# wm_seq

==> wm_seq/clock_wires.png <==
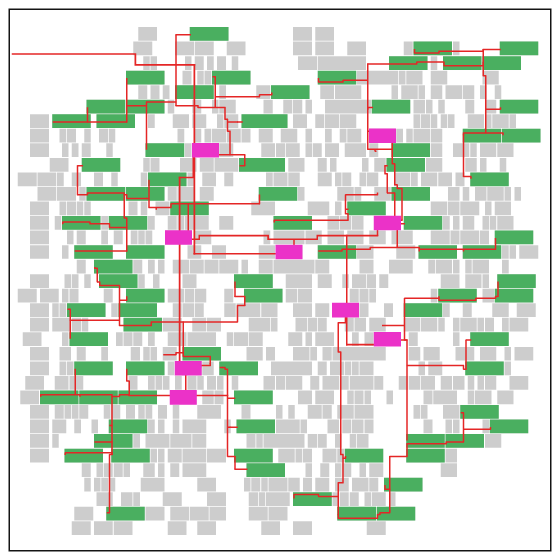

--- src/rtl/wm_seq.sv ---
// wm_seq: washing-machine cycle sequencer.
//   clk, rst            : clock, synchronous active-high reset
//   start/stop/pause_tog: single-cycle command pulses
//   cfg_*               : run configuration, snapshotted when a run starts
//   valve_hot/valve_cold/motor_wash/motor_spin/drain_pump : actuator enables
//   busy/paused/done    : run status (done is a one-cycle completion pulse)
//   phase/remain/rinse_cnt : state code, ticks left in phase, rinses completed
// Every output is a register or a decode of registers only.
module wm_seq #(
  parameter int TICK_DIV   = 125_000_000,
  parameter int DRAIN_TIME = 3
) (
  input  logic       clk,
  input  logic       rst,
  input  logic       start,
  input  logic       stop,
  input  logic       pause_tog,
  input  logic [7:0] cfg_time_wash,
  input  logic [7:0] cfg_time_rinse,
  input  logic [7:0] cfg_time_dry,
  input  logic [7:0] cfg_repeat,
  input  logic [1:0] cfg_water_height,
  input  logic [1:0] cfg_hot_cold,
  output logic       valve_hot,
  output logic       valve_cold,
  output logic       motor_wash,
  output logic       motor_spin,
  output logic       drain_pump,
  output logic       busy,
  output logic       paused,
  output logic       done,
  output logic [2:0] phase,
  output logic [7:0] remain,
  output logic [7:0] rinse_cnt
);

  typedef enum logic [2:0] {
    S_IDLE  = 3'd0, S_FILL = 3'd1, S_WASH = 3'd2, S_DRAIN = 3'd3,
    S_RINSE = 3'd4, S_DRY  = 3'd5, S_DONE = 3'd6, S_ABORT = 3'd7
  } state_t;

  localparam int             PW        = (TICK_DIV > 1) ? $clog2(TICK_DIV) : 1;
  localparam logic [PW-1:0]  PRESC_MAX = PW'(TICK_DIV - 1);
  localparam logic [7:0]     DRAIN_DUR = 8'(DRAIN_TIME);

  state_t        state, state_n;
  logic [PW-1:0] presc;
  logic [7:0]    remain_r, rinse_r, dur_n;
  logic          paused_r, wash_done;
  logic [7:0]    snap_wash, snap_rinse, snap_dry, snap_rep;
  logic [1:0]    snap_height, snap_hc;
  logic [7:0]    rep_san;
  logic [1:0]    h_san, hc_san, fill_h;
  logic          tick, run, act;

  function automatic logic is_busy(state_t s);
    return (s != S_IDLE) && (s != S_DONE);
  endfunction

  assign rep_san = (cfg_repeat == 8'd0) ? 8'd1 : cfg_repeat;
  assign h_san   = (cfg_water_height == 2'd3) ? 2'd2 : cfg_water_height;
  assign hc_san  = (cfg_hot_cold == 2'd3) ? 2'd0 : cfg_hot_cold;

  assign run  = is_busy(state) && !paused_r;
  assign tick = (presc == PRESC_MAX);

  always_comb begin
    state_n = state;
    case (state)
      S_IDLE: if (start) state_n = S_FILL;
      S_DONE: state_n = S_IDLE;
      default: begin
        if (stop && state != S_ABORT) state_n = S_ABORT;
        else if (!paused_r && remain_r == 8'd0) begin
          case (state)
            S_FILL:  state_n = wash_done ? S_RINSE : S_WASH;
            S_WASH:  state_n = S_DRAIN;
            S_DRAIN: state_n = (rinse_r < snap_rep) ? S_FILL : S_DRY;
            S_RINSE: state_n = S_DRAIN;
            S_DRY:   state_n = S_DONE;
            default: state_n = S_IDLE;
          endcase
        end
      end
    endcase
  end

  // The first FILL is entered in the same edge as the snapshot, so its
  // duration comes straight from the sanitised input.
  assign fill_h = (state == S_IDLE) ? h_san : snap_height;

  always_comb begin
    dur_n = 8'd0;
    case (state_n)
      S_FILL:           dur_n = {6'd0, fill_h} + 8'd2;
      S_WASH:           dur_n = snap_wash;
      S_RINSE:          dur_n = snap_rinse;
      S_DRY:            dur_n = snap_dry;
      S_DRAIN, S_ABORT: dur_n = DRAIN_DUR;
      default:          dur_n = 8'd0;
    endcase
  end

  always_ff @(posedge clk) begin
    if (rst) begin
      state       <= S_IDLE;
      presc       <= '0;
      remain_r    <= 8'd0;
      rinse_r     <= 8'd0;
      paused_r    <= 1'b0;
      wash_done   <= 1'b0;
      snap_wash   <= 8'd0;
      snap_rinse  <= 8'd0;
      snap_dry    <= 8'd0;
      snap_rep    <= 8'd0;
      snap_height <= 2'd0;
      snap_hc     <= 2'd0;
    end else begin
      state <= state_n;
      if (state_n != state) begin
        remain_r <= dur_n;
        presc    <= '0;
      end else if (run) begin
        if (tick) begin
          presc <= '0;
          if (remain_r != 8'd0) remain_r <= remain_r - 8'd1;
        end else begin
          presc <= presc + 1'b1;
        end
      end
      // stop clears pause; leaving the busy states never carries it along
      if (!is_busy(state_n) || (state_n == S_ABORT && state != S_ABORT))
        paused_r <= 1'b0;
      else if (is_busy(state) && pause_tog)
        paused_r <= ~paused_r;
      if (state == S_IDLE && start) begin
        snap_wash   <= cfg_time_wash;
        snap_rinse  <= cfg_time_rinse;
        snap_dry    <= cfg_time_dry;
        snap_rep    <= rep_san;
        snap_height <= h_san;
        snap_hc     <= hc_san;
        rinse_r     <= 8'd0;
        wash_done   <= 1'b0;
      end
      if (state == S_WASH && state_n == S_DRAIN) wash_done <= 1'b1;
      if (state == S_RINSE && state_n == S_DRAIN) rinse_r <= rinse_r + 8'd1;
    end
  end

  assign act        = !paused_r;
  // hot_cold: 0 both, 1 cold only, 2 hot only; rinse fills are always cold
  assign valve_hot  = act && state == S_FILL && !wash_done && snap_hc != 2'd1;
  assign valve_cold = act && state == S_FILL && (wash_done || snap_hc != 2'd2);
  assign motor_wash = act && (state == S_WASH || state == S_RINSE);
  assign drain_pump = act && (state == S_DRAIN || state == S_ABORT);
  assign motor_spin = act && state == S_DRY;
  assign busy       = is_busy(state);
  assign paused     = paused_r;
  assign done       = (state == S_DONE);
  assign phase      = state;
  assign remain     = remain_r;
  assign rinse_cnt  = rinse_r;

endmodule
--- config.mk ---
export PLATFORM = sky130hd
export DESIGN_NAME = wm_seq
export DESIGN_NICKNAME = d
export VERILOG_FILES = /design/src/rtl/wm_seq.sv
export SDC_FILE = /design/constraint.sdc
export NUM_CORES = 1
export LEC_CHECK = 0
export CAP_MARGIN = 0
export CORE_UTILIZATION = 45
export CTS_CLUSTER_DIAMETER = 120
export DETAILED_ROUTE_END_ITERATION = 12
export GPL_TIMING_DRIVEN = 0
export PLACE_DENSITY = 0.71
export RECOVER_POWER = 25
export SYNTH_ARGS = -nofsm -noshare
export SYNTH_HDL_FRONTEND = slang
export SYNTH_SLANG_ARGS = --single-unit
--- constraint.sdc ---
create_clock -name clk -period 2.7 [get_ports clk]
set_input_delay 0.405 -clock clk [delete_from_list [all_inputs] [get_ports clk]]
set_output_delay 0.405 -clock clk [all_outputs]
set_load 0.02 [all_outputs]
# egress_rr_sched

$ cat src/rtl/egress_sched_pkg.sv
// -----------------------------------------------------------------------------
// egress_sched_pkg
// Shared definitions for the egress round-robin scheduler:
//   NPORT, PTR_W, DATA_W : port count and FIFO word widths
//   state_t / ST_*       : scheduler FSM state codes
//   len_field()          : extracts the byte-length field from a pointer word
// -----------------------------------------------------------------------------
package egress_sched_pkg;

    localparam int NPORT  = 4;
    localparam int PTR_W  = 16;
    localparam int DATA_W = 8;

    typedef logic [2:0] state_t;

    localparam state_t ST_IDLE  = 3'd0;
    localparam state_t ST_PTR   = 3'd1;
    localparam state_t ST_LEN   = 3'd2;
    localparam state_t ST_DATA  = 3'd3;
    localparam state_t ST_DRAIN = 3'd4;
    localparam state_t ST_GAP   = 3'd5;

    // Keeps only the low len_w bits of a pointer word; upper bits carry
    // metadata this block does not interpret.
    function automatic logic [PTR_W-1:0] len_field(input logic [PTR_W-1:0] word,
                                                   input int unsigned      len_w);
        logic [PTR_W-1:0] mask;
        mask = (len_w >= PTR_W) ? '1 : ((PTR_W'(1) << len_w) - PTR_W'(1));
        return word & mask;
    endfunction

endpackage

$ cat src/rtl/egress_rr_sched_rr_arb4.sv
// -----------------------------------------------------------------------------
// rr_arb4
// Combinational 4-way round-robin next-grant selector. The search starts at
// last+1 and wraps, so the most recently served port has lowest priority.
//   req   [3:0] in  : request per port (non-empty pointer FIFO)
//   last  [1:0] in  : port granted most recently
//   valid       out : at least one request present
//   grant [1:0] out : selected port (holds 'last' when valid is 0)
// -----------------------------------------------------------------------------
module rr_arb4 (
    input  logic [3:0] req,
    input  logic [1:0] last,
    output logic       valid,
    output logic [1:0] grant
);

    logic [1:0] idx;

    always_comb begin
        // NOTE: every output of a combinational block gets a default before
        // any conditional assignment, otherwise the tool infers a latch.
        valid = 1'b0;
        grant = last;
        idx   = last;
        // Walk from the farthest candidate (last+4) to the nearest (last+1);
        // the final write therefore belongs to the nearest requester.
        for (int k = 4; k >= 1; k--) begin
            idx = last + 2'(k);
            if (req[idx]) begin
                valid = 1'b1;
                grant = idx;
            end
        end
    end

endmodule

$ cat src/rtl/egress_rr_sched.sv
// -----------------------------------------------------------------------------
// egress_rr_sched
// Drains four per-port output queues (pointer FIFO + byte FIFO) onto a single
// 8-bit transmit line. Round-robin between non-empty pointer FIFOs; each grant
// pops one pointer, reads L bytes, frames them with tx_sof/tx_dv and then
// holds an inter-frame gap of IFG_CYCLES idle cycles.
//
// Ports:
//   clk, rstn                 : clock, asynchronous active-low reset
//   ptr_fifo_empty[3:0]       : pointer FIFO i empty
//   ptr_fifo_dout0..3 [15:0]  : pointer words, valid the cycle after rd
//   ptr_fifo_rd[3:0]          : one-hot pointer pop strobe
//   data_fifo_dout0..3 [7:0]  : data bytes, valid the cycle after rd
//   data_fifo_rd[3:0]         : one-hot byte read strobe
//   tx_pause                  : blocks new grants (looked at in IDLE only)
//   tx_sof, tx_dv, tx_dout    : transmit framing and byte
//   tx_port[1:0]              : source port, stable from grant to end of gap
//   busy                      : FSM not in IDLE
//   frame_cnt0..3, zero_len_cnt : statistics, only with EGRESS_RR_SCHED_STATS_EN
//
// Optional feature macro: EGRESS_RR_SCHED_STATS_EN
// -----------------------------------------------------------------------------
module egress_rr_sched
    import egress_sched_pkg::*;
#(
    parameter int IFG_CYCLES = 12,
    parameter int LEN_W      = 12
) (
    input  logic              clk,
    input  logic              rstn,
    input  logic [NPORT-1:0]  ptr_fifo_empty,
    input  logic [PTR_W-1:0]  ptr_fifo_dout0,
    input  logic [PTR_W-1:0]  ptr_fifo_dout1,
    input  logic [PTR_W-1:0]  ptr_fifo_dout2,
    input  logic [PTR_W-1:0]  ptr_fifo_dout3,
    output logic [NPORT-1:0]  ptr_fifo_rd,
    input  logic [DATA_W-1:0] data_fifo_dout0,
    input  logic [DATA_W-1:0] data_fifo_dout1,
    input  logic [DATA_W-1:0] data_fifo_dout2,
    input  logic [DATA_W-1:0] data_fifo_dout3,
    output logic [NPORT-1:0]  data_fifo_rd,
    input  logic              tx_pause,
    output logic              tx_sof,
    output logic              tx_dv,
    output logic [DATA_W-1:0] tx_dout,
    output logic [1:0]        tx_port,
`ifdef EGRESS_RR_SCHED_STATS_EN
    output logic [31:0]       frame_cnt0,
    output logic [31:0]       frame_cnt1,
    output logic [31:0]       frame_cnt2,
    output logic [31:0]       frame_cnt3,
    output logic [15:0]       zero_len_cnt,
`endif
    output logic              busy
);

    localparam bit         NO_GAP = (IFG_CYCLES == 0);
    localparam logic [7:0] IFG_LD = 8'(IFG_CYCLES);

    logic [PTR_W-1:0]  ptr_dout  [NPORT];
    logic [DATA_W-1:0] data_dout [NPORT];

    assign ptr_dout[0]  = ptr_fifo_dout0;
    assign ptr_dout[1]  = ptr_fifo_dout1;
    assign ptr_dout[2]  = ptr_fifo_dout2;
    assign ptr_dout[3]  = ptr_fifo_dout3;
    assign data_dout[0] = data_fifo_dout0;
    assign data_dout[1] = data_fifo_dout1;
    assign data_dout[2] = data_fifo_dout2;
    assign data_dout[3] = data_fifo_dout3;

    state_t            state;
    logic [1:0]        rr_last;
    logic [LEN_W-1:0]  byte_cnt;
    logic [7:0]        gap_cnt;
    logic              drain_ph;
    logic              first_rd;
    logic              dv_p1;
    logic              sof_p1;

    logic              arb_valid;
    logic [1:0]        arb_grant;
    logic [LEN_W-1:0]  frame_len;
    logic [NPORT-1:0]  port_onehot;
    logic              data_rd_any;
    logic              zero_len_err;

    rr_arb4 u_arb (
        .req   (~ptr_fifo_empty),
        .last  (rr_last),
        .valid (arb_valid),
        .grant (arb_grant)
    );

    // The pointer word popped in PTR is on the FIFO output during LEN.
    assign frame_len    = LEN_W'(len_field(ptr_dout[tx_port], LEN_W));
    assign port_onehot  = NPORT'(1) << tx_port;
    assign data_rd_any  = (state == ST_DATA);
    assign zero_len_err = (state == ST_LEN) && (frame_len == '0);

    assign ptr_fifo_rd  = (state == ST_PTR) ? port_onehot : '0;
    assign data_fifo_rd = data_rd_any ? port_onehot : '0;
    assign busy         = (state != ST_IDLE);

    // -------------------------------------------------------------------------
    // Scheduler FSM
    // -------------------------------------------------------------------------
    always_ff @(posedge clk or negedge rstn) begin
        // NOTE: sequential state uses non-blocking assignments so every flop
        // samples pre-edge values regardless of statement order.
        if (!rstn) begin
            state    <= ST_IDLE;
            rr_last  <= 2'd3;
            tx_port  <= 2'd0;
            byte_cnt <= '0;
            gap_cnt  <= '0;
            drain_ph <= 1'b0;
            first_rd <= 1'b0;
        end else begin
            case (state)
                ST_IDLE: begin
                    if (!tx_pause && arb_valid) begin
                        state   <= ST_PTR;
                        tx_port <= arb_grant;
                        rr_last <= arb_grant;
                    end
                end
                ST_PTR: begin
                    state <= ST_LEN;
                end
                ST_LEN: begin
                    byte_cnt <= frame_len;
                    first_rd <= 1'b1;
                    if (frame_len != '0) begin
                        state <= ST_DATA;
                    end else if (NO_GAP) begin
                        state <= ST_IDLE;
                    end else begin
                        state   <= ST_GAP;
                        gap_cnt <= IFG_LD;
                    end
                end
                ST_DATA: begin
                    first_rd <= 1'b0;
                    byte_cnt <= byte_cnt - LEN_W'(1);
                    if (byte_cnt == LEN_W'(1)) begin
                        state    <= ST_DRAIN;
                        drain_ph <= 1'b0;
                    end
                end
                ST_DRAIN: begin
                    // Two cycles: the last byte is still in the FIFO read and
                    // tx_dout register stages.
                    drain_ph <= ~drain_ph;
                    if (drain_ph) begin
                        if (NO_GAP) begin
                            state <= ST_IDLE;
                        end else begin
                            state   <= ST_GAP;
                            gap_cnt <= IFG_LD;
                        end
                    end
                end
                ST_GAP: begin
                    gap_cnt <= gap_cnt - 8'd1;
                    if (gap_cnt == 8'd1) begin
                        state <= ST_IDLE;
                    end
                end
                default: begin
                    state <= ST_IDLE;
                end
            endcase
        end
    end

    // -------------------------------------------------------------------------
    // Transmit pipeline: rd -> FIFO output -> tx_dout register
    // -------------------------------------------------------------------------
    always_ff @(posedge clk or negedge rstn) begin
        if (!rstn) begin
            dv_p1   <= 1'b0;
            sof_p1  <= 1'b0;
            tx_dv   <= 1'b0;
            tx_sof  <= 1'b0;
            tx_dout <= '0;
        end else begin
            dv_p1  <= data_rd_any;
            sof_p1 <= data_rd_any && first_rd;
            tx_dv  <= dv_p1;
            tx_sof <= sof_p1;
            if (dv_p1) begin
                tx_dout <= data_dout[tx_port];
            end
        end
    end

`ifdef EGRESS_RR_SCHED_STATS_EN
    logic [31:0] frame_cnt [NPORT];

    always_ff @(posedge clk or negedge rstn) begin
        // NOTE: this array is a handful of counter flops, not a RAM macro,
        // so it takes the reset like any other register.
        if (!rstn) begin
            for (int p = 0; p < NPORT; p++) begin
                frame_cnt[p] <= '0;
            end
            zero_len_cnt <= '0;
        end else begin
            for (int p = 0; p < NPORT; p++) begin
                if (tx_sof && (tx_port == 2'(p))) begin
                    frame_cnt[p] <= frame_cnt[p] + 32'd1;
                end
            end
            if (zero_len_err && (zero_len_cnt != 16'hFFFF)) begin
                zero_len_cnt <= zero_len_cnt + 16'd1;
            end
        end
    end

    assign frame_cnt0 = frame_cnt[0];
    assign frame_cnt1 = frame_cnt[1];
    assign frame_cnt2 = frame_cnt[2];
    assign frame_cnt3 = frame_cnt[3];
`else
    // Zero-length pointers are flagged internally only in this build.
    logic unused_zero_len_err;
    assign unused_zero_len_err = zero_len_err;
`endif

endmodule

$ cat config.mk
export PLATFORM = sky130hd
export DESIGN_NAME = egress_rr_sched
export DESIGN_NICKNAME = d
export VERILOG_FILES = /design/src/rtl/egress_sched_pkg.sv /design/src/rtl/egress_rr_sched_rr_arb4.sv /design/src/rtl/egress_rr_sched.sv
export SDC_FILE = /design/constraint.sdc
export NUM_CORES = 1
export LEC_CHECK = 0
export CAP_MARGIN = 20
export CORE_MARGIN = 2
export CORE_UTILIZATION = 43
export CTS_CLUSTER_SIZE = 24
export DETAILED_ROUTE_END_ITERATION = 8
export PLACE_DENSITY_LB_ADDON = 0.1
export SYNTH_ARGS = -nofsm -noshare
export SYNTH_HDL_FRONTEND = slang
export SYNTH_SLANG_ARGS = --single-unit
$ cat constraint.sdc
create_clock -name clk -period 2.55 [get_ports clk]
set_clock_uncertainty 0.1 [all_clocks]
set_input_delay 0.3825 -clock clk [delete_from_list [all_inputs] [get_ports clk]]
set_output_delay 0.3825 -clock clk [all_outputs]
set_load 0.05 [all_outputs]
==> wm_seq/congestion_map.png <==
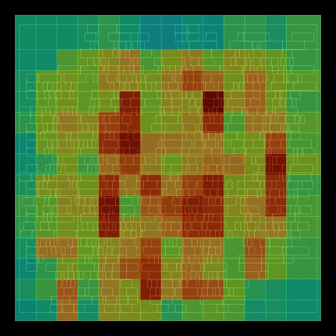
gr busiest metal: met2
met2 Usage GRT: 0.390
Routed WL per cell: 15.1 um
met1 global-route usage: 0.301
M3 GR Usage: 0.0319

About wm_seq/clock_wires.png:
Key: magenta = clock-net drivers [count 9]; red = clock wires [length 1020 um]; green = flip-flops [count 84]
There are 10 routed clock nets. Position of the flops: spread over the die.

==> Changelog: implementation, wm_seq <==
## Flow update

- Run status: finished clean
- AND-OR/OR-AND share of the synthesized area: 0.196
- Hold Path Origin: snap_wash[1]$_SDFFE_PP0P_
- Fraction of the core area covered by cells at the end of the flow: 0.600
- Estimated wirelength of the detail-placed design: 8690 um
- Net count of the mapped netlist: 612
- Critical R2R Capture: remain[2]$_SDFFE_PP0P_
- Detail Route met3 WL: 426 um
- Most common logic cells in the final layout: sky130_fd_sc_hd__nand2_1, sky130_fd_sc_hd__dfxtp_1, sky130_fd_sc_hd__nor2_1
- Die area: 10200 um2
- Pin count of the biggest net entering global routing: 16
- First-pass GRT wire length: 18700 um
- Width of the die: 101 um
- Root buffer cell: sky130_fd_sc_hd__clkbuf_8
- Synth unique cells: 61
- Hold Violations, Final: 0
- Vias per std cell: 5.49
- Clk pin slew, worst setup/hold paths: 90 ps
- Largest family of logic cells by area: simple AND/OR/NAND/NOR gates
- Worst path arrival time: 2230 ps
- Power per unit of standard cell area: 896 nW/um2
- CP Launch Type: flop
- H-tree level count: 3
- Area of the mapped netlist: 4410 um2
- Total power consumption of the routed design: 5.04 mW
- Area growth from synthesis to layout: 27.4%
- Final std cell area, no fill: 5620 um2
- Share of synthesized cell area in full adder, half adder and majority cells: 0.0283
- Buffer-and-inverter tally for the worst setup path: 3
- Placed Area: 5250 um2
- Top routing layer in use: met4
==> wm_seq: registers in the layout, summed over array words and instances, names as in the netlist <==
name,cells
snap_rinse,8
snap_wash,8
snap_hc,2
paused,1
snap_dry,8
wash_done,1
presc,27
snap_rep,8
phase,3
remain,8
rinse_cnt,8
snap_height,2
==> wm_seq: timing repair <==
action                                  CTS  global route
endpoints found under the setup margin   62            56
pin swaps                                 2             8
resized                                  19            28
hold endpoints to repair                  0             0
buffers inserted                          3             5
==> wm_seq: final cells by class <==
class	count	area, um2
plain buffers	27	128
clock buffers	9	124
clock inverters	7	51.3
fillers	908	3750
inverters	15	56.3
multi-input cells	433	2680
flip-flops and latches	84	1690
well taps	129	161
repair buffers	75	731
==> wm_seq: where the power goes <==
group / total [mW] / switching [mW] / internal, mW
logic: 2.66 / 1.58 / 1.08
clock network: 0.816 / 0.479 / 0.337
registers: 1.57 / 0.155 / 1.41
total: 5.04 / 2.21 / 2.83
==> wm_seq: cell families after synthesis <==
family          Yosys count
fa+ha+maj                10
mux                       2
xor+xnor                 35
buf+inv                  44
simple gates            258
compound gates          128
flops                    84
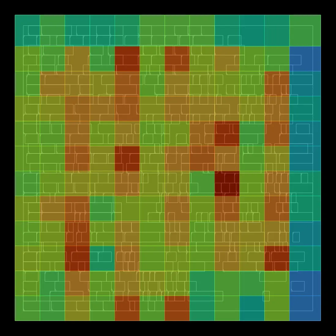
(egress_rr_sched/congestion_map.png)
fraction of the core area covered by cells at the end of the flow: 0.676
M3 GR Usage: 0.0708
met2 Usage GRT: 0.371
met1 global-route usage: 0.288

==> Changelog: implementation, egress_rr_sched <==
## Flow update

- Run status: finished clean
- Post-Synth XOR/XNOR Area: 0
- Final std cell area, no fill: 4270 um2
- I/O Buffers: 107
- Synth unique cells: 55
- Slowest stage cell, crit path: sky130_fd_sc_hd__or4_4
- Category of the worst setup path capture point: flop
- Initial drt markers: 115
- Most numerous logic cell after layout: sky130_fd_sc_hd__clkdlybuf4s50_1
- Synthesized chip area reported by yosys: 2790 um2
- Estimated wirelength of the detail-placed design: 6120 um
- Largest family of logic cells by area: multiplexers
- Die area: 7150 um2
- List of most frequent post-synthesis cells: sky130_fd_sc_hd__dfrtp_1, sky130_fd_sc_hd__nor2_1, sky130_fd_sc_hd__nand2_1
- Largest fanout of any net on the critical path: 8
- Total routing usage reported by global routing: 0.228
- Critical Path, Cell by Cell: buf_12 -> buf_4 -> mux4_2 -> or4_4 -> nor4_4 -> buf_6 -> o31a_1
==> egress_rr_sched: where the power goes <==
group	total [mW]	switching [mW]	internal, mW
clock network	0.545	0.252	0.293
registers	1.18	0.273	0.910
logic	2.52	1.26	1.25
total	4.24	1.79	2.46
==> egress_rr_sched: final timing paths <==
| path | from | endpoint | slack (ps) | depth (start not counted) |
|---|---|---|---|---|
| hold / removal | sof_p1$_DFF_PN0_ | tx_sof$_DFF_PN0_ | 260 | 0 |
| setup / recovery | tx_port[0]$_DFFE_PN0P_ | gap_cnt[3]$_DFFE_PN0P_ | 80 | 7 |
| setup reg to reg | tx_port[0]$_DFFE_PN0P_ | gap_cnt[3]$_DFFE_PN0P_ | 80 | 7 |
| hold reg to reg | sof_p1$_DFF_PN0_ | tx_sof$_DFF_PN0_ | 260 | 0 |
| min in group asynchronous | rstn | tx_dout[5]$_DFFE_PN0P_ | 490 | 2 |
| max in group asynchronous | rstn | gap_cnt[1]$_DFFE_PN0P_ | 1390 | 3 |
==> egress_rr_sched: area by class of cell <==
cell class	instances	share of cell area
well taps	77	0.0226
multi-input cells	203	0.382
repair buffers	132	0.319
clock inverters	3	0.0108
flip-flops and latches	41	0.242
clock buffers	5	0.0161
inverters	8	0.00703

==> gallery <==
Cells coloured by class.
Bar = 20 um.
picture 1
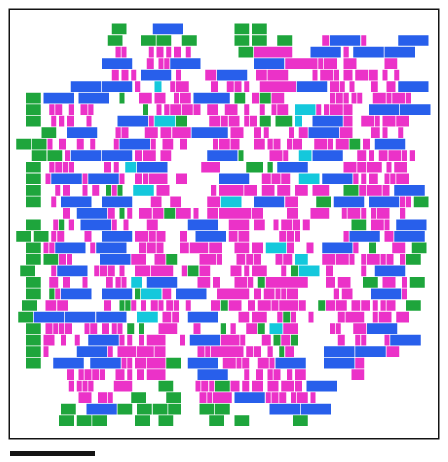
picture 2
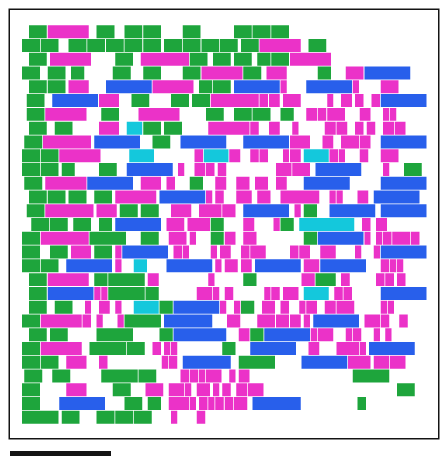
| from | picture |
|---|---|
| wm_seq | picture 1 |
| egress_rr_sched | picture 2 |


# vga_grid_capture

==> vga_grid_capture/layers.png <==
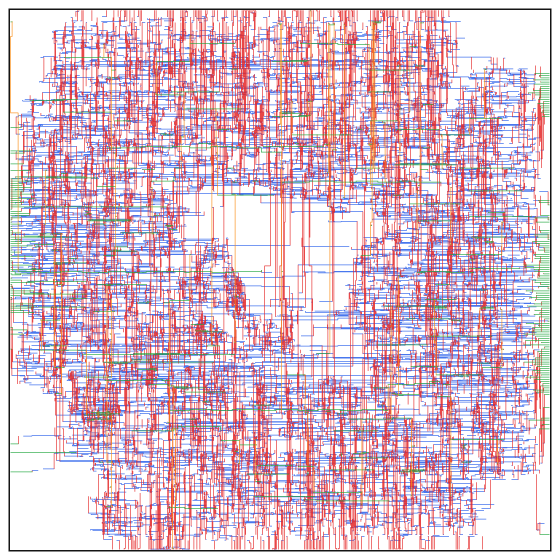

### config.mk
export PLATFORM = sky130hd
export DESIGN_NAME = vga_grid_capture
export DESIGN_NICKNAME = d
export VERILOG_FILES = /design/src/rtl/vga_grid_capture.sv
export SDC_FILE = /design/constraint.sdc
export NUM_CORES = 1
export LEC_CHECK = 0
export ABC_AREA = 1
export CORE_MARGIN = 3
export CORE_UTILIZATION = 36
export DETAILED_ROUTE_END_ITERATION = 10
export HOLD_SLACK_MARGIN = 0.12
export PLACE_DENSITY_LB_ADDON = 0.1
export SKIP_LAST_GASP = 1
export SLEW_MARGIN = 20
export SYNTH_ARGS = -nofsm -noshare
export SYNTH_HDL_FRONTEND = slang
export SYNTH_SLANG_ARGS = --single-unit
### constraint.sdc
create_clock -name clk -period 5 [get_ports clk]
set_input_delay 0.5 -clock clk [delete_from_list [all_inputs] [get_ports clk]]
set_output_delay 0.5 -clock clk [all_outputs]
set_load 0.02 [all_outputs]
### src/rtl/vga_grid_capture.sv
// vga_grid_capture: rebuilds the Game-of-Life cell grid from a VGA stream.
// Samples each cell centre on the active raster and commits once per frame.
//
// Ports:
//   clk          system clock
//   rst          asynchronous reset, active-low
//   hsync_in     horizontal sync, active-low
//   vsync_in     vertical sync, active-low
//   red          pixel red (used only with GRID_CAPTURE_POPCOUNT_EN)
//   green        pixel green, alive decision
//   blue         pixel blue (ignored)
//   grid_out     last committed grid, bit r*GRID_N+c = cell (r,c)
//   frame_valid  one-cycle pulse when grid_out updates
//   frame_cnt    committed frames, wrapping
//   sync_err     sticky, a frame ended with a wrong sample count
//   live_cnt     set bits in grid_out (GRID_CAPTURE_POPCOUNT_EN only)
//
// Option macro GRID_CAPTURE_POPCOUNT_EN: adds live_cnt and requires
// red < ALIVE_THR for a live cell, rejecting white/red overlays.

module vga_grid_capture #(
    parameter int GRID_N    = 20,
    parameter int CELL_PX   = 16,
    parameter int GRID_X0   = 160,
    parameter int GRID_Y0   = 80,
    parameter int H_BP      = 48,
    parameter int V_BP      = 33,
    parameter int CLK_DIV   = 2,
    parameter int ALIVE_THR = 8
) (
    input  logic                       clk,
    input  logic                       rst,
    input  logic                       hsync_in,
    input  logic                       vsync_in,
    input  logic [3:0]                 red,
    input  logic [3:0]                 green,
    input  logic [3:0]                 blue,
    output logic [GRID_N*GRID_N-1:0]   grid_out,
    output logic                       frame_valid,
    output logic [15:0]                frame_cnt,
`ifdef GRID_CAPTURE_POPCOUNT_EN
    output logic [8:0]                 live_cnt,
`endif
    output logic                       sync_err
);

    localparam int NN = GRID_N * GRID_N;
    localparam int IW = (NN > 1) ? $clog2(NN) : 1;
    localparam int DW = (CLK_DIV > 1) ? $clog2(CLK_DIV) : 1;
    // px/ln counter values at the first sample point of the grid
    localparam int XS = H_BP + GRID_X0 + CELL_PX / 2;
    localparam int YS = V_BP + GRID_Y0 + CELL_PX / 2;

    typedef enum logic [1:0] {
        WAIT_VSYNC,
        ACTIVE,
        COMMIT
    } state_t;

    state_t state, state_n;

    logic hs_q, hs_qq, vs_q, vs_qq;
    logic [3:0] g_q, r_q;
    logic hs_rise, hs_fall, vs_rise, vs_fall;

    logic [DW-1:0] div_cnt;
    logic tick;
    logic [10:0] px_cnt;
    logic [9:0] ln_cnt;

    logic [NN-1:0] shadow;
    logic [15:0] samp_cnt;

    logic col_hit, row_hit;
    logic [IW-1:0] cell_idx;
    logic alive;

    logic clr_samp, do_samp, do_commit;
    logic [8:0] pop;

    logic unused_inputs;
    assign unused_inputs = ^{blue, red};

    // Input register plus one delayed copy for edge detection. Syncs reset
    // to their idle (deasserted) level so reset release never fakes an edge.
    always_ff @(posedge clk or negedge rst) begin
        if (!rst) begin
            hs_q  <= 1'b1;
            hs_qq <= 1'b1;
            vs_q  <= 1'b1;
            vs_qq <= 1'b1;
            g_q   <= '0;
            r_q   <= '0;
        end else begin
            hs_q  <= hsync_in;
            hs_qq <= hs_q;
            vs_q  <= vsync_in;
            vs_qq <= vs_q;
            g_q   <= green;
            r_q   <= red;
        end
    end

    assign hs_rise = hs_q & ~hs_qq;
    assign hs_fall = ~hs_q & hs_qq;
    assign vs_rise = vs_q & ~vs_qq;
    assign vs_fall = ~vs_q & vs_qq;

    assign tick = (div_cnt == '0);

    // Pixel phase realigns to every line on hsync deassertion.
    always_ff @(posedge clk or negedge rst) begin
        if (!rst) begin
            div_cnt <= '0;
        end else if (hs_rise) begin
            div_cnt <= '0;
        end else if (div_cnt == DW'(CLK_DIV - 1)) begin
            div_cnt <= '0;
        end else begin
            div_cnt <= div_cnt + 1'b1;
        end
    end

    always_ff @(posedge clk or negedge rst) begin
        if (!rst) begin
            px_cnt <= '0;
        end else if (hs_rise) begin
            px_cnt <= '0;
        end else if (tick && px_cnt != 11'h7FF) begin
            px_cnt <= px_cnt + 1'b1;
        end
    end

    // vsync clear wins over a coincident hsync edge.
    always_ff @(posedge clk or negedge rst) begin
        if (!rst) begin
            ln_cnt <= '0;
        end else if (vs_rise) begin
            ln_cnt <= '0;
        end else if (hs_fall && ln_cnt != 10'h3FF) begin
            ln_cnt <= ln_cnt + 1'b1;
        end
    end

    // Cell-centre match: one comparator per column and per row.
    always_comb begin
        int col_i;
        int row_i;
        col_hit  = 1'b0;
        row_hit  = 1'b0;
        col_i    = 0;
        row_i    = 0;
        for (int c = 0; c < GRID_N; c++) begin
            if (int'(px_cnt) == XS + c * CELL_PX) begin
                col_hit = 1'b1;
                col_i   = c;
            end
        end
        for (int r = 0; r < GRID_N; r++) begin
            if (int'(ln_cnt) == YS + r * CELL_PX) begin
                row_hit = 1'b1;
                row_i   = r;
            end
        end
        cell_idx = IW'(row_i * GRID_N + col_i);
    end

`ifdef GRID_CAPTURE_POPCOUNT_EN
    assign alive = (int'(g_q) >= ALIVE_THR) && (int'(r_q) < ALIVE_THR);
`else
    assign alive = (int'(g_q) >= ALIVE_THR);
`endif

    always_ff @(posedge clk or negedge rst) begin
        if (!rst) begin
            state <= WAIT_VSYNC;
        end else begin
            state <= state_n;
        end
    end

    always_comb begin
        state_n   = state;
        clr_samp  = 1'b0;
        do_samp   = 1'b0;
        do_commit = 1'b0;
        unique case (state)
            WAIT_VSYNC: begin
                if (vs_rise) begin
                    state_n  = ACTIVE;
                    clr_samp = 1'b1;
                end
            end
            ACTIVE: begin
                if (tick && col_hit && row_hit) begin
                    do_samp = 1'b1;
                end
                if (vs_fall) begin
                    state_n = COMMIT;
                end
            end
            COMMIT: begin
                do_commit = 1'b1;
                state_n   = WAIT_VSYNC;
            end
            default: begin
                state_n = WAIT_VSYNC;
            end
        endcase
    end

    always_comb begin
        pop = '0;
        for (int i = 0; i < NN; i++) begin
            pop = pop + 9'(shadow[i]);
        end
    end

    // samp_cnt saturates so a runaway frame can never wrap back to NN.
    always_ff @(posedge clk or negedge rst) begin
        if (!rst) begin
            shadow   <= '0;
            samp_cnt <= '0;
        end else begin
            if (clr_samp) begin
                samp_cnt <= '0;
            end
            if (do_samp) begin
                shadow[cell_idx] <= alive;
                if (samp_cnt != 16'hFFFF) begin
                    samp_cnt <= samp_cnt + 1'b1;
                end
            end
        end
    end

    always_ff @(posedge clk or negedge rst) begin
        if (!rst) begin
            grid_out    <= '0;
            frame_valid <= 1'b0;
            frame_cnt   <= '0;
            sync_err    <= 1'b0;
`ifdef GRID_CAPTURE_POPCOUNT_EN
            live_cnt    <= '0;
`endif
        end else begin
            frame_valid <= 1'b0;
            if (do_commit) begin
                if (samp_cnt == 16'(NN)) begin
                    grid_out    <= shadow;
                    frame_valid <= 1'b1;
                    frame_cnt   <= frame_cnt + 1'b1;
`ifdef GRID_CAPTURE_POPCOUNT_EN
                    live_cnt    <= pop;
`endif
                end else begin
                    sync_err <= 1'b1;
                end
            end
        end
    end

`ifndef GRID_CAPTURE_POPCOUNT_EN
    logic unused_pop;
    assign unused_pop = ^pop;
`endif

endmodule
# ram_arbiter

[src/rtl/ram_arbiter.sv]
// Round-robin arbiter sharing one single-port synchronous ram
// between two requesters, one access in flight at a time.
`ifndef DefaultAddrSize
`define DefaultAddrSize 4
`endif
`ifndef DefaultWordSize
`define DefaultWordSize 8
`endif

module ram_arbiter #(
  parameter int AddrSize = `DefaultAddrSize,
  parameter int WordSize = `DefaultWordSize
) (
  input  logic                clk,
  input  logic                rst_n,
  input  logic                req0,
  input  logic                req1,
  input  logic                we0,
  input  logic                we1,
  input  logic [AddrSize-1:0] addr0,
  input  logic [AddrSize-1:0] addr1,
  input  logic [WordSize-1:0] wdata0,
  input  logic [WordSize-1:0] wdata1,
  output logic                ack0,
  output logic                ack1,
  output logic [WordSize-1:0] rdata0,
  output logic [WordSize-1:0] rdata1,
  output logic                busy,
  output logic [AddrSize-1:0] ram_address,
  output logic [WordSize-1:0] ram_in,
  output logic                ram_load,
  input  logic [WordSize-1:0] ram_out
);

  typedef enum logic [1:0] {
    IDLE,
    ISSUE,
    RESP
  } state_t;

  state_t              state;
  state_t              state_nx;
  logic                last_grant;
  logic                grant;
  logic                pick;
  logic                any_req;
  logic [WordSize-1:0] hold0;
  logic [WordSize-1:0] hold1;

  assign any_req = req0 | req1;

  // On a tie the port that did not win last time goes next.
  always_comb begin
    pick = 1'b0;
    if (req0 && req1) begin
      pick = ~last_grant;
    end else if (req1) begin
      pick = 1'b1;
    end
  end

  always_comb begin
    state_nx = state;
    unique case (state)
      IDLE:    if (any_req) state_nx = ISSUE;
      ISSUE:   state_nx = RESP;
      RESP:    state_nx = IDLE;
      default: state_nx = IDLE;
    endcase
  end

  always_ff @(posedge clk or negedge rst_n) begin
    if (!rst_n) begin
      state       <= IDLE;
      last_grant  <= 1'b1;
      grant       <= 1'b0;
      ack0        <= 1'b0;
      ack1        <= 1'b0;
      busy        <= 1'b0;
      ram_address <= '0;
      ram_in      <= '0;
      ram_load    <= 1'b0;
      hold0       <= '0;
      hold1       <= '0;
    end else begin
      state <= state_nx;
      busy  <= (state_nx != IDLE);
      ack0  <= (state_nx == RESP) && !grant;
      ack1  <= (state_nx == RESP) && grant;
      if (state == IDLE && any_req) begin
        grant       <= pick;
        last_grant  <= pick;
        ram_address <= pick ? addr1 : addr0;
        ram_in      <= pick ? wdata1 : wdata0;
        ram_load    <= pick ? we1 : we0;
      end
      if (state == ISSUE) begin
        ram_load <= 1'b0;
      end
      if (state == RESP) begin
        if (grant) hold1 <= ram_out;
        else       hold0 <= ram_out;
      end
    end
  end

  // ram_out turns valid on the edge that raises ack, so pass it live.
  assign rdata0 = ack0 ? ram_out : hold0;
  assign rdata1 = ack1 ? ram_out : hold1;

endmodule

[config.mk]
export PLATFORM = sky130hd
export DESIGN_NAME = ram_arbiter
export DESIGN_NICKNAME = d
export VERILOG_FILES = /design/src/rtl/ram_arbiter.sv
export SDC_FILE = /design/constraint.sdc
export NUM_CORES = 1
export LEC_CHECK = 0
export CAP_MARGIN = 20
export CORE_MARGIN = 1.5
export CORE_UTILIZATION = 43
export DETAILED_ROUTE_END_ITERATION = 7
export PLACE_DENSITY_LB_ADDON = 0.15
export SETUP_SLACK_MARGIN = 0.2
export SYNTH_ARGS = -nofsm -noshare
export SYNTH_HDL_FRONTEND = slang
export SYNTH_SLANG_ARGS = --single-unit
[constraint.sdc]
create_clock -name clk -period 2 [get_ports clk]
set_input_delay 0.4 -clock clk [delete_from_list [all_inputs] [get_ports clk]]
set_output_delay 0.4 -clock clk [all_outputs]
set_load 0.01 [all_outputs]

## Gallery

Clock network drawn from the DEF.
shot_01.png
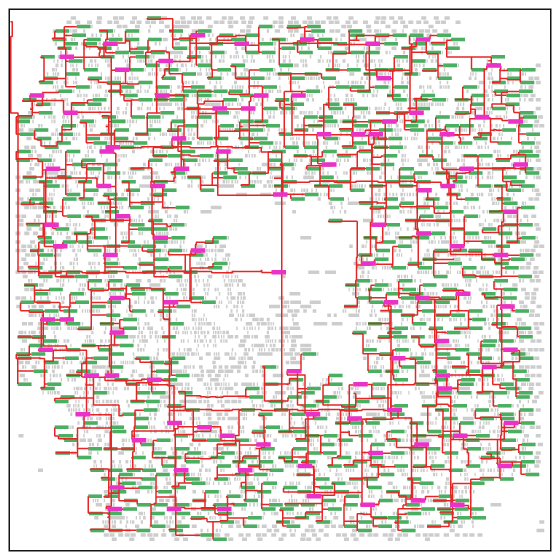
shot_02.png
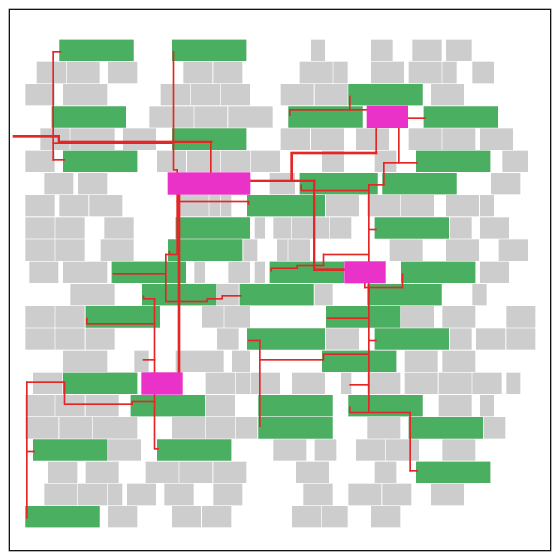
- shot_02.png = ram_arbiter
- shot_01.png = vga_grid_capture

Key to shot_01.png:
Key: magenta = clock-net drivers [count 99]; green = flip-flops [count 863]; red = clock wires [length 12500 um]
Position of the flops: spread over the die. There are 100 routed clock nets.

==> vga_grid_capture/congestion_map.png <==
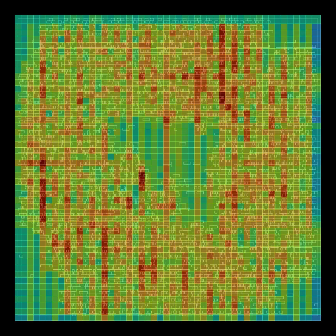
gr busiest metal: met2
total routing usage reported by global routing: 0.207
M3 GR Usage: 0.0313
Routed WL per cell: 17.9 um
fraction of the core area covered by cells at the end of the flow: 0.449

Notes on vga_grid_capture/layers.png above:
Key: red = M2 [wire length 57.3 mm]; orange = M4 [wire length 3650 um]; green = M3 [wire length 5250 um]; blue = M1 [wire length 55.9 mm]

==> Changelog: implementation, vga_grid_capture <==
## Flow update

- Area used by sequential logic in the layout: 21600 um2
- Total power consumption of the routed design: 15.1 mW
- Detail Route met3 WL: 5250 um
- Buffer-and-inverter tally for the worst setup path: 4
- Total count of max-transition violations in the final report: 0
- Insertion delay to the later sink of the worst-skew pair: 680 ps
- Placed Instances: 6634
- Vias post-DR: 32800
- Kind of critical path: reg2reg
- Number of warnings issued by yosys: 0
- Share of synthesized cell area in full adder, half adder and majority cells: 0.00514
- Met2 routed wirelength: 57300 um
- Largest vdd supply drop: 0.231 mV
- Hold Violations, Final: 0
- Worst path arrival time: 5170 ps
- Net count of the mapped netlist: 5019
- Post-Route M1 WL: 55900 um
- DRC violation count after routing: 0
- Post-cts hold-fix buffer tally: 1
- TritonCTS buffer count: 99
- Clk buf depth: 3
- Run status: finished clean
- Number of diodes added for antenna fixing: 0
- Die area: 116000 um2
- I/O Buffers: 422
- Initial drt markers: 2262
- Area of the mapped netlist: 40400 um2
- Largest family of logic cells by area: simple AND/OR/NAND/NOR gates
- Largest stage delay on the critical path: 450 ps
- Clock tree sinks: 863
- Fraction of the yosys area taken by sequential cells: 0.535
- Tally of non-filler cells in the final layout: 6827
- Fraction of layout instances using a drive strength above 1: 0.0661
- Final total negative setup slack: 0 ps
- Width of the die: 341 um
- Crit path max-delay family: simple AND/OR/NAND/NOR gates
- Synth unique cells: 44
- Launching instance or port of the critical path: ln_cnt[0]$_DFFE_PN0P_
- Count of fill cells added during filler insertion: 11000
- CP Launch Type: flop
- Average instance area after synthesis: 8.10 um2
- Combinational gate count: 2836
- Vias per std cell: 4.81
- Top routing layer in use: met4
- RR Startpoint: ln_cnt[0]$_DFFE_PN0P_
- Initial antenna violation count: 0
- Area of the core region: 111000 um2
- Power per unit of standard cell area: 304 nW/um2
- Reg-to-reg setup timing slack: 390 ps
vga_grid_capture: cells in the final DEF (no fill, tap or decap), drive strengths merged, types with 17 or more instances in the layout:
| cell type | netlist | final |
|---|---|---|
| nand2 | 1311 | 1311 |
| inv | 929 | 929 |
| dfrtp | 859 | 859 |
| o21ai | 470 | 470 |
| nand3 | 433 | 433 |
| clkdlybuf4s50 | 0 | 421 |
| nand4 | 387 | 387 |
| clkbuf | 148 | 152 |
| nor2 | 107 | 107 |
| buf | 211 | 107 |
| nor3 | 33 | 33 |
| a21oi | 23 | 23 |
| xor2 | 17 | 17 |
vga_grid_capture: per-stage QoR:
stage | hold WS [ps] | util | cell area (um2)
3_3_place_gp | 406 | 0.415 | 46100
2_1_floorplan | 204 | - | 40400
4_1_cts | 200 | 0.447 | 49600
3_5_place_dp | 408 | 0.415 | 46100
5_1_grt | 219 | 0.449 | 49800
6_report | 252 | 0.449 | 49800
vga_grid_capture: power by group:
group          total (mW)  internal (mW)  switching, mW
Sequential           7.03           7.01         0.0222
Combinational       0.327         0.0554          0.271
Clock                7.76           4.78           2.98
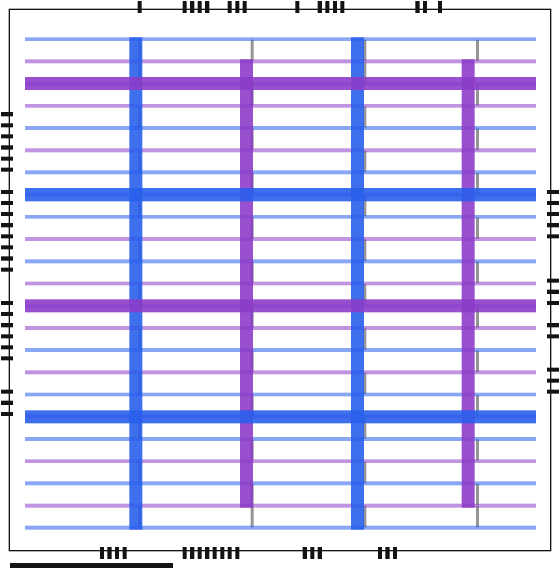
(ram_arbiter/floorplan.png)
Bar = 20 um. Pins as bars on the die edge. Tap cells in grey.
Key: purple = VDD; blue = VSS
48 tap cells. The core has 22 rows.

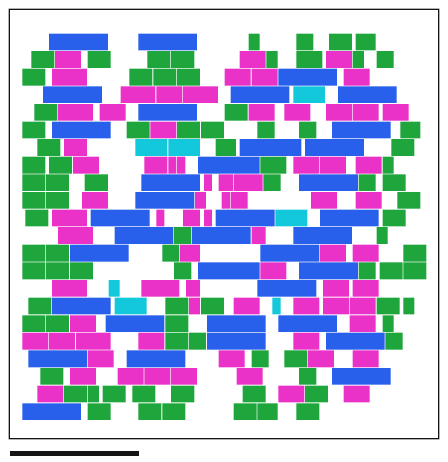
(ram_arbiter/class_map.png)
Bar = 20 um.
Key: blue = sequential cells [cells 36, share of their area 36%]; magenta = remaining logic cells [cells 74, share of their area 31%]; cyan = clock drivers and dummy loads [cells 7, share of their area 3.1%]; green = remaining buffers and delay cells [cells 85, share of their area 30%]

==> Changelog: implementation, ram_arbiter <==
## Flow update

- Reg power frac: 0.349
- Share of synthesized cell area in full adder, half adder and majority cells: 0
- Area used by sequential logic in the layout: 905 um2
- Number of ports placed on the die boundary: 70
- I/O Buffers: 69
- Final std cell area, no fill: 2600 um2
- Number of flip-flops and latches: 36
- Number of max-cap violations: 0
- Fraction of synthesis flops using an asynchronous set or reset pin: 1.00
- Maximum clock skew at final layout: 4.39 ps
- Total routing usage reported by global routing: 0.196
- Number of nets in the layout: 240
- Net count of the mapped netlist: 152
- CP Launch Type: input port
- Synth Instances: 114
- Average instance area after synthesis: 15.0 um2
- Crit path max-delay family: buffers and inverters
- Vias post-DR: 1250
- Combinational share of power: 0.525
- Clk pin slew, worst setup/hold paths: 60 ps
- Slew Limit Headroom: 0.471
- First-pass detailed-route iteration total: 2
- Vias per std cell: 5.00
- Category of the worst setup path capture point: output pin
- Routed WL per cell: 15.2 um
- List of most frequent post-synthesis cells: sky130_fd_sc_hd__mux2_2, sky130_fd_sc_hd__dfrtp_1, sky130_fd_sc_hd__mux2_4
- Area fraction of clock buffers and clock inverters: 0.0298
- Final setup violation count: 0
- Part of the power in the clock network: 0.126
- Unrepaired setup endpoints after global routing: false
- Sw Pwr: 1.21 mW
- Count of flip-flops with a built-in enable after synthesis: 0
- Post-DRT Antenna Nets: 0
- Clkbuf count: 6
- Synth unique cells: 21
- Tcrit/Tclk final: 0.880
- Leak Pwr: 1.15 nW
- Worst hold-check slack: 201 ps
- Number of cell instances after yosys synthesis: 114
- Count of fill cells added during filler insertion: 288
- Run status: finished clean
[ram_arbiter: routing by layer]
metal	track usage	wire length, um	part of all wire
met1	0.205	1440	0.38
met3	0.0409	186	0.049
met4	0.0612	36	0.0095
met5	0	0	0
met2	0.384	2140	0.56
[ram_arbiter: worst paths after layout]
kind                                                 start                         end  slack [ps]  depth (start not counted)
worst max-delay path                            ram_out[3]                   rdata0[3]         240                          3
worst min-delay path                                 rst_n       ram_in[7]$_DFFE_PN0P_         200                          1
worst max register to register      last_grant$_DFFE_PN1P_       ram_in[0]$_DFFE_PN0P_         420                          3
worst min register to register  ram_address[2]$_DFFE_PN0P_  ram_address[2]$_DFFE_PN0P_         510                          1
max in group asynchronous                            rst_n              ack0$_DFF_PN0_        1250                          1
min in group clk                ram_address[2]$_DFFE_PN0P_  ram_address[2]$_DFFE_PN0P_         510                          1
[ram_arbiter: registers in the layout, indices dropped and copies added (netlist names)]
register,cells
ack0,1
ram_address,4
ram_in,8
hold0,8
state,2
ack1,1
hold1,8
ram_load,1
busy,1
grant,1
last_grant,1
[ram_arbiter: what timing repair did]
item | in CTS | in global routing
pin swaps | 0 | 0
resized | 38 | 11
buffers inserted | 5 | 0
setup endpoints to repair | 18 | 11

# i2s_mic_rx

### src/rtl/turret_pkg.sv
// Shared types and constants for the I2S microphone receive path.
package turret_pkg;

  localparam int unsigned I2S_SAMPLE_W   = 18;
  localparam int unsigned I2S_SLOT_W     = 32;
  localparam int unsigned I2S_FRAME_BITS = 64;

  typedef logic signed [I2S_SAMPLE_W-1:0] mic_sample_t;

  typedef enum logic {IDLE, RUN} i2s_state_t;

endpackage

### src/rtl/i2s_bclk_gen.sv
// BCLK divider: toggles bclk every CLK_DIV cycles while run_i is high, parks low otherwise.
module i2s_bclk_gen #(
  parameter int unsigned CLK_DIV = 16
) (
  input  logic clk_i,
  input  logic rst_ni,
  input  logic run_i,
  output logic bclk_o,
  output logic bclk_fall_stb_o,
  output logic sample_stb_o
);

  localparam int unsigned DivW = (CLK_DIV > 1) ? $clog2(CLK_DIV) : 1;

  logic [DivW-1:0] div_q, div_d;
  logic            bclk_q, bclk_d;
  logic            div_end;

  assign div_end = (div_q == DivW'(CLK_DIV - 1));

  always_comb begin
    div_d  = div_q;
    bclk_d = bclk_q;
    if (!run_i) begin
      div_d  = '0;
      bclk_d = 1'b0;
    end else if (div_end) begin
      div_d  = '0;
      bclk_d = ~bclk_q;
    end else begin
      div_d = div_q + 1'b1;
    end
  end

  always_ff @(posedge clk_i or negedge rst_ni) begin
    if (!rst_ni) begin
      div_q  <= '0;
      bclk_q <= 1'b0;
    end else begin
      div_q  <= div_d;
      bclk_q <= bclk_d;
    end
  end

  // Last high cycle doubles as the sampling point and the falling-edge decision.
  assign sample_stb_o    = run_i & bclk_q & div_end;
  assign bclk_fall_stb_o = run_i & bclk_q & div_end;
  assign bclk_o          = bclk_q;

endmodule

### src/rtl/i2s_mic_rx.sv
// Master-mode I2S receiver for one 18-bit MEMS mic; one sample per 64-bit frame on data/data_rdy.
module i2s_mic_rx
  import turret_pkg::*;
#(
  parameter int unsigned CLK_DIV = 16,
  parameter int unsigned CHANNEL = 0
) (
  input  logic                    clock,
  input  logic                    reset_n,
  input  logic                    enable,
  input  logic                    mic_sd,
  output logic                    mic_bclk,
  output logic                    mic_ws,
  output logic [I2S_SAMPLE_W-1:0] data,
  output logic                    data_rdy
);

  localparam int unsigned CntW    = $clog2(I2S_FRAME_BITS);
  localparam int unsigned SlotBit = $clog2(I2S_SLOT_W);
  localparam logic        ChanSel = 1'(CHANNEL);

  i2s_state_t              state_q;
  logic [CntW-1:0]         bit_cnt_q, bit_cnt_nxt;
  logic                    ws_q;
  logic                    sd_meta_q, sd_s_q;
  logic [I2S_SAMPLE_W-1:0] shreg_q, shreg_nxt;
  mic_sample_t             data_q;
  logic                    rdy_q;
  logic [SlotBit-1:0]      slot_idx;
  logic                    capture;
  logic                    bclk_fall_stb, sample_stb;

  i2s_bclk_gen #(
    .CLK_DIV(CLK_DIV)
  ) u_bclk_gen (
    .clk_i          (clock),
    .rst_ni         (reset_n),
    .run_i          (state_q == RUN),
    .bclk_o         (mic_bclk),
    .bclk_fall_stb_o(bclk_fall_stb),
    .sample_stb_o   (sample_stb)
  );

  assign bit_cnt_nxt = bit_cnt_q + 1'b1;
  assign slot_idx    = bit_cnt_q[SlotBit-1:0];
  // Slot index 0 is the I2S one-bit delay; bits past the sample width are padding.
  assign capture     = (bit_cnt_q[SlotBit] == ChanSel) && (slot_idx >= SlotBit'(1)) &&
                       (slot_idx <= SlotBit'(I2S_SAMPLE_W));
  assign shreg_nxt   = {shreg_q[I2S_SAMPLE_W-2:0], sd_s_q};

  always_ff @(posedge clock or negedge reset_n) begin
    if (!reset_n) begin
      state_q   <= IDLE;
      bit_cnt_q <= '0;
      ws_q      <= 1'b0;
      sd_meta_q <= 1'b0;
      sd_s_q    <= 1'b0;
      shreg_q   <= '0;
      data_q    <= '0;
      rdy_q     <= 1'b0;
    end else begin
      sd_meta_q <= mic_sd;
      sd_s_q    <= sd_meta_q;
      rdy_q     <= 1'b0;
      unique case (state_q)
        IDLE: begin
          bit_cnt_q <= '0;
          ws_q      <= 1'b0;
          if (enable) state_q <= RUN;
        end
        RUN: begin
          if (sample_stb && capture) begin
            shreg_q <= shreg_nxt;
            if (slot_idx == SlotBit'(I2S_SAMPLE_W)) begin
              data_q <= shreg_nxt;
              rdy_q  <= 1'b1;
            end
          end
          if (bclk_fall_stb) begin
            bit_cnt_q <= bit_cnt_nxt;
            ws_q      <= bit_cnt_nxt[SlotBit];
            // Stop only on a frame boundary so the far slot always finishes.
            if ((bit_cnt_q == {CntW{1'b1}}) && !enable) state_q <= IDLE;
          end
        end
        default: state_q <= IDLE;
      endcase
    end
  end

  assign mic_ws   = ws_q;
  assign data     = data_q;
  assign data_rdy = rdy_q;

endmodule

### config.mk
export PLATFORM = sky130hd
export DESIGN_NAME = i2s_mic_rx
export DESIGN_NICKNAME = d
export VERILOG_FILES = /design/src/rtl/turret_pkg.sv /design/src/rtl/i2s_bclk_gen.sv /design/src/rtl/i2s_mic_rx.sv
export SDC_FILE = /design/constraint.sdc
export NUM_CORES = 1
export LEC_CHECK = 0
export ABC_AREA = 0
export CAP_MARGIN = 25
export CORE_MARGIN = 2
export CORE_UTILIZATION = 59
export DETAILED_ROUTE_END_ITERATION = 8
export GPL_TIMING_DRIVEN = 0
export PLACE_DENSITY = 0.94
export SLEW_MARGIN = 10
export SYNTH_ARGS = -nofsm -noshare
export SYNTH_HDL_FRONTEND = slang
export SYNTH_SLANG_ARGS = --single-unit
export TNS_END_PERCENT = 5
### constraint.sdc
create_clock -name clock -period 5.3 [get_ports clock]
set_input_delay 1.06 -clock clock [delete_from_list [all_inputs] [get_ports clock]]
set_output_delay 1.06 -clock clock [all_outputs]
set_load 0.03 [all_outputs]
# mux_scan_ctrl

File: src/rtl/mux_scan_ctrl.sv
// rtl/mux_scan_ctrl.sv - 4:1 analog MUX scan sequencer with per-channel duty counting
// Defining MUX_SCAN_MASK_EN adds ch_mask[3:0] so that disabled channels are skipped.
module mux_scan_ctrl #(
   parameter int DWELL_W     = 8,
   parameter int SETTLE      = 4,
   parameter int SYNC_STAGES = 2
) (
   input  logic               clk,
   input  logic               rst,
   input  logic               en,
   input  logic [DWELL_W-1:0] dwell,
   input  logic               comp_in,
`ifdef MUX_SCAN_MASK_EN
   input  logic [3:0]         ch_mask,
`endif
   output logic [1:0]         sel,
   output logic               latch_clr,
   output logic               busy,
   output logic               res_valid,
   input  logic               res_ready,
   output logic [DWELL_W+1:0] res_data
);
   localparam int SW = $clog2(SETTLE + 1);

   typedef enum logic [2:0] {IDLE, SELECT, SETTLING, MEASURE, OUTPUT} state_t;

   state_t                 state, state_nxt;
   logic [SYNC_STAGES-1:0] sync_q;
   logic                   comp_s;
   logic [1:0]             ch, ch_start, ch_adv;
   logic [DWELL_W-1:0]     dwell_q, count, meas_cnt;
   logic [SW-1:0]          settle_cnt;
   logic                   any_ch, settle_done, meas_done, handshake;

`ifdef MUX_SCAN_MASK_EN
   // First enabled channel at or after base, wrapping modulo 4.
   function automatic logic [1:0] next_enabled(input logic [1:0] base, input logic [3:0] mask);
      next_enabled = base;
      for (int i = 3; i >= 0; i--)
         if (mask[base + 2'(i)]) next_enabled = base + 2'(i);
   endfunction

   assign any_ch   = |ch_mask;
   assign ch_start = next_enabled(ch, ch_mask);
   assign ch_adv   = next_enabled(ch + 2'd1, ch_mask);
`else
   assign any_ch   = 1'b1;
   assign ch_start = ch;
   assign ch_adv   = ch + 2'd1;
`endif

   always_ff @(posedge clk or posedge rst) begin
      if (rst) sync_q <= '0;
      else     sync_q <= {sync_q[SYNC_STAGES-2:0], comp_in};
   end
   assign comp_s = sync_q[SYNC_STAGES-1];

   assign settle_done = (settle_cnt == SW'(SETTLE - 1));
   assign meas_done   = (meas_cnt == dwell_q - DWELL_W'(1));
   assign handshake   = (state == OUTPUT) && res_ready;

   always_ff @(posedge clk or posedge rst) begin
      if (rst) state <= IDLE;
      else     state <= state_nxt;
   end

   always_comb begin
      state_nxt = state;
      latch_clr = 1'b0;
      busy      = 1'b1;
      res_valid = 1'b0;
      res_data  = '0;
      case (state)
         IDLE: begin
            busy = 1'b0;
            if (en && any_ch) state_nxt = SELECT;
         end
         SELECT: begin
            latch_clr = 1'b1;
            state_nxt = SETTLING;
         end
         SETTLING:
            if (settle_done) state_nxt = (dwell_q == '0) ? OUTPUT : MEASURE;
         MEASURE:
            if (meas_done) state_nxt = OUTPUT;
         OUTPUT: begin
            res_valid = 1'b1;
            res_data  = {ch, count};
            if (res_ready) state_nxt = (en && any_ch) ? SELECT : IDLE;
         end
         default: state_nxt = IDLE;
      endcase
   end

   // sel is loaded on entry to SELECT so it is already valid during the clear pulse.
   always_ff @(posedge clk or posedge rst) begin
      if (rst) begin
         ch         <= 2'd0;
         sel        <= 2'd0;
         dwell_q    <= '0;
         count      <= '0;
         meas_cnt   <= '0;
         settle_cnt <= '0;
      end else begin
         case (state)
            IDLE:
               if (state_nxt == SELECT) begin
                  ch  <= ch_start;
                  sel <= ch_start;
               end
            SELECT: begin
               dwell_q    <= dwell;
               count      <= '0;
               meas_cnt   <= '0;
               settle_cnt <= '0;
            end
            SETTLING:
               settle_cnt <= settle_cnt + SW'(1);
            MEASURE: begin
               count    <= count + DWELL_W'(comp_s);
               meas_cnt <= meas_cnt + DWELL_W'(1);
            end
            OUTPUT:
               if (handshake) begin
                  ch <= ch_adv;
                  if (state_nxt == SELECT) sel <= ch_adv;
               end
            default: ;
         endcase
      end
   end
endmodule

File: config.mk
export PLATFORM = sky130hd
export DESIGN_NAME = mux_scan_ctrl
export DESIGN_NICKNAME = d
export VERILOG_FILES = /design/src/rtl/mux_scan_ctrl.sv
export SDC_FILE = /design/constraint.sdc
export NUM_CORES = 1
export LEC_CHECK = 0
export CORE_MARGIN = 2
export CORE_UTILIZATION = 38
export CTS_CLUSTER_SIZE = 20
export DETAILED_ROUTE_END_ITERATION = 10
export HOLD_SLACK_MARGIN = 0.02
export PLACE_DENSITY = 0.7
export SLEW_MARGIN = 20
export SYNTH_ARGS = -nofsm -noshare
export SYNTH_HDL_FRONTEND = slang
export SYNTH_SLANG_ARGS = --single-unit
export TNS_END_PERCENT = 20
File: constraint.sdc
create_clock -name clk -period 1.97 [get_ports clk]
set_input_delay 0.4925 -clock clk [delete_from_list [all_inputs] [get_ports clk]]
set_output_delay 0.4925 -clock clk [all_outputs]
set_load 0.005 [all_outputs]
==> mux_scan_ctrl/layers.png <==
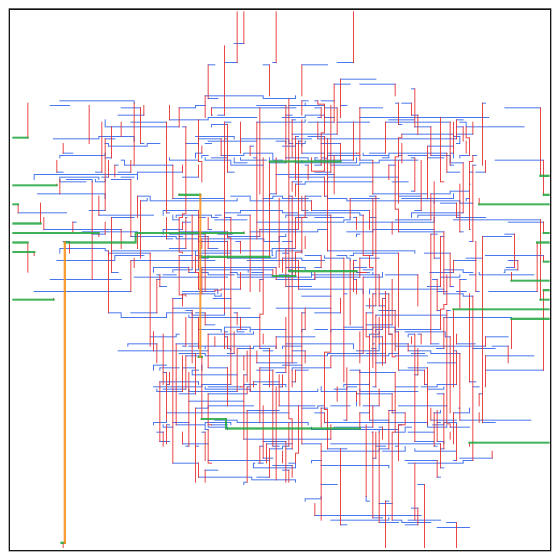
Key: red = M2 [wire length 1980 um]; blue = M1 [wire length 2250 um]; orange = M4 [wire length 66.0 um]; green = M3 [wire length 175 um]

==> Changelog: implementation, mux_scan_ctrl <==
## Flow update

- Endpoint of the worst hold path: sync_q[1]$_DFF_PP0_
- Insertion delay to the later sink of the worst-skew pair: 300 ps
- Met2 routed wirelength: 1980 um
- Post-Route M1 WL: 2250 um
- Top routing layer in use: met4
- Hold Path Origin: sync_q[0]$_DFF_PP0_
- Critical Path, Cell by Cell: nor2_4 -> buf_6 -> and3_1 -> clkdlybuf4s50_1
- Routed WL per cell: 13.5 um
- Worst reg2reg path depth: 5
- Die area: 5930 um2
- Run status: finished with violations
- Count of flip-flops with a built-in enable after synthesis: 0
- Unrepaired setup endpoints after global routing: true
- Total power consumption of the routed design: 3.38 mW
- Total count of max-transition violations in the final report: 0
- Met1 global-route usage: 0.222
- Portion of synthesized cell area occupied by the leading cell type: 0.444
- Tcrit/Tclk final: 1.07
- Final setup violation count: 5
- Worst Setup Slack, final: -146 ps
- Top achievable clock speed: 473 MHz
- Clock tree sinks: 36
- Critical R2R Capture: state[2]$_DFF_PP0_
- #FFs+latches synth: 36
- Number of nets in the layout: 281
- Largest fanout of any net on the critical path: 5
- Pin count of the biggest net entering global routing: 37
- Post-DRT Antenna Nets: 0
- Hold Violations, Final: 0
- Violated checks: setup timing
- Clk buf depth: 2
- Leak Pwr: 1.31 nW
- Fraction of synthesis flops using an asynchronous set or reset pin: 1.00
- Slowest stage cell, crit path: sky130_fd_sc_hd__clkdlybuf4s50_1
- Reg-to-reg setup timing slack: -110 ps
- Critical path capture point: res_data[3]
[mux_scan_ctrl: stage by stage]
step	util	hold WS (ps)	std cells	setup WS, ps
after global routing	0.509	371	331	-217
after floorplan	-	331	211	-85.8
final	0.509	361	331	-146
after detailed placement	0.484	345	321	-106
after CTS	0.505	363	330	-193
after global placement	0.484	335	321	-84.5
[mux_scan_ctrl: power by group]
group          switching [mW]  leakage [nW]  internal [mW]  total, mW
clock                   0.276        0.0445          0.284      0.560
combinational           0.736         0.833          0.808       1.54
sequential              0.277         0.435           1.00       1.28
[mux_scan_ctrl: flip-flops by register name, summed over array words and instances (netlist names)]
signal      flops
count           8
dwell_q         8
meas_cnt        8
settle_cnt      3
state           3
ch              2
sel             2
sync_q          2
[mux_scan_ctrl: timing repair]
| action | CTS | global route |
|---|---|---|
| endpoints found under the setup margin | 16 | 13 |
| resized | 8 | 13 |
| setup buffers | 1 | 1 |
| pin swaps | 1 | 1 |
[mux_scan_ctrl: area by class of cell]
cell class,count,area [um2],area share
timing repair buffer,51,458,0.175
sequential,36,902,0.345
clock buffer,7,86.3,0.0330
inverter,10,37.5,0.0143
multi-input combinational,156,1040,0.397
tap,70,87.6,0.0335
clock inverter,1,7.51,0.00287
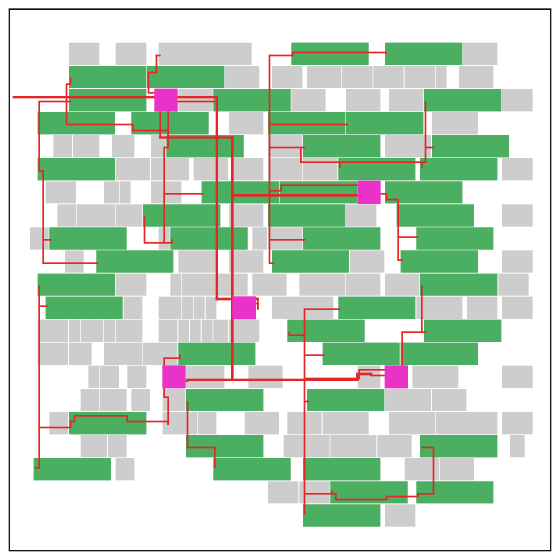
(i2s_mic_rx/clock_wires.png)
Key: magenta = clock-net drivers [count 5]; green = flip-flops [count 50]; red = clock wires [length 485 um]
Position of the flops: spread over the die. There are 6 routed clock nets.

==> Changelog: implementation, i2s_mic_rx <==
## Flow update

- Combinational share of cell area: 0.313
- Leading cell category by total area: flip-flops and latches
- Clkbuf count: 5
- CP Launch Type: flop
- Routed wire length: 3340 um
- Sw Pwr: 0.241 mW
- Hold Violations, Final: 0
- Crit path max-delay family: buffers and inverters
- Fraction of the core area covered by cells at the end of the flow: 0.737
- Area used by sequential logic in the layout: 1250 um2
- DRC violation count after routing: 0
- Stages on worst setup path: 1
- Vias post-DR: 1181
- Hold Path Depth: 0
- Global route overflow: 0
- Met2 Usage GRT: 0.312
- Tally of non-filler cells in the final layout: 219
- Portion of synthesized cell area occupied by the leading cell type: 0.596
- Number of cell instances after yosys synthesis: 140
- Slew Limit Headroom: 0.733
- Worst path arrival time: 1510 ps
- Repair and plain buffers: 31
- Count of flip-flops with a built-in enable after synthesis: 0
- Kind of critical path: reg2out
- Top routing layer in use: met4
- Routed WL per cell: 15.2 um
- Most frequent cell after synthesis: sky130_fd_sc_hd__dfrtp_1
- Part of the power in the clock network: 0.269
- Non-CTS inverters: 3
- Run status: finished clean
- Initial antenna violation count: 0
- Endpoint of the worst hold path: sd_s_q$_DFF_PN0_
- Fraction of the yosys area taken by sequential cells: 0.596
- Critical Path, Cell by Cell: clkdlybuf4s50_1
- Final weighted congestion in routability-driven placement: 0.787
- Class of the worst hold path: reg2reg
- Launching instance or port of the critical path: u_bclk_gen.bclk_o$_DFFE_PN0P_
i2s_mic_rx: layout by cell type (no fill, tap or decap), drive strengths merged:
cell type | synthesis | final
and4 | 1 | 1
nand3 | 1 | 1
mux2 | 35 | 35
a21oi | 1 | 1
inv | 3 | 4
bufinv | 0 | 1
xnor2 | 4 | 4
o221a | 1 | 1
ha | 4 | 4
a21o | 1 | 1
nor4 | 1 | 1
nand2 | 7 | 7
nor2 | 2 | 2
clkdlybuf4s50 | 0 | 23
clkinvlp | 0 | 1
and2 | 6 | 6
or2b | 1 | 1
a21bo | 1 | 1
xor2 | 1 | 1
nand4 | 6 | 6
buf | 4 | 6
a21boi | 1 | 1
nor2b | 1 | 1
o21ai | 1 | 1
clkbuf | 2 | 7
dfrtp | 50 | 50
and3 | 3 | 3
mux2i | 1 | 1
a211oi | 1 | 1
i2s_mic_rx: flip-flops by register name (all words and copies together) (netlist names):
register / count
data_rdy: 1
data: 18
state_q: 1
sd_meta_q: 1
shreg_q: 17
bit_cnt_q: 6
sd_s_q: 1
u_bclk_gen.div_q: 4
u_bclk_gen.bclk_o: 1

# input_debouncer

==> input_debouncer/layers.png <==
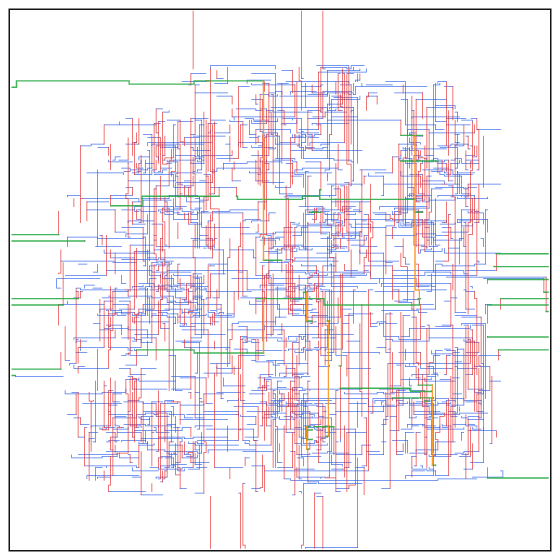

==> config.mk <==
export PLATFORM = sky130hd
export DESIGN_NAME = input_debouncer
export DESIGN_NICKNAME = d
export VERILOG_FILES = /design/src/rtl/input_debouncer_pkg.sv /design/src/rtl/input_debouncer_bit.sv /design/src/rtl/input_debouncer.sv
export SDC_FILE = /design/constraint.sdc
export NUM_CORES = 1
export LEC_CHECK = 0
export CORE_MARGIN = 10
export CORE_UTILIZATION = 60
export DETAILED_ROUTE_END_ITERATION = 10
export GPL_ROUTABILITY_DRIVEN = 0
export PLACE_DENSITY = 0.8
export RECOVER_POWER = 50
export REMOVE_ABC_BUFFERS = 1
export SLEW_MARGIN = 20
export SYNTH_ARGS = -nofsm -noshare
export SYNTH_HDL_FRONTEND = slang
export SYNTH_SLANG_ARGS = --single-unit
==> constraint.sdc <==
create_clock -name clk -period 2.5 [get_ports clk]
set_clock_uncertainty 0.1 [all_clocks]
set_input_delay 0.5 -clock clk [delete_from_list [all_inputs] [get_ports clk]]
set_output_delay 0.5 -clock clk [all_outputs]
set_load 0.005 [all_outputs]
==> src/rtl/input_debouncer_pkg.sv <==
`default_nettype none
// input_debouncer_pkg: shared widths, default timing parameters and counter sizing.
package input_debouncer_pkg;

    localparam int DATA_WIDTH              = 8;
    localparam int DEFAULT_SYNC_STAGES     = 2;
    localparam int DEFAULT_DEBOUNCE_CYCLES = 1000;

    // A 1-bit counter is still needed when DEBOUNCE_CYCLES is 2.
    function automatic int cnt_width(input int cycles);
        return (cycles <= 2) ? 1 : $clog2(cycles);
    endfunction

endpackage : input_debouncer_pkg
`default_nettype wire

==> src/rtl/input_debouncer_bit.sv <==
`default_nettype none
// debounce_bit: synchroniser chain, per-bit mismatch counter and debounced output flop.
module debounce_bit
    import input_debouncer_pkg::*;
#(
    parameter int SYNC_STAGES     = DEFAULT_SYNC_STAGES,
    parameter int DEBOUNCE_CYCLES = DEFAULT_DEBOUNCE_CYCLES
) (
    input  logic clk,
    input  logic rst_n,
    input  logic raw_i,
    output logic data_o
);

    localparam int                CW      = cnt_width(DEBOUNCE_CYCLES);
    localparam logic [CW-1:0]     CNT_MAX = CW'(DEBOUNCE_CYCLES - 1);

    logic [SYNC_STAGES-1:0] sync_q;
    logic [CW-1:0]          cnt_q, cnt_d;
    logic                   data_q, data_d;
    logic                   synced;

    assign synced = sync_q[SYNC_STAGES-1];

    always_comb begin
        cnt_d  = cnt_q;
        data_d = data_q;
        if (synced == data_q) begin
            cnt_d = '0;
        end else if (cnt_q == CNT_MAX) begin
            data_d = synced;
            cnt_d  = '0;
        end else begin
            cnt_d = cnt_q + CW'(1);
        end
    end

    always_ff @(posedge clk or negedge rst_n) begin
        if (!rst_n) begin
            sync_q <= '0;
            cnt_q  <= '0;
            data_q <= 1'b0;
        end else begin
            sync_q <= {sync_q[SYNC_STAGES-2:0], raw_i};
            cnt_q  <= cnt_d;
            data_q <= data_d;
        end
    end

    assign data_o = data_q;

endmodule : debounce_bit
`default_nettype wire

==> src/rtl/input_debouncer.sv <==
`default_nettype none
// input_debouncer: eight independent debounced bits plus a registered change pulse and mask.
module input_debouncer
    import input_debouncer_pkg::*;
#(
    parameter int SYNC_STAGES     = DEFAULT_SYNC_STAGES,
    parameter int DEBOUNCE_CYCLES = DEFAULT_DEBOUNCE_CYCLES
) (
    input  logic                  clk,
    input  logic                  rst_n,
    input  logic [DATA_WIDTH-1:0] raw,
    output logic [DATA_WIDTH-1:0] data,
    output logic                  changed,
    output logic [DATA_WIDTH-1:0] changed_mask
);

    logic [DATA_WIDTH-1:0] data_w;
    logic [DATA_WIDTH-1:0] data_prev_q;
    logic [DATA_WIDTH-1:0] mask_d, mask_q;
    logic                  changed_q;

    for (genvar i = 0; i < DATA_WIDTH; i++) begin : g_bit
        debounce_bit #(
            .SYNC_STAGES     (SYNC_STAGES),
            .DEBOUNCE_CYCLES (DEBOUNCE_CYCLES)
        ) u_bit (
            .clk    (clk),
            .rst_n  (rst_n),
            .raw_i  (raw[i]),
            .data_o (data_w[i])
        );
    end

    // data_prev_q lags data by one edge, so the mask lands one cycle after the flip.
    assign mask_d = data_w ^ data_prev_q;

    always_ff @(posedge clk or negedge rst_n) begin
        if (!rst_n) begin
            data_prev_q <= '0;
            mask_q      <= '0;
            changed_q   <= 1'b0;
        end else begin
            data_prev_q <= data_w;
            mask_q      <= mask_d;
            changed_q   <= |mask_d;
        end
    end

    assign data         = data_w;
    assign changed      = changed_q;
    assign changed_mask = mask_q;

endmodule : input_debouncer
`default_nettype wire

# fb_writer

### src/rtl/fb_writer.sv
// Framebuffer write side: PPU shade stream -> palette RGB -> {y,x} address,
// buffered in a small first-word-fall-through FIFO ahead of a stallable port.
module fb_writer #(
  parameter int         H_PIXELS   = 160,
  parameter int         V_LINES    = 144,
  parameter logic [7:0] X_ORIGIN   = 8'd0,
  parameter logic [7:0] Y_ORIGIN   = 8'd0,
  parameter int         FIFO_DEPTH = 4
) (
  input  logic        clock,
  input  logic        resetN,
  input  logic        pixValid,
  output logic        pixReady,
  input  logic [1:0]  pixShade,
  input  logic        pixFirst,
  input  logic [7:0]  palette,
  output logic        fbWe,
  input  logic        fbReady,
  output logic [15:0] fbAddr,
  output logic [23:0] fbData,
  output logic [15:0] ppu_addr,
  output logic        frameDone,
  output logic        syncErr
);

  localparam int AW = $clog2(FIFO_DEPTH);
  localparam int CW = AW + 1;
  localparam int EW = 41;

  logic [EW-1:0] mem_q [FIFO_DEPTH];
  logic [AW-1:0] rd_q, wr_q;
  logic [CW-1:0] cnt_q, cnt_d;
  logic [7:0]    x_q, y_q;
  logic [15:0]   ppu_q;
  logic [23:0]   dat_q;
  logic          done_q, serr_q;

  logic          accept, commit;
  logic [7:0]    px, py, nx, ny;
  logic          last_pix;
  logic [1:0]    idx;
  logic [23:0]   rgb;
  logic [EW-1:0] entry, head;

  assign pixReady = resetN && (cnt_q < CW'(FIFO_DEPTH));
  assign accept   = pixValid && pixReady;
  assign fbWe     = (cnt_q != '0);
  assign commit   = fbWe && fbReady;

  assign px       = pixFirst ? 8'd0 : x_q;
  assign py       = pixFirst ? 8'd0 : y_q;
  assign last_pix = (px == 8'(H_PIXELS - 1)) && (py == 8'(V_LINES - 1));

  always_comb begin
    nx = px + 8'd1;
    ny = py;
    if (px == 8'(H_PIXELS - 1)) begin
      nx = 8'd0;
      ny = (py == 8'(V_LINES - 1)) ? 8'd0 : py + 8'd1;
    end
  end

  assign idx = palette[{pixShade, 1'b0} +: 2];

  always_comb begin
    rgb = 24'hD0F8E0;
    unique case (idx)
      2'd0: rgb = 24'hD0F8E0;
      2'd1: rgb = 24'h70C088;
      2'd2: rgb = 24'h566834;
      2'd3: rgb = 24'h201808;
    endcase
  end

  assign entry = {last_pix, Y_ORIGIN + py, X_ORIGIN + px, rgb};
  assign head  = mem_q[rd_q];

  // When empty, replay the last committed word so the port stays stable.
  assign fbAddr    = fbWe ? head[39:24] : ppu_q;
  assign fbData    = fbWe ? head[23:0]  : dat_q;
  assign ppu_addr  = ppu_q;
  assign frameDone = done_q;
  assign syncErr   = serr_q;

  always_comb begin
    cnt_d = cnt_q;
    unique case ({accept, commit})
      2'b10:   cnt_d = cnt_q + CW'(1);
      2'b01:   cnt_d = cnt_q - CW'(1);
      default: cnt_d = cnt_q;
    endcase
  end

  always_ff @(posedge clock) begin
    if (accept) mem_q[wr_q] <= entry;
  end

  always_ff @(posedge clock or negedge resetN) begin
    if (!resetN) begin
      rd_q   <= '0;
      wr_q   <= '0;
      cnt_q  <= '0;
      x_q    <= 8'd0;
      y_q    <= 8'd0;
      ppu_q  <= 16'd0;
      dat_q  <= 24'd0;
      done_q <= 1'b0;
      serr_q <= 1'b0;
    end else begin
      cnt_q  <= cnt_d;
      done_q <= commit && head[EW-1];
      if (accept) begin
        wr_q <= wr_q + AW'(1);
        x_q  <= nx;
        y_q  <= ny;
        if (pixFirst && (x_q != 8'd0 || y_q != 8'd0)) serr_q <= 1'b1;
      end
      if (commit) begin
        rd_q  <= rd_q + AW'(1);
        ppu_q <= head[39:24];
        dat_q <= head[23:0];
      end
    end
  end

endmodule

### config.mk
export PLATFORM = sky130hd
export DESIGN_NAME = fb_writer
export DESIGN_NICKNAME = d
export VERILOG_FILES = /design/src/rtl/fb_writer.sv
export SDC_FILE = /design/constraint.sdc
export NUM_CORES = 1
export LEC_CHECK = 0
export CORE_UTILIZATION = 40
export CTS_BUF_LIST = sky130_fd_sc_hd__clkbuf_8
export CTS_CLUSTER_SIZE = 16
export DETAILED_ROUTE_END_ITERATION = 16
export GPL_ROUTABILITY_DRIVEN = 0
export PLACE_DENSITY = 0.64
export SLEW_MARGIN = 20
export SYNTH_ARGS = -nofsm -noshare
export SYNTH_HDL_FRONTEND = slang
export SYNTH_SLANG_ARGS = --single-unit
### constraint.sdc
create_clock -name clock -period 3.5 [get_ports clock]
set_input_delay 0.7 -clock clock [delete_from_list [all_inputs] [get_ports clock]]
set_output_delay 0.7 -clock clock [all_outputs]
set_load 0.005 [all_outputs]
# reg_multiply_unit_flat

==> src/rtl/reg_multiply_unit_if.sv <==
// Bundle of the multiply unit's command/status signals and its register file port.
// The master side issues commands and serves register reads; the slave side is the unit.
interface reg_multiply_unit_if #(
    parameter int WIDTH       = 16,
    parameter int INDEX_WIDTH = 2
);
    logic                   start;
    logic [INDEX_WIDTH-1:0] src_a;
    logic [INDEX_WIDTH-1:0] src_b;
    logic [INDEX_WIDTH-1:0] dst;
    logic                   busy;
    logic                   done;
    logic                   overflow;
    logic [INDEX_WIDTH-1:0] rf_read_index;
    logic [WIDTH-1:0]       rf_read_data;
    logic [INDEX_WIDTH-1:0] rf_write_index;
    logic [WIDTH-1:0]       rf_write_data;
    logic                   rf_write_enable;

    // Handshake: start is a request honoured only while busy is low; a request
    // made while busy is dropped. done marks the single cycle in which the
    // register file write is presented (rf_write_enable high), committing on
    // the following rising edge.
    modport master (
        output start, src_a, src_b, dst, rf_read_data,
        input  busy, done, overflow, rf_read_index,
               rf_write_index, rf_write_data, rf_write_enable
    );

    modport slave (
        input  start, src_a, src_b, dst, rf_read_data,
        output busy, done, overflow, rf_read_index,
               rf_write_index, rf_write_data, rf_write_enable
    );
endinterface

==> src/rtl/reg_multiply_unit.sv <==
// Multi-cycle shift-add multiplier that fetches two operands from the register
// file through its single read port and writes the low half of the product back.
module reg_multiply_unit #(
    parameter int WIDTH       = 16,
    parameter int INDEX_WIDTH = 2
) (
    input  logic                 clk,
    input  logic                 reset,
    reg_multiply_unit_if.slave   bus,
    output logic [2:0]           debug_state
);
    localparam int CW = $clog2(WIDTH) + 1;

    typedef enum logic [2:0] {
        IDLE    = 3'd0,
        FETCH_A = 3'd1,
        FETCH_B = 3'd2,
        MULT    = 3'd3,
        WRITE   = 3'd4
    } state_t;

    state_t                 state_q;
    state_t                 state_d;
    logic [INDEX_WIDTH-1:0] src_a_q;
    logic [INDEX_WIDTH-1:0] src_b_q;
    logic [INDEX_WIDTH-1:0] dst_q;
    logic [2*WIDTH-1:0]     mcand_q;
    logic [WIDTH-1:0]       mplier_q;
    logic [2*WIDTH-1:0]     acc_q;
    logic [CW-1:0]          cnt_q;
    logic                   ovf_q;
    logic [2*WIDTH-1:0]     step_acc;
    logic                   last_step;

    assign last_step = (cnt_q == CW'(WIDTH - 1));
    assign step_acc  = mplier_q[0] ? (acc_q + mcand_q) : acc_q;

    always_ff @(posedge clk or negedge reset) begin
        if (!reset) begin
            state_q <= IDLE;
        end else begin
            state_q <= state_d;
        end
    end

    always_comb begin
        state_d = state_q;
        case (state_q)
            IDLE:    if (bus.start) state_d = FETCH_A;
            FETCH_A: state_d = FETCH_B;
            FETCH_B: state_d = MULT;
            MULT:    if (last_step) state_d = WRITE;
            WRITE:   state_d = IDLE;
            default: state_d = IDLE;
        endcase
    end

    // The multiplicand is kept pre-shifted so each MULT step is a plain add.
    always_ff @(posedge clk or negedge reset) begin
        if (!reset) begin
            src_a_q  <= '0;
            src_b_q  <= '0;
            dst_q    <= '0;
            mcand_q  <= '0;
            mplier_q <= '0;
            acc_q    <= '0;
            cnt_q    <= '0;
            ovf_q    <= 1'b0;
        end else begin
            case (state_q)
                IDLE: begin
                    if (bus.start) begin
                        src_a_q <= bus.src_a;
                        src_b_q <= bus.src_b;
                        dst_q   <= bus.dst;
                    end
                end
                FETCH_A: begin
                    mcand_q <= {{WIDTH{1'b0}}, bus.rf_read_data};
                end
                FETCH_B: begin
                    mplier_q <= bus.rf_read_data;
                    acc_q    <= '0;
                    cnt_q    <= '0;
                end
                MULT: begin
                    acc_q    <= step_acc;
                    mcand_q  <= mcand_q << 1;
                    mplier_q <= mplier_q >> 1;
                    cnt_q    <= cnt_q + CW'(1);
                    if (last_step) begin
                        ovf_q <= |step_acc[2*WIDTH-1:WIDTH];
                    end
                end
                default: begin
                end
            endcase
        end
    end

    always_comb begin
        bus.busy            = (state_q != IDLE);
        bus.done            = (state_q == WRITE);
        bus.overflow        = ovf_q;
        bus.rf_read_index   = '0;
        bus.rf_write_index  = '0;
        bus.rf_write_data   = '0;
        bus.rf_write_enable = 1'b0;
        case (state_q)
            FETCH_A: bus.rf_read_index = src_a_q;
            FETCH_B: bus.rf_read_index = src_b_q;
            WRITE: begin
                bus.rf_write_enable = 1'b1;
                bus.rf_write_index  = dst_q;
                bus.rf_write_data   = acc_q[WIDTH-1:0];
            end
            default: begin
            end
        endcase
    end

    assign debug_state = state_q;
endmodule

==> src/flat_wrapper.sv <==
// flat-port wrapper written by rule: the top's interface ports become plain ports
module reg_multiply_unit_flat 
#(
    parameter int WIDTH       = 16,
    parameter int INDEX_WIDTH = 2
)
  (clk, reset, debug_state, bus_start, bus_src_a, bus_src_b, bus_dst, bus_rf_read_data, bus_busy, bus_done, bus_overflow, bus_rf_read_index, bus_rf_write_index, bus_rf_write_data, bus_rf_write_enable);
  reg_multiply_unit_if #(.WIDTH(WIDTH), .INDEX_WIDTH(INDEX_WIDTH)) bus_i ();
  input  logic clk;
  input  logic reset;
  output logic [2:0] debug_state;
  input wire logic [$bits(bus_i.start)-1:0] bus_start;
  input wire logic [$bits(bus_i.src_a)-1:0] bus_src_a;
  input wire logic [$bits(bus_i.src_b)-1:0] bus_src_b;
  input wire logic [$bits(bus_i.dst)-1:0] bus_dst;
  input wire logic [$bits(bus_i.rf_read_data)-1:0] bus_rf_read_data;
  output wire logic [$bits(bus_i.busy)-1:0] bus_busy;
  output wire logic [$bits(bus_i.done)-1:0] bus_done;
  output wire logic [$bits(bus_i.overflow)-1:0] bus_overflow;
  output wire logic [$bits(bus_i.rf_read_index)-1:0] bus_rf_read_index;
  output wire logic [$bits(bus_i.rf_write_index)-1:0] bus_rf_write_index;
  output wire logic [$bits(bus_i.rf_write_data)-1:0] bus_rf_write_data;
  output wire logic [$bits(bus_i.rf_write_enable)-1:0] bus_rf_write_enable;
  assign bus_i.start = bus_start;
  assign bus_i.src_a = bus_src_a;
  assign bus_i.src_b = bus_src_b;
  assign bus_i.dst = bus_dst;
  assign bus_i.rf_read_data = bus_rf_read_data;
  assign bus_busy = bus_i.busy;
  assign bus_done = bus_i.done;
  assign bus_overflow = bus_i.overflow;
  assign bus_rf_read_index = bus_i.rf_read_index;
  assign bus_rf_write_index = bus_i.rf_write_index;
  assign bus_rf_write_data = bus_i.rf_write_data;
  assign bus_rf_write_enable = bus_i.rf_write_enable;
  reg_multiply_unit #(.WIDTH(WIDTH), .INDEX_WIDTH(INDEX_WIDTH)) u_core (.clk(clk), .reset(reset), .bus(bus_i), .debug_state(debug_state));
endmodule
==> config.mk <==
export PLATFORM = sky130hd
export DESIGN_NAME = reg_multiply_unit_flat
export DESIGN_NICKNAME = d
export VERILOG_FILES = /design/src/rtl/reg_multiply_unit_if.sv /design/src/rtl/reg_multiply_unit.sv /design/src/flat_wrapper.sv
export SDC_FILE = /design/constraint.sdc
export NUM_CORES = 1
export LEC_CHECK = 0
export CORE_UTILIZATION = 63
export CTS_CLUSTER_DIAMETER = 40
export DETAILED_ROUTE_END_ITERATION = 6
export GPL_TIMING_DRIVEN = 0
export HOLD_SLACK_MARGIN = 0.12
export PLACE_DENSITY = 0.86
export SLEW_MARGIN = 20
export SYNTH_ARGS = -nofsm -noshare
export SYNTH_HDL_FRONTEND = slang
export SYNTH_SLANG_ARGS = --single-unit
==> constraint.sdc <==
create_clock -name clk -period 8.99 [get_ports clk]
set_clock_uncertainty 0.1 [all_clocks]
set_input_delay 0.899 -clock clk [delete_from_list [all_inputs] [get_ports clk]]
set_output_delay 0.899 -clock clk [all_outputs]
set_load 0.02 [all_outputs]
==> reg_multiply_unit_flat/layers.png <==
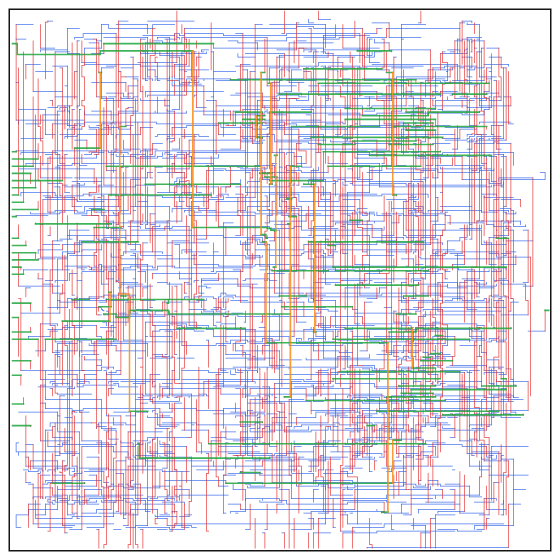
Key: blue = M1 [wire length 7390 um]; red = M2 [wire length 8030 um]; green = M3 [wire length 1260 um]; orange = M4 [wire length 345 um]

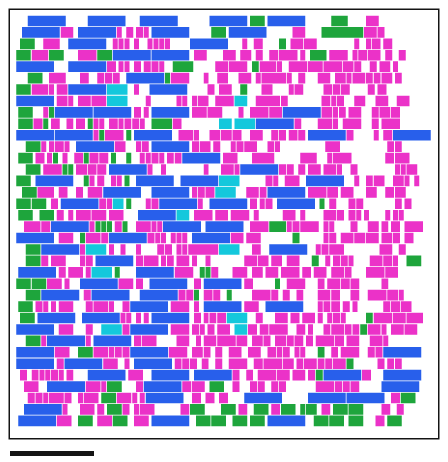
(reg_multiply_unit_flat/class_map.png)
Bar = 20 um.
Key: green = remaining buffers and delay cells [cells 95, share of their area 11%]; magenta = remaining logic cells [cells 573, share of their area 53%]; blue = sequential cells [cells 95, share of their area 34%]; cyan = clock drivers and dummy loads [cells 15, share of their area 2.6%]

==> Changelog: implementation, reg_multiply_unit_flat <==
## Flow update

- Combinational share of power: 0.568
- Initial antenna violation count: 0
- Endpoint required time on the critical path: 7990 ps
- Minimum clock period: 3960 ps
- Placed Instances: 896
- Routed wire length: 17000 um
- Cell type with the largest total area after synthesis: sky130_fd_sc_hd__dfrtp_1
- Tcrit/Tclk final: 0.441
- Combinational cell area excluding buffers and inverters: 3650 um2
- Run status: finished clean
- Hold Violations, Final: 0
- Power per unit of standard cell area: 324 nW/um2
- Launching instance or port of the critical path: u_core.debug_state[2]$_DFFE_PN0P_
- First-pass GRT wire length: 27300 um
- Clkbuf count: 10
- Reg power frac: 0.316
- Fraction of the mapped netlist area in simple logic gates: 0.207
- Non-CTS inverters: 14
- Root buffer cell: sky130_fd_sc_hd__clkbuf_8
reg_multiply_unit_flat: worst max path at each step:
stage / endpoint / depth (start not counted)
after CTS: bus_rf_write_data[12] / 5
final: bus_rf_write_data[13] / 5
after global placement: u_core.mplier_q[9]$_DFFE_PN0P_ / 1
after global routing: bus_rf_write_data[12] / 5
after detailed placement: u_core.bus.overflow$_DFFE_PN0P_ / 12
after floorplan: u_core.bus.overflow$_DFFE_PN0P_ / 12
reg_multiply_unit_flat: power by group through the flow:
stage	Combinational (mW)	Sequential (mW)	Clock, mW
after floorplan	0.974	0.686	0
after global placement	1.24	0.727	0
after detailed placement	1.29	0.736	0
after CTS	1.30	0.728	0.268
after global routing	1.46	0.748	0.283
final	1.32	0.735	0.269
reg_multiply_unit_flat: routing by layer:
| layer | global-route usage | share of wire |
|---|---|---|
| met5 | 0 | 0 |
| met4 | 0.113 | 0.020 |
| met3 | 0.0588 | 0.074 |
| met2 | 0.567 | 0.47 |
| met1 | 0.469 | 0.43 |
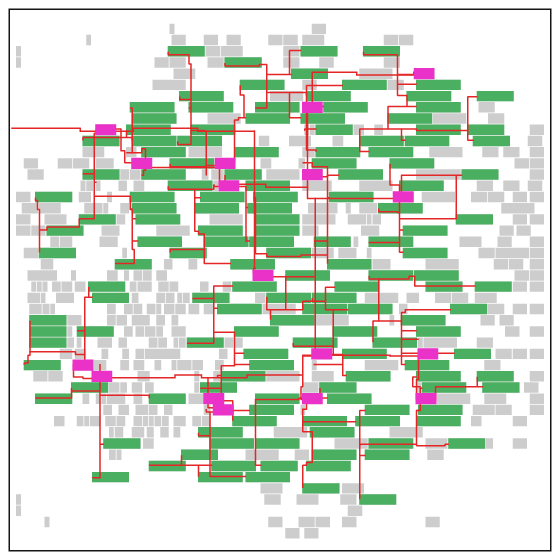
(fb_writer/clock_wires.png)
Key: green = flip-flops [count 149]; magenta = clock-net drivers [count 17]; red = clock wires [length 1660 um]
There are 18 routed clock nets. Position of the flops: spread over the die.

==> Changelog: implementation, fb_writer <==
## Flow update

- Run status: finished clean
- Reg power frac: 0.397
- Detail Route met3 WL: 908 um
- Synth Instances: 407
- Pin count of the biggest net entering global routing: 50
- I/O Buffers: 67
- Clk buf depth: 2
- Root buffer cell: sky130_fd_sc_hd__clkbuf_8
- Number of ports placed on the die boundary: 75
- Largest vdd supply drop: 0.449 mV
- Final std cell area, no fill: 7860 um2
- Clock tree from TritonCTS: built
- #FFs+latches synth: 149
- TritonCTS buffer count: 17
- Routed WL per cell: 17.7 um
- Width of the die: 131 um
- Total number of placement rows: 46
fb_writer: worst paths after layout:
check | startpoint | end | slack [ps] | cells after the start
min in group asynchronous | resetN | ppu_addr[7]$_DFFE_PN0P_ | 520 | 2
max in group asynchronous | resetN | ppu_addr[14]$_DFFE_PN0P_ | 2480 | 2
max reg2reg | cnt_q[2]$_DFFE_PN0P_ | cnt_q[2]$_DFFE_PN0P_ | 1250 | 9
min reg2reg | syncErr$_DFFE_PN0P_ | syncErr$_DFFE_PN0P_ | 490 | 1
min | syncErr$_DFFE_PN0P_ | syncErr$_DFFE_PN0P_ | 490 | 1
max | rd_q[0]$_DFFE_PN0P_ | fbData[14] | 320 | 4
fb_writer: layout make-up:
class / count / area (um2)
Clock buffer: 17 / 234
Clock inverter: 15 / 100
Fill cell: 1342 / 8190
Inverter: 11 / 41.3
Multi-Input combinational cell: 215 / 2170
Sequential cell: 149 / 4230
Tap cell: 216 / 270
Timing Repair Buffer: 84 / 818
fb_writer: stage by stage:
stage,total power [mW],util
after global routing,6.27,0.490
after CTS,5.99,0.490
after global placement,4.78,0.469
after detailed placement,4.83,0.469
final,5.89,0.490
after floorplan,3.80,-
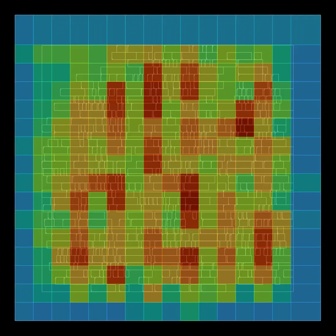
(input_debouncer/congestion_map.png)
met2 Usage GRT: 0.284
fraction of the core area covered by cells at the end of the flow: 0.726
Routed WL per cell: 15.3 um

## Picture notes: input_debouncer/layers.png
Key: green = M3 [wire length 411 um]; orange = M4 [wire length 151 um]; blue = M1 [wire length 4500 um]; red = M2 [wire length 5240 um]

==> Changelog: implementation, input_debouncer <==
## Flow update

- Final std cell area, no fill: 6330 um2
- Clock tree from TritonCTS: built
- TritonCTS buffer count: 17
- Pre-Place Util: 0.617
- Area used by sequential logic in the layout: 3030 um2
- Width of the die: 115 um
- Minimum clock period: 2170 ps
- Reg-to-reg setup timing slack: 580 ps
- RR Startpoint: g_bit[1].u_bit.cnt_q[0]$_DFF_PN0_
- Average instance area after synthesis: 10.5 um2
- I/O Buffers: 26
- Total power consumption of the routed design: 4.59 mW
- Top achievable clock speed: 461 MHz
- Multiplexer fraction of the synthesized cell area: 0.0167
- Post-Synth XOR/XNOR Area: 0.0896
- Endpoint of the worst hold path: g_bit[3].u_bit.sync_q[1]$_DFF_PN0_
- Run status: finished clean
- Largest stage delay on the critical path: 570 ps
- AND-OR/OR-AND share of the synthesized area: 0.0770
- Worst hold-check slack: 247 ps
- Pin count of the biggest net entering global routing: 48
- Initial antenna violation count: 0
- Clkbuf count: 24
## input_debouncer: sequential cells by signal (all words and copies together) (netlist names)
register            flops
g_bit.u_bit.data_o      8
g_bit.u_bit.cnt_q      80
data_prev_q             8
changed_mask            8
changed                 1
g_bit.u_bit.sync_q     16
## input_debouncer: power groups by stage
stage               Combinational, mW  Clock (mW)  Sequential, mW
CTS                             0.159        2.41            2.05
floorplan                      0.0765           0            2.07
detailed placement              0.156           0            2.09
finish                          0.147        2.39            2.05
global placement                0.147           0            2.08
global route                    0.172        2.52            2.06
## input_debouncer: metal layers
metal	up-vias	wire length, um	global-route usage
met5	-	0	0
met4	0	150	0.0627
met3	18	410	0.0529
met2	53	5240	0.284
met1	1861	4500	0.204
li1	1858	-	-
## input_debouncer: metrics by stage
stage / cells / setup WS, ps / utilization
after floorplan: 503 / 666 / -
after CTS: 673 / 316 / 0.728
final: 673 / 330 / 0.726
after global placement: 640 / 624 / 0.659
after global routing: 673 / 230 / 0.726
after detailed placement: 640 / 582 / 0.659

==> screenshots <==
Power grid.
panel A
Bar = 50 um. Pins as bars on the die edge. Tap cells in grey.
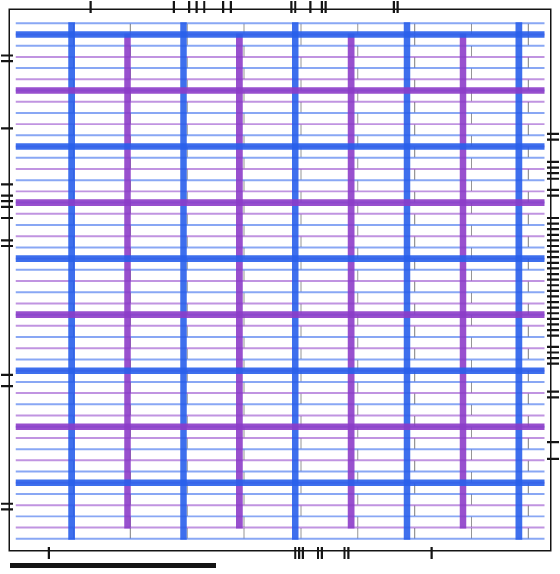
panel B
Bar = 20 um. Pins as bars on the die edge. Tap cells in grey.
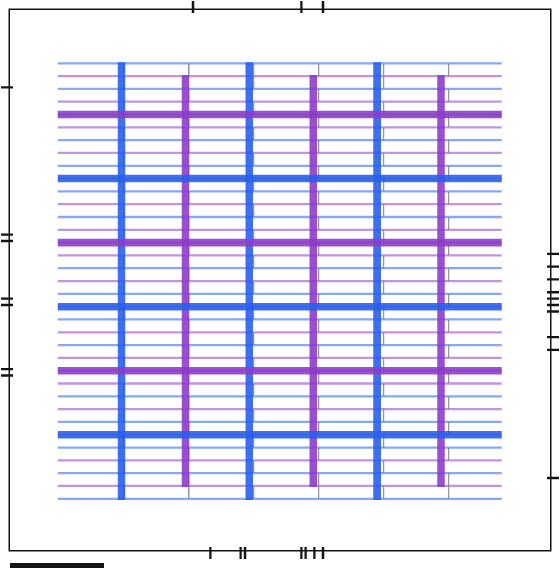
panel C
Bar = 20 um. Pins as bars on the die edge. Tap cells in grey.
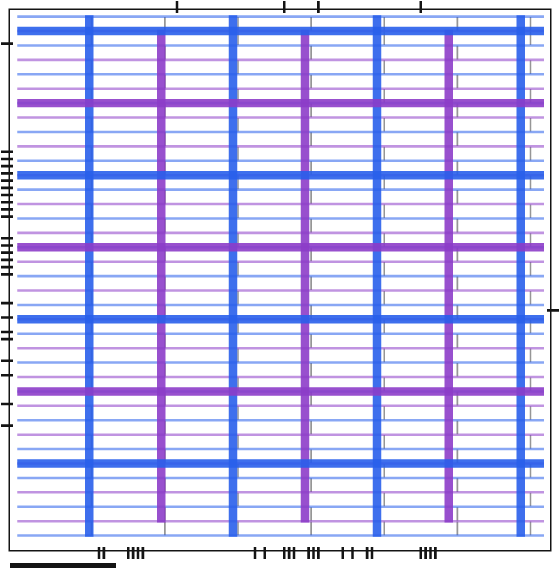
- panel B = input_debouncer
- panel A = fb_writer
- panel C = reg_multiply_unit_flat
Of these, smallest die: panel C
Of these, fewest pins: panel B


# dram_cycle_sched

$ cat config.mk
export PLATFORM = sky130hd
export DESIGN_NAME = dram_cycle_sched
export DESIGN_NICKNAME = d
export VERILOG_FILES = /design/src/rtl/dram_cycle_sched.sv
export SDC_FILE = /design/constraint.sdc
export NUM_CORES = 1
export LEC_CHECK = 0
export CAP_MARGIN = 20
export CORE_MARGIN = 5
export CORE_UTILIZATION = 45
export CTS_CLUSTER_DIAMETER = 200
export CTS_CLUSTER_SIZE = 25
export DETAILED_ROUTE_END_ITERATION = 16
export PLACE_DENSITY = 0.7
export SLEW_MARGIN = 20
export SYNTH_ARGS = -nofsm -noshare
export SYNTH_HDL_FRONTEND = slang
export SYNTH_SLANG_ARGS = --single-unit
$ cat constraint.sdc
create_clock -name pin_clk -period 2.6 [get_ports pin_clk]
set_input_delay 0.52 -clock pin_clk [delete_from_list [all_inputs] [get_ports pin_clk]]
set_output_delay 0.52 -clock pin_clk [all_outputs]
set_load 0.01 [all_outputs]
$ cat src/rtl/dram_cycle_sched.sv
// DRAM cycle scheduler: arbitrates video fetch, RAS-only refresh and CPU accesses
// onto one 16-bit DRAM array and drives registered, glitch-free strobes.
module dram_cycle_sched #(
    parameter int REF_PERIOD = 64,
    parameter int T_PRE      = 1,
    parameter int REF_MAX    = 3
) (
    input  logic        pin_clk,
    input  logic        pin_r,
    input  logic        cpu_req,
    input  logic        cpu_we,
    input  logic [1:0]  cpu_be,
    input  logic [13:0] cpu_addr,
    output logic        cpu_rply,
    input  logic        vid_req,
    input  logic [13:0] vid_addr,
    output logic        vid_load,
    output logic        vid_ovr,
    output logic [6:0]  pin_ma,
    output logic        pin_ras_n,
    output logic [1:0]  pin_cas_n,
    output logic        pin_we_n,
    output logic        lat_le
);

    localparam int TW = (REF_PERIOD > 1) ? $clog2(REF_PERIOD) : 1;
    localparam int PW = (T_PRE > 1) ? $clog2(T_PRE) : 1;
    localparam int CW = $clog2(REF_MAX + 1);

    typedef enum logic [2:0] {S_IDLE, S_ROW, S_COL, S_DATA, S_PRE, S_RHOLD} state_t;
    typedef enum logic [1:0] {K_VID, K_CPU, K_REF} kind_t;

    state_t        state_reg, state_next;
    kind_t         kind_reg, kind_next;
    logic [13:0]   addr_reg, addr_next;
    logic          wr_reg, wr_next;
    logic [1:0]    be_reg, be_next;
    logic [PW-1:0] pre_reg, pre_next;
    logic          vid_pend_reg, vid_pend_next;
    logic [13:0]   vid_addr_reg;
    logic          vid_ovr_reg;
    logic [6:0]    ref_row_reg, ref_row_next;
    logic [TW-1:0] ref_tmr_reg;
    logic [CW-1:0] ref_pend_reg, ref_pend_next;
    logic          grant_vid, grant_ref, tmr_wrap, vid_any, cpu_ok;
    logic [6:0]    ma_reg, ma_next;
    logic          ras_n_reg, ras_n_next, we_n_reg, we_n_next;
    logic [1:0]    cas_n_reg, cas_n_next, cas_wr_n;
    logic          lat_le_reg, lat_le_next, vid_load_reg, vid_load_next, rply_reg;

    // A pulse arriving in IDLE competes directly, so it can win against a same-cycle CPU request.
    assign vid_any  = vid_req | vid_pend_reg;
    assign cpu_ok   = cpu_req & ~rply_reg;
    assign tmr_wrap = (ref_tmr_reg == TW'(REF_PERIOD - 1));

    generate
        for (genvar gi = 0; gi < 2; gi++) begin : g_cas
            assign cas_wr_n[gi] = ~be_next[gi];
        end
    endgenerate

    always_comb begin
        state_next   = state_reg;
        kind_next    = kind_reg;
        addr_next    = addr_reg;
        wr_next      = wr_reg;
        be_next      = be_reg;
        pre_next     = pre_reg;
        ref_row_next = ref_row_reg;
        grant_vid    = 1'b0;
        grant_ref    = 1'b0;
        case (state_reg)
            S_IDLE: begin
                if (vid_any) begin
                    state_next = S_ROW;
                    kind_next  = K_VID;
                    addr_next  = vid_req ? vid_addr : vid_addr_reg;
                    wr_next    = 1'b0;
                    grant_vid  = 1'b1;
                end else if (ref_pend_reg == CW'(REF_MAX)) begin
                    state_next = S_ROW;
                    kind_next  = K_REF;
                    grant_ref  = 1'b1;
                end else if (cpu_ok) begin
                    state_next = S_ROW;
                    kind_next  = K_CPU;
                    addr_next  = cpu_addr;
                    wr_next    = cpu_we;
                    be_next    = cpu_be;
                end else if (ref_pend_reg != '0) begin
                    state_next = S_ROW;
                    kind_next  = K_REF;
                    grant_ref  = 1'b1;
                end
            end
            S_ROW:   state_next = (kind_reg == K_REF) ? S_RHOLD : S_COL;
            S_COL:   state_next = S_DATA;
            S_DATA: begin
                state_next = S_PRE;
                pre_next   = '0;
            end
            S_RHOLD: begin
                state_next   = S_PRE;
                pre_next     = '0;
                ref_row_next = ref_row_reg + 7'd1;
            end
            S_PRE: begin
                if (pre_reg == PW'(T_PRE - 1)) state_next = S_IDLE;
                else                           pre_next   = pre_reg + PW'(1);
            end
            default: state_next = S_IDLE;
        endcase
    end

    always_comb begin
        ref_pend_next = ref_pend_reg;
        if (tmr_wrap && !grant_ref) begin
            if (ref_pend_reg != CW'(REF_MAX)) ref_pend_next = ref_pend_reg + CW'(1);
        end else if (!tmr_wrap && grant_ref) begin
            ref_pend_next = ref_pend_reg - CW'(1);
        end
        vid_pend_next = grant_vid ? 1'b0 : (vid_req | vid_pend_reg);
    end

    // Strobes are decoded from the next state so every pin comes straight from a flop.
    always_comb begin
        ma_next       = ma_reg;
        ras_n_next    = 1'b1;
        cas_n_next    = 2'b11;
        we_n_next     = 1'b1;
        lat_le_next   = 1'b0;
        vid_load_next = 1'b0;
        case (state_next)
            S_ROW: begin
                ras_n_next = 1'b0;
                ma_next    = (kind_next == K_REF) ? ref_row_reg : addr_next[6:0];
            end
            S_RHOLD: ras_n_next = 1'b0;
            S_COL, S_DATA: begin
                ras_n_next = 1'b0;
                ma_next    = addr_next[13:7];
                if (kind_next == K_CPU && wr_next) begin
                    cas_n_next = cas_wr_n;
                    we_n_next  = 1'b0;
                end else begin
                    cas_n_next = 2'b00;
                end
                lat_le_next   = (kind_next == K_CPU) && !wr_next;
                vid_load_next = (state_next == S_DATA) && (kind_next == K_VID);
            end
            default: ;
        endcase
    end

    always_ff @(posedge pin_clk) begin
        if (pin_r) begin
            state_reg    <= S_IDLE;
            kind_reg     <= K_VID;
            addr_reg     <= '0;
            wr_reg       <= 1'b0;
            be_reg       <= '0;
            pre_reg      <= '0;
            vid_pend_reg <= 1'b0;
            vid_addr_reg <= '0;
            vid_ovr_reg  <= 1'b0;
            ref_row_reg  <= '0;
            ref_tmr_reg  <= '0;
            ref_pend_reg <= '0;
            ma_reg       <= '0;
            ras_n_reg    <= 1'b1;
            cas_n_reg    <= 2'b11;
            we_n_reg     <= 1'b1;
            lat_le_reg   <= 1'b0;
            vid_load_reg <= 1'b0;
            rply_reg     <= 1'b0;
        end else begin
            state_reg    <= state_next;
            kind_reg     <= kind_next;
            addr_reg     <= addr_next;
            wr_reg       <= wr_next;
            be_reg       <= be_next;
            pre_reg      <= pre_next;
            vid_pend_reg <= vid_pend_next;
            if (vid_req) vid_addr_reg <= vid_addr;
            vid_ovr_reg  <= vid_ovr_reg | (vid_req & vid_pend_reg);
            ref_row_reg  <= ref_row_next;
            ref_tmr_reg  <= tmr_wrap ? '0 : ref_tmr_reg + TW'(1);
            ref_pend_reg <= ref_pend_next;
            ma_reg       <= ma_next;
            ras_n_reg    <= ras_n_next;
            cas_n_reg    <= cas_n_next;
            we_n_reg     <= we_n_next;
            lat_le_reg   <= lat_le_next;
            vid_load_reg <= vid_load_next;
            // Reply rises on entry to PRE and then follows the request handshake.
            rply_reg     <= ((state_reg == S_DATA) && (kind_reg == K_CPU)) | (rply_reg & cpu_req);
        end
    end

    assign cpu_rply  = rply_reg;
    assign vid_load  = vid_load_reg;
    assign vid_ovr   = vid_ovr_reg;
    assign pin_ma    = ma_reg;
    assign pin_ras_n = ras_n_reg;
    assign pin_cas_n = cas_n_reg;
    assign pin_we_n  = we_n_reg;
    assign lat_le    = lat_le_reg;

endmodule

# axil_lite_responder

==> src/rtl/axil_lite_pkg.sv <==
// Shared types and default widths for the 3-bit-address / 4-bit-data AXI-lite responder.
package axil_lite_pkg;
  localparam int AXIL_ADDR_W = 3;
  localparam int AXIL_DATA_W = 4;

  typedef enum logic [1:0] {
    WR_IDLE     = 2'd0,
    WR_GOT_ADDR = 2'd1,
    WR_GOT_DATA = 2'd2,
    WR_RESP     = 2'd3
  } wr_state_t;

  typedef enum logic {
    RD_IDLE = 1'b0,
    RD_DATA = 1'b1
  } rd_state_t;
endpackage

==> src/rtl/axil_regfile.sv <==
// 2**ADDR_W x DATA_W storage: one synchronous write port, two combinational read ports.
module axil_regfile
  import axil_lite_pkg::*;
#(
  parameter int                ADDR_W    = AXIL_ADDR_W,
  parameter int                DATA_W    = AXIL_DATA_W,
  parameter logic [DATA_W-1:0] RESET_VAL = '0
) (
  input  logic              clk,
  input  logic              rst_n,
  input  logic              we,
  input  logic [ADDR_W-1:0] waddr,
  input  logic [DATA_W-1:0] wdata,
  input  logic [ADDR_W-1:0] raddr,
  output logic [DATA_W-1:0] rdata,
  input  logic [ADDR_W-1:0] dbg_addr,
  output logic [DATA_W-1:0] dbg_data
);
  localparam int DEPTH = 2 ** ADDR_W;

  logic [DATA_W-1:0] mem [DEPTH];

  always_ff @(posedge clk or negedge rst_n) begin
    if (!rst_n) begin
      for (int i = 0; i < DEPTH; i++) mem[i] <= RESET_VAL;
    end else if (we) begin
      mem[waddr] <= wdata;
    end
  end

  // Reads see pre-edge contents, so a same-edge write never leaks into a read.
  assign rdata    = mem[raddr];
  assign dbg_data = mem[dbg_addr];
endmodule

==> src/rtl/axil_lite_responder.sv <==
// AXI-lite-style register-file responder: independent write (aw/w/b) and read (ar/r)
// channels, one outstanding transaction each, plus a combinational debug read port.
module axil_lite_responder
  import axil_lite_pkg::*;
#(
  parameter int                ADDR_W    = AXIL_ADDR_W,
  parameter int                DATA_W    = AXIL_DATA_W,
  parameter logic [DATA_W-1:0] RESET_VAL = '0
) (
  input  logic              clk,
  input  logic              rst_n,
  input  logic              aw_valid,
  output logic              aw_ready,
  input  logic [ADDR_W-1:0] aw_addr,
  input  logic              w_valid,
  output logic              w_ready,
  input  logic [DATA_W-1:0] w_data,
  output logic              b_valid,
  input  logic              b_ready,
  input  logic              ar_valid,
  output logic              ar_ready,
  input  logic [ADDR_W-1:0] ar_addr,
  output logic              r_valid,
  input  logic              r_ready,
  output logic [DATA_W-1:0] r_data,
  input  logic [ADDR_W-1:0] dbg_addr,
  output logic [DATA_W-1:0] dbg_data
);
  wr_state_t         wr_state, wr_next;
  rd_state_t         rd_state, rd_next;
  logic              live;
  logic [ADDR_W-1:0] addr_q;
  logic [DATA_W-1:0] data_q;
  logic              ld_addr, ld_data;
  logic              we;
  logic [ADDR_W-1:0] waddr;
  logic [DATA_W-1:0] wdata;
  logic [DATA_W-1:0] rd_mem;
  logic              aw_hs, w_hs, ar_hs;

  // Holds all readies low through the first cycle after reset release.
  always_ff @(posedge clk or negedge rst_n) begin
    if (!rst_n) live <= 1'b0;
    else        live <= 1'b1;
  end

  assign aw_ready = live & ((wr_state == WR_IDLE) | (wr_state == WR_GOT_DATA));
  assign w_ready  = live & ((wr_state == WR_IDLE) | (wr_state == WR_GOT_ADDR));
  assign b_valid  = (wr_state == WR_RESP);
  assign ar_ready = live & (rd_state == RD_IDLE);
  assign r_valid  = (rd_state == RD_DATA);

  assign aw_hs = aw_valid & aw_ready;
  assign w_hs  = w_valid & w_ready;
  assign ar_hs = ar_valid & ar_ready;

  always_ff @(posedge clk or negedge rst_n) begin
    if (!rst_n) begin
      wr_state <= WR_IDLE;
      rd_state <= RD_IDLE;
      addr_q   <= '0;
      data_q   <= '0;
      r_data   <= '0;
    end else begin
      wr_state <= wr_next;
      rd_state <= rd_next;
      if (ld_addr) addr_q <= aw_addr;
      if (ld_data) data_q <= w_data;
      if (ar_hs)   r_data <= rd_mem;
    end
  end

  always_comb begin
    wr_next = wr_state;
    ld_addr = 1'b0;
    ld_data = 1'b0;
    we      = 1'b0;
    waddr   = aw_addr;
    wdata   = w_data;
    unique case (wr_state)
      WR_IDLE: begin
        if (aw_hs && w_hs) begin
          we      = 1'b1;
          wr_next = WR_RESP;
        end else if (aw_hs) begin
          ld_addr = 1'b1;
          wr_next = WR_GOT_ADDR;
        end else if (w_hs) begin
          ld_data = 1'b1;
          wr_next = WR_GOT_DATA;
        end
      end
      WR_GOT_ADDR: begin
        waddr = addr_q;
        if (w_hs) begin
          we      = 1'b1;
          wr_next = WR_RESP;
        end
      end
      WR_GOT_DATA: begin
        wdata = data_q;
        if (aw_hs) begin
          we      = 1'b1;
          wr_next = WR_RESP;
        end
      end
      WR_RESP: if (b_ready) wr_next = WR_IDLE;
      default: wr_next = WR_IDLE;
    endcase
  end

  always_comb begin
    rd_next = rd_state;
    unique case (rd_state)
      RD_IDLE: if (ar_hs)   rd_next = RD_DATA;
      RD_DATA: if (r_ready) rd_next = RD_IDLE;
      default: rd_next = RD_IDLE;
    endcase
  end

  axil_regfile #(
    .ADDR_W    (ADDR_W),
    .DATA_W    (DATA_W),
    .RESET_VAL (RESET_VAL)
  ) u_regfile (
    .clk      (clk),
    .rst_n    (rst_n),
    .we       (we),
    .waddr    (waddr),
    .wdata    (wdata),
    .raddr    (ar_addr),
    .rdata    (rd_mem),
    .dbg_addr (dbg_addr),
    .dbg_data (dbg_data)
  );
endmodule

==> config.mk <==
export PLATFORM = sky130hd
export DESIGN_NAME = axil_lite_responder
export DESIGN_NICKNAME = d
export VERILOG_FILES = /design/src/rtl/axil_lite_pkg.sv /design/src/rtl/axil_regfile.sv /design/src/rtl/axil_lite_responder.sv
export SDC_FILE = /design/constraint.sdc
export NUM_CORES = 1
export LEC_CHECK = 0
export CORE_ASPECT_RATIO = 1.5
export CORE_MARGIN = 4
export CORE_UTILIZATION = 35
export CTS_CLUSTER_DIAMETER = 60
export DETAILED_ROUTE_END_ITERATION = 16
export PLACE_DENSITY = 0.55
export SKIP_CTS_REPAIR_TIMING = 1
export SLEW_MARGIN = 30
export SYNTH_ARGS = -nofsm -noshare
export SYNTH_HDL_FRONTEND = slang
export SYNTH_HIERARCHICAL = 1
export SYNTH_SLANG_ARGS = --single-unit
==> constraint.sdc <==
create_clock -name clk -period 3.1 [get_ports clk]
set_clock_uncertainty 0.05 [all_clocks]
set_input_delay 0.93 -clock clk [delete_from_list [all_inputs] [get_ports clk]]
set_output_delay 0.93 -clock clk [all_outputs]
set_load 0.1 [all_outputs]
==> axil_lite_responder/class_map.png <==
Bar = 20 um.
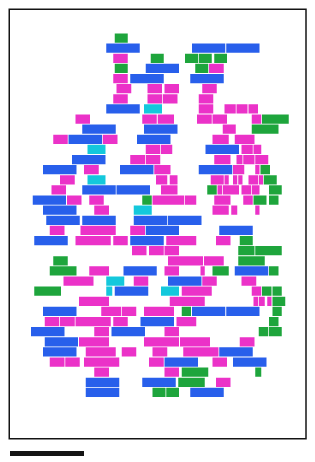
Key: blue = sequential cells [cells 47, share of their area 38%]; magenta = remaining logic cells [cells 117, share of their area 45%]; cyan = clock drivers and dummy loads [cells 7, share of their area 2.8%]; green = remaining buffers and delay cells [cells 38, share of their area 14%]

==> Changelog: implementation, axil_lite_responder <==
## Flow update

- Routed WL per cell: 20.1 um
- Area fraction of clock buffers and clock inverters: 0.0271
- Clk pin slew, worst setup/hold paths: 90 ps
- Combinational gate count: 111
- AND-OR/OR-AND share of the synthesized area: 0.0291
- DRC violation count after routing: 0
- Total number of placement rows: 38
- Final weighted congestion in routability-driven placement: 0.780
- Reg-to-reg setup timing slack: 600 ps
- Average instance area after synthesis: 15.5 um2
- Number of logged tool warnings: 30
- Reg power frac: 0.336
- Number of cell instances after yosys synthesis: 172
- Crit path max-delay family: multiplexers
- Number of warnings issued by yosys: 6
- Hold Path Origin: data_q[0]$_DFFE_PN0P_
- Portion of synthesized cell area occupied by the leading cell type: 0.440
- Max reg flops: 32
- Launching instance or port of the critical path: dbg_addr[0]
- Total routing usage reported by global routing: 0.143
- Fraction of the core area covered by cells at the end of the flow: 0.442
- Fraction of layout instances using a drive strength above 1: 0.483
- Top FF cell, synth: sky130_fd_sc_hd__dfrtp_1
- Run status: finished clean
- Insertion delay to the later sink of the worst-skew pair: 300 ps
- Synthesized chip area reported by yosys: 2670 um2
- Buffer-and-inverter tally for the worst setup path: 2
- First-pass detailed-route iteration total: 4
- Critical R2R Capture: u_regfile/mem[29]$_DFFE_PN0P_
- H-tree level count: 2
- Post-Synth XOR/XNOR Area: 0
- Die area: 9120 um2
- Leading cell category by total area: logic gates
- Vias post-DR: 1639
- Slowest stage cell, crit path: sky130_fd_sc_hd__mux4_2
- Most numerous logic cell after layout: sky130_fd_sc_hd__mux2_2
- Class of the worst hold path: reg2reg
[axil_lite_responder: metal layers]
metal	share of wire	GRT usage
met4	0.017	0.0505
met5	0	0
met1	0.42	0.162
met2	0.54	0.265
met3	0.029	0.0259
[axil_lite_responder: power by group through the flow]
stage	Combinational, mW	Clock (mW)	Sequential (mW)
floorplan	1.11	0	1.19
global placement	1.67	0	1.04
global route	1.83	0.426	1.10
CTS	1.72	0.400	1.06
detailed placement	1.72	0	1.07
finish	1.73	0.387	1.07
[axil_lite_responder: cells in the mapped netlist (2+ instances only)]
library cell                instances
sky130_fd_sc_hd__mux4_1            16
sky130_fd_sc_hd__o21a_1             2
sky130_fd_sc_hd__o2111ai_1          2
sky130_fd_sc_hd__buf_6              4
sky130_fd_sc_hd__inv_1              6
sky130_fd_sc_hd__dfrtp_1           47
sky130_fd_sc_hd__nand4b_1           5
sky130_fd_sc_hd__nand2_1            3
sky130_fd_sc_hd__ha_1               5
sky130_fd_sc_hd__clkbuf_1           2
sky130_fd_sc_hd__and4bb_2           3
sky130_fd_sc_hd__mux2i_1            2
sky130_fd_sc_hd__o21ai_0            3
sky130_fd_sc_hd__mux2_2            58
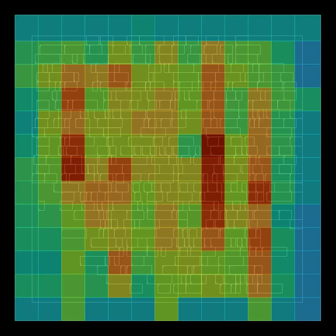
(dram_cycle_sched/congestion_map.png)
met1 global-route usage: 0.205
met2 Usage GRT: 0.255
total routing usage reported by global routing: 0.160
fraction of the core area covered by cells at the end of the flow: 0.576
M3 GR Usage: 0.0442

==> Changelog: implementation, dram_cycle_sched <==
## Flow update

- Total number of placement rows: 29
- Synth Instances: 310
- Run status: finished clean
- Final std cell area, no fill: 3640 um2
- Slew Limit Headroom: 0.459
- Number of logged tool warnings: 26
- Width of the die: 90.5 um
- First-pass detailed-route iteration total: 4
- Final setup violation count: 0
- I/O Buffers: 49
- Top routing layer in use: met4
- Total count of max-transition violations in the final report: 0
- Estimated wirelength of the detail-placed design: 4630 um
- Clk pin slew, worst setup/hold paths: 70 ps
- Buffer-and-inverter tally for the worst setup path: 0
- Worst Setup Slack, final: 295 ps
- DRC violation count after routing: 0
- Pin count of the biggest net entering global routing: 47
- Slowest stage cell, crit path: sky130_fd_sc_hd__dfxtp_1
- Pre-Place Util: 0.462
- Vias post-DR: 2341
- RR Startpoint: state_reg[2]$_SDFF_PP0_
- Synthesized chip area reported by yosys: 2920 um2
- Tcrit/Tclk final: 0.886
- Most numerous logic cell after layout: sky130_fd_sc_hd__dfxtp_1
- Die area: 8190 um2
- Fraction of the yosys area taken by sequential cells: 0.460
- Number of cells upsized or downsized after cts: 0
- Routed WL per cell: 14.6 um
- Category of the worst setup path capture point: flop
- Kind of critical path: reg2reg
- Final weighted congestion in routability-driven placement: 0.782
- Reg-to-reg setup timing slack: 300 ps
- Placed Instances: 424
- Insertion delay to the later sink of the worst-skew pair: 340 ps
[dram_cycle_sched: kinds of logic (layout without fill, tap and decap cells)]
group | after synthesis | in the layout | synth area share
adder cells (fa/ha/maj) | 3 | 3 | 0.0120
XOR/XNOR | 10 | 10 | 0.0300
buffers and inverters | 32 | 83 | 0.0489
flip-flops | 67 | 67 | 0.460
AND/OR/NAND/NOR | 122 | 122 | 0.211
AND-OR/OR-AND | 55 | 55 | 0.166
multiplexers | 21 | 21 | 0.0721
[dram_cycle_sched: layout make-up]
cell class	count	area (um2)	share of cell area
Sequential cell	67	1340	0.369
Clock inverter	3	40.0	0.0110
Multi-Input combinational cell	211	1430	0.394
Tap cell	77	96.3	0.0265
Timing Repair Buffer	56	538	0.148
Inverter	13	48.8	0.0134
Clock buffer	11	141	0.0389
[dram_cycle_sched: power breakdown]
group	total, mW	internal [mW]	leakage, nW	switching (mW)
clock network	0.827	0.456	0.0950	0.371
registers	1.17	1.12	0.551	0.0487
logic	0.554	0.281	0.815	0.273


==> notes/layouts.md <==
Pictures saved along the way, in no particular order.

Routing congestion.
(a)
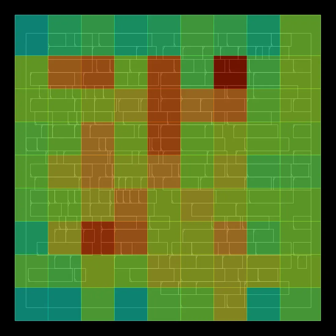
(b)
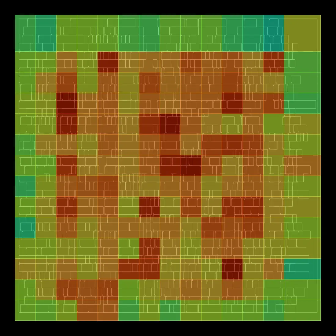
(c)
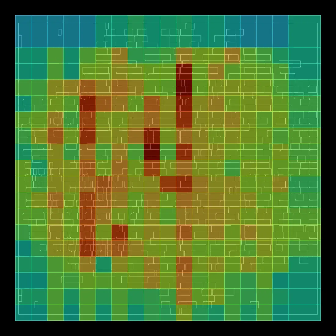
(d)
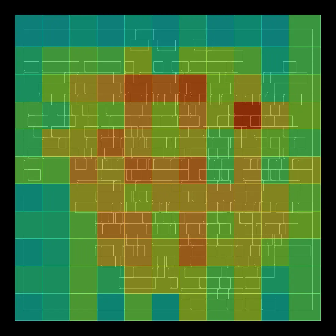
(e)
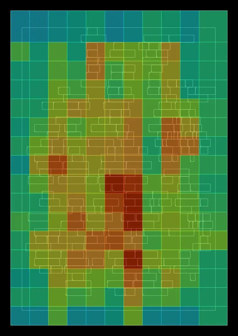
(f)
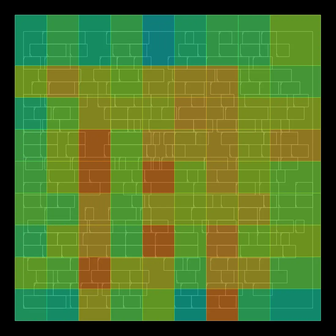
(f) -> ram_arbiter
(c) -> fb_writer
(d) -> mux_scan_ctrl
(b) -> reg_multiply_unit_flat
(e) -> axil_lite_responder
(a) -> i2s_mic_rx
- highest track usage: (b)


## Gallery

Metal layers overlaid.
image #1
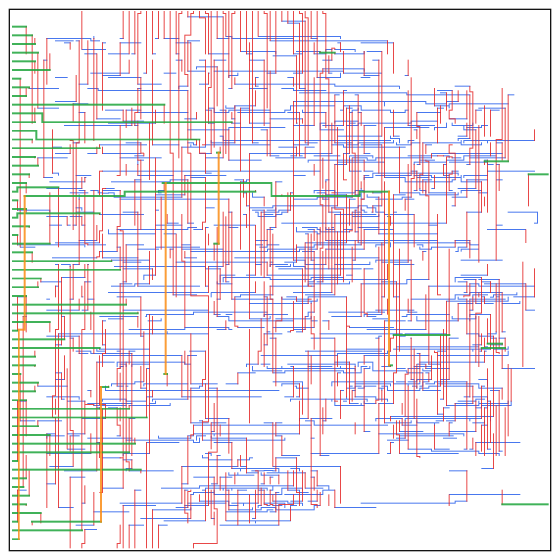
image #2
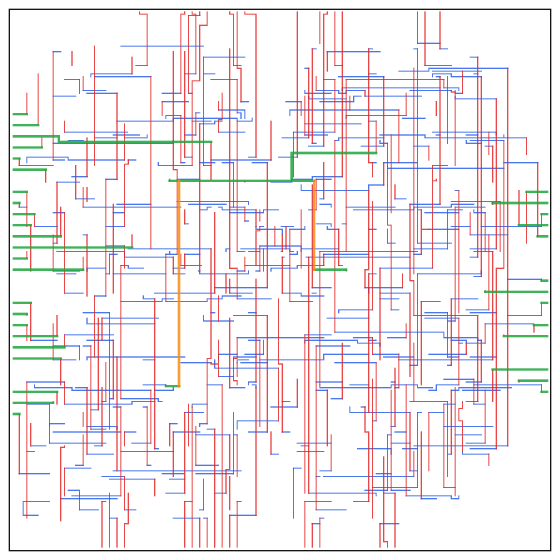
image #3
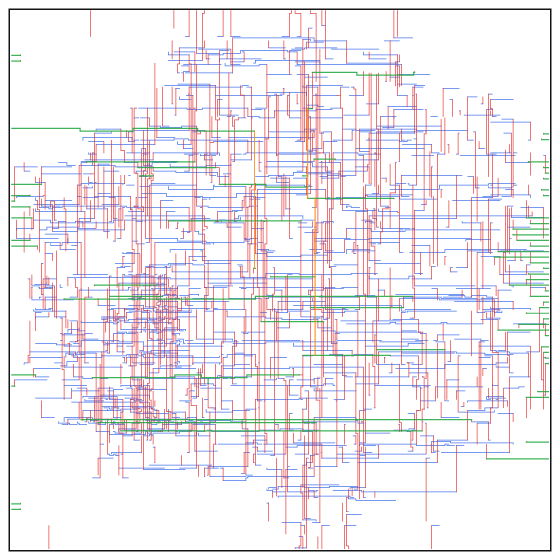
image #4
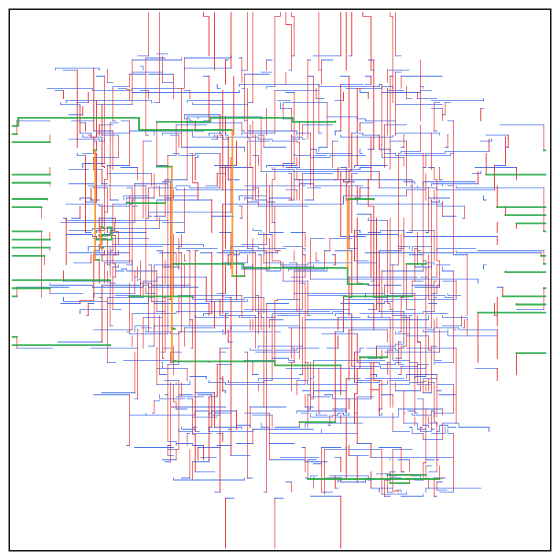
image #5
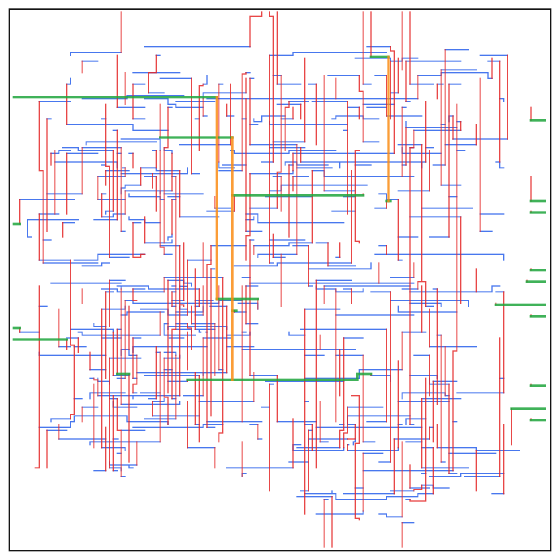
image #6
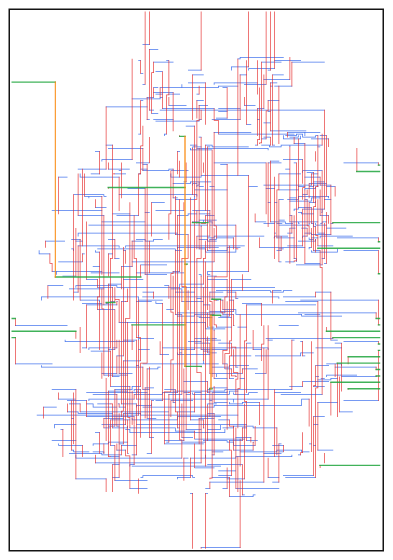
| picture | from |
|---|---|
| image #5 | i2s_mic_rx |
| image #4 | dram_cycle_sched |
| image #2 | ram_arbiter |
| image #1 | egress_rr_sched |
| image #6 | axil_lite_responder |
| image #3 | fb_writer |
The one with the most wire is image #3.

No activity file was given, so power comes from the tool's default toggle rates.
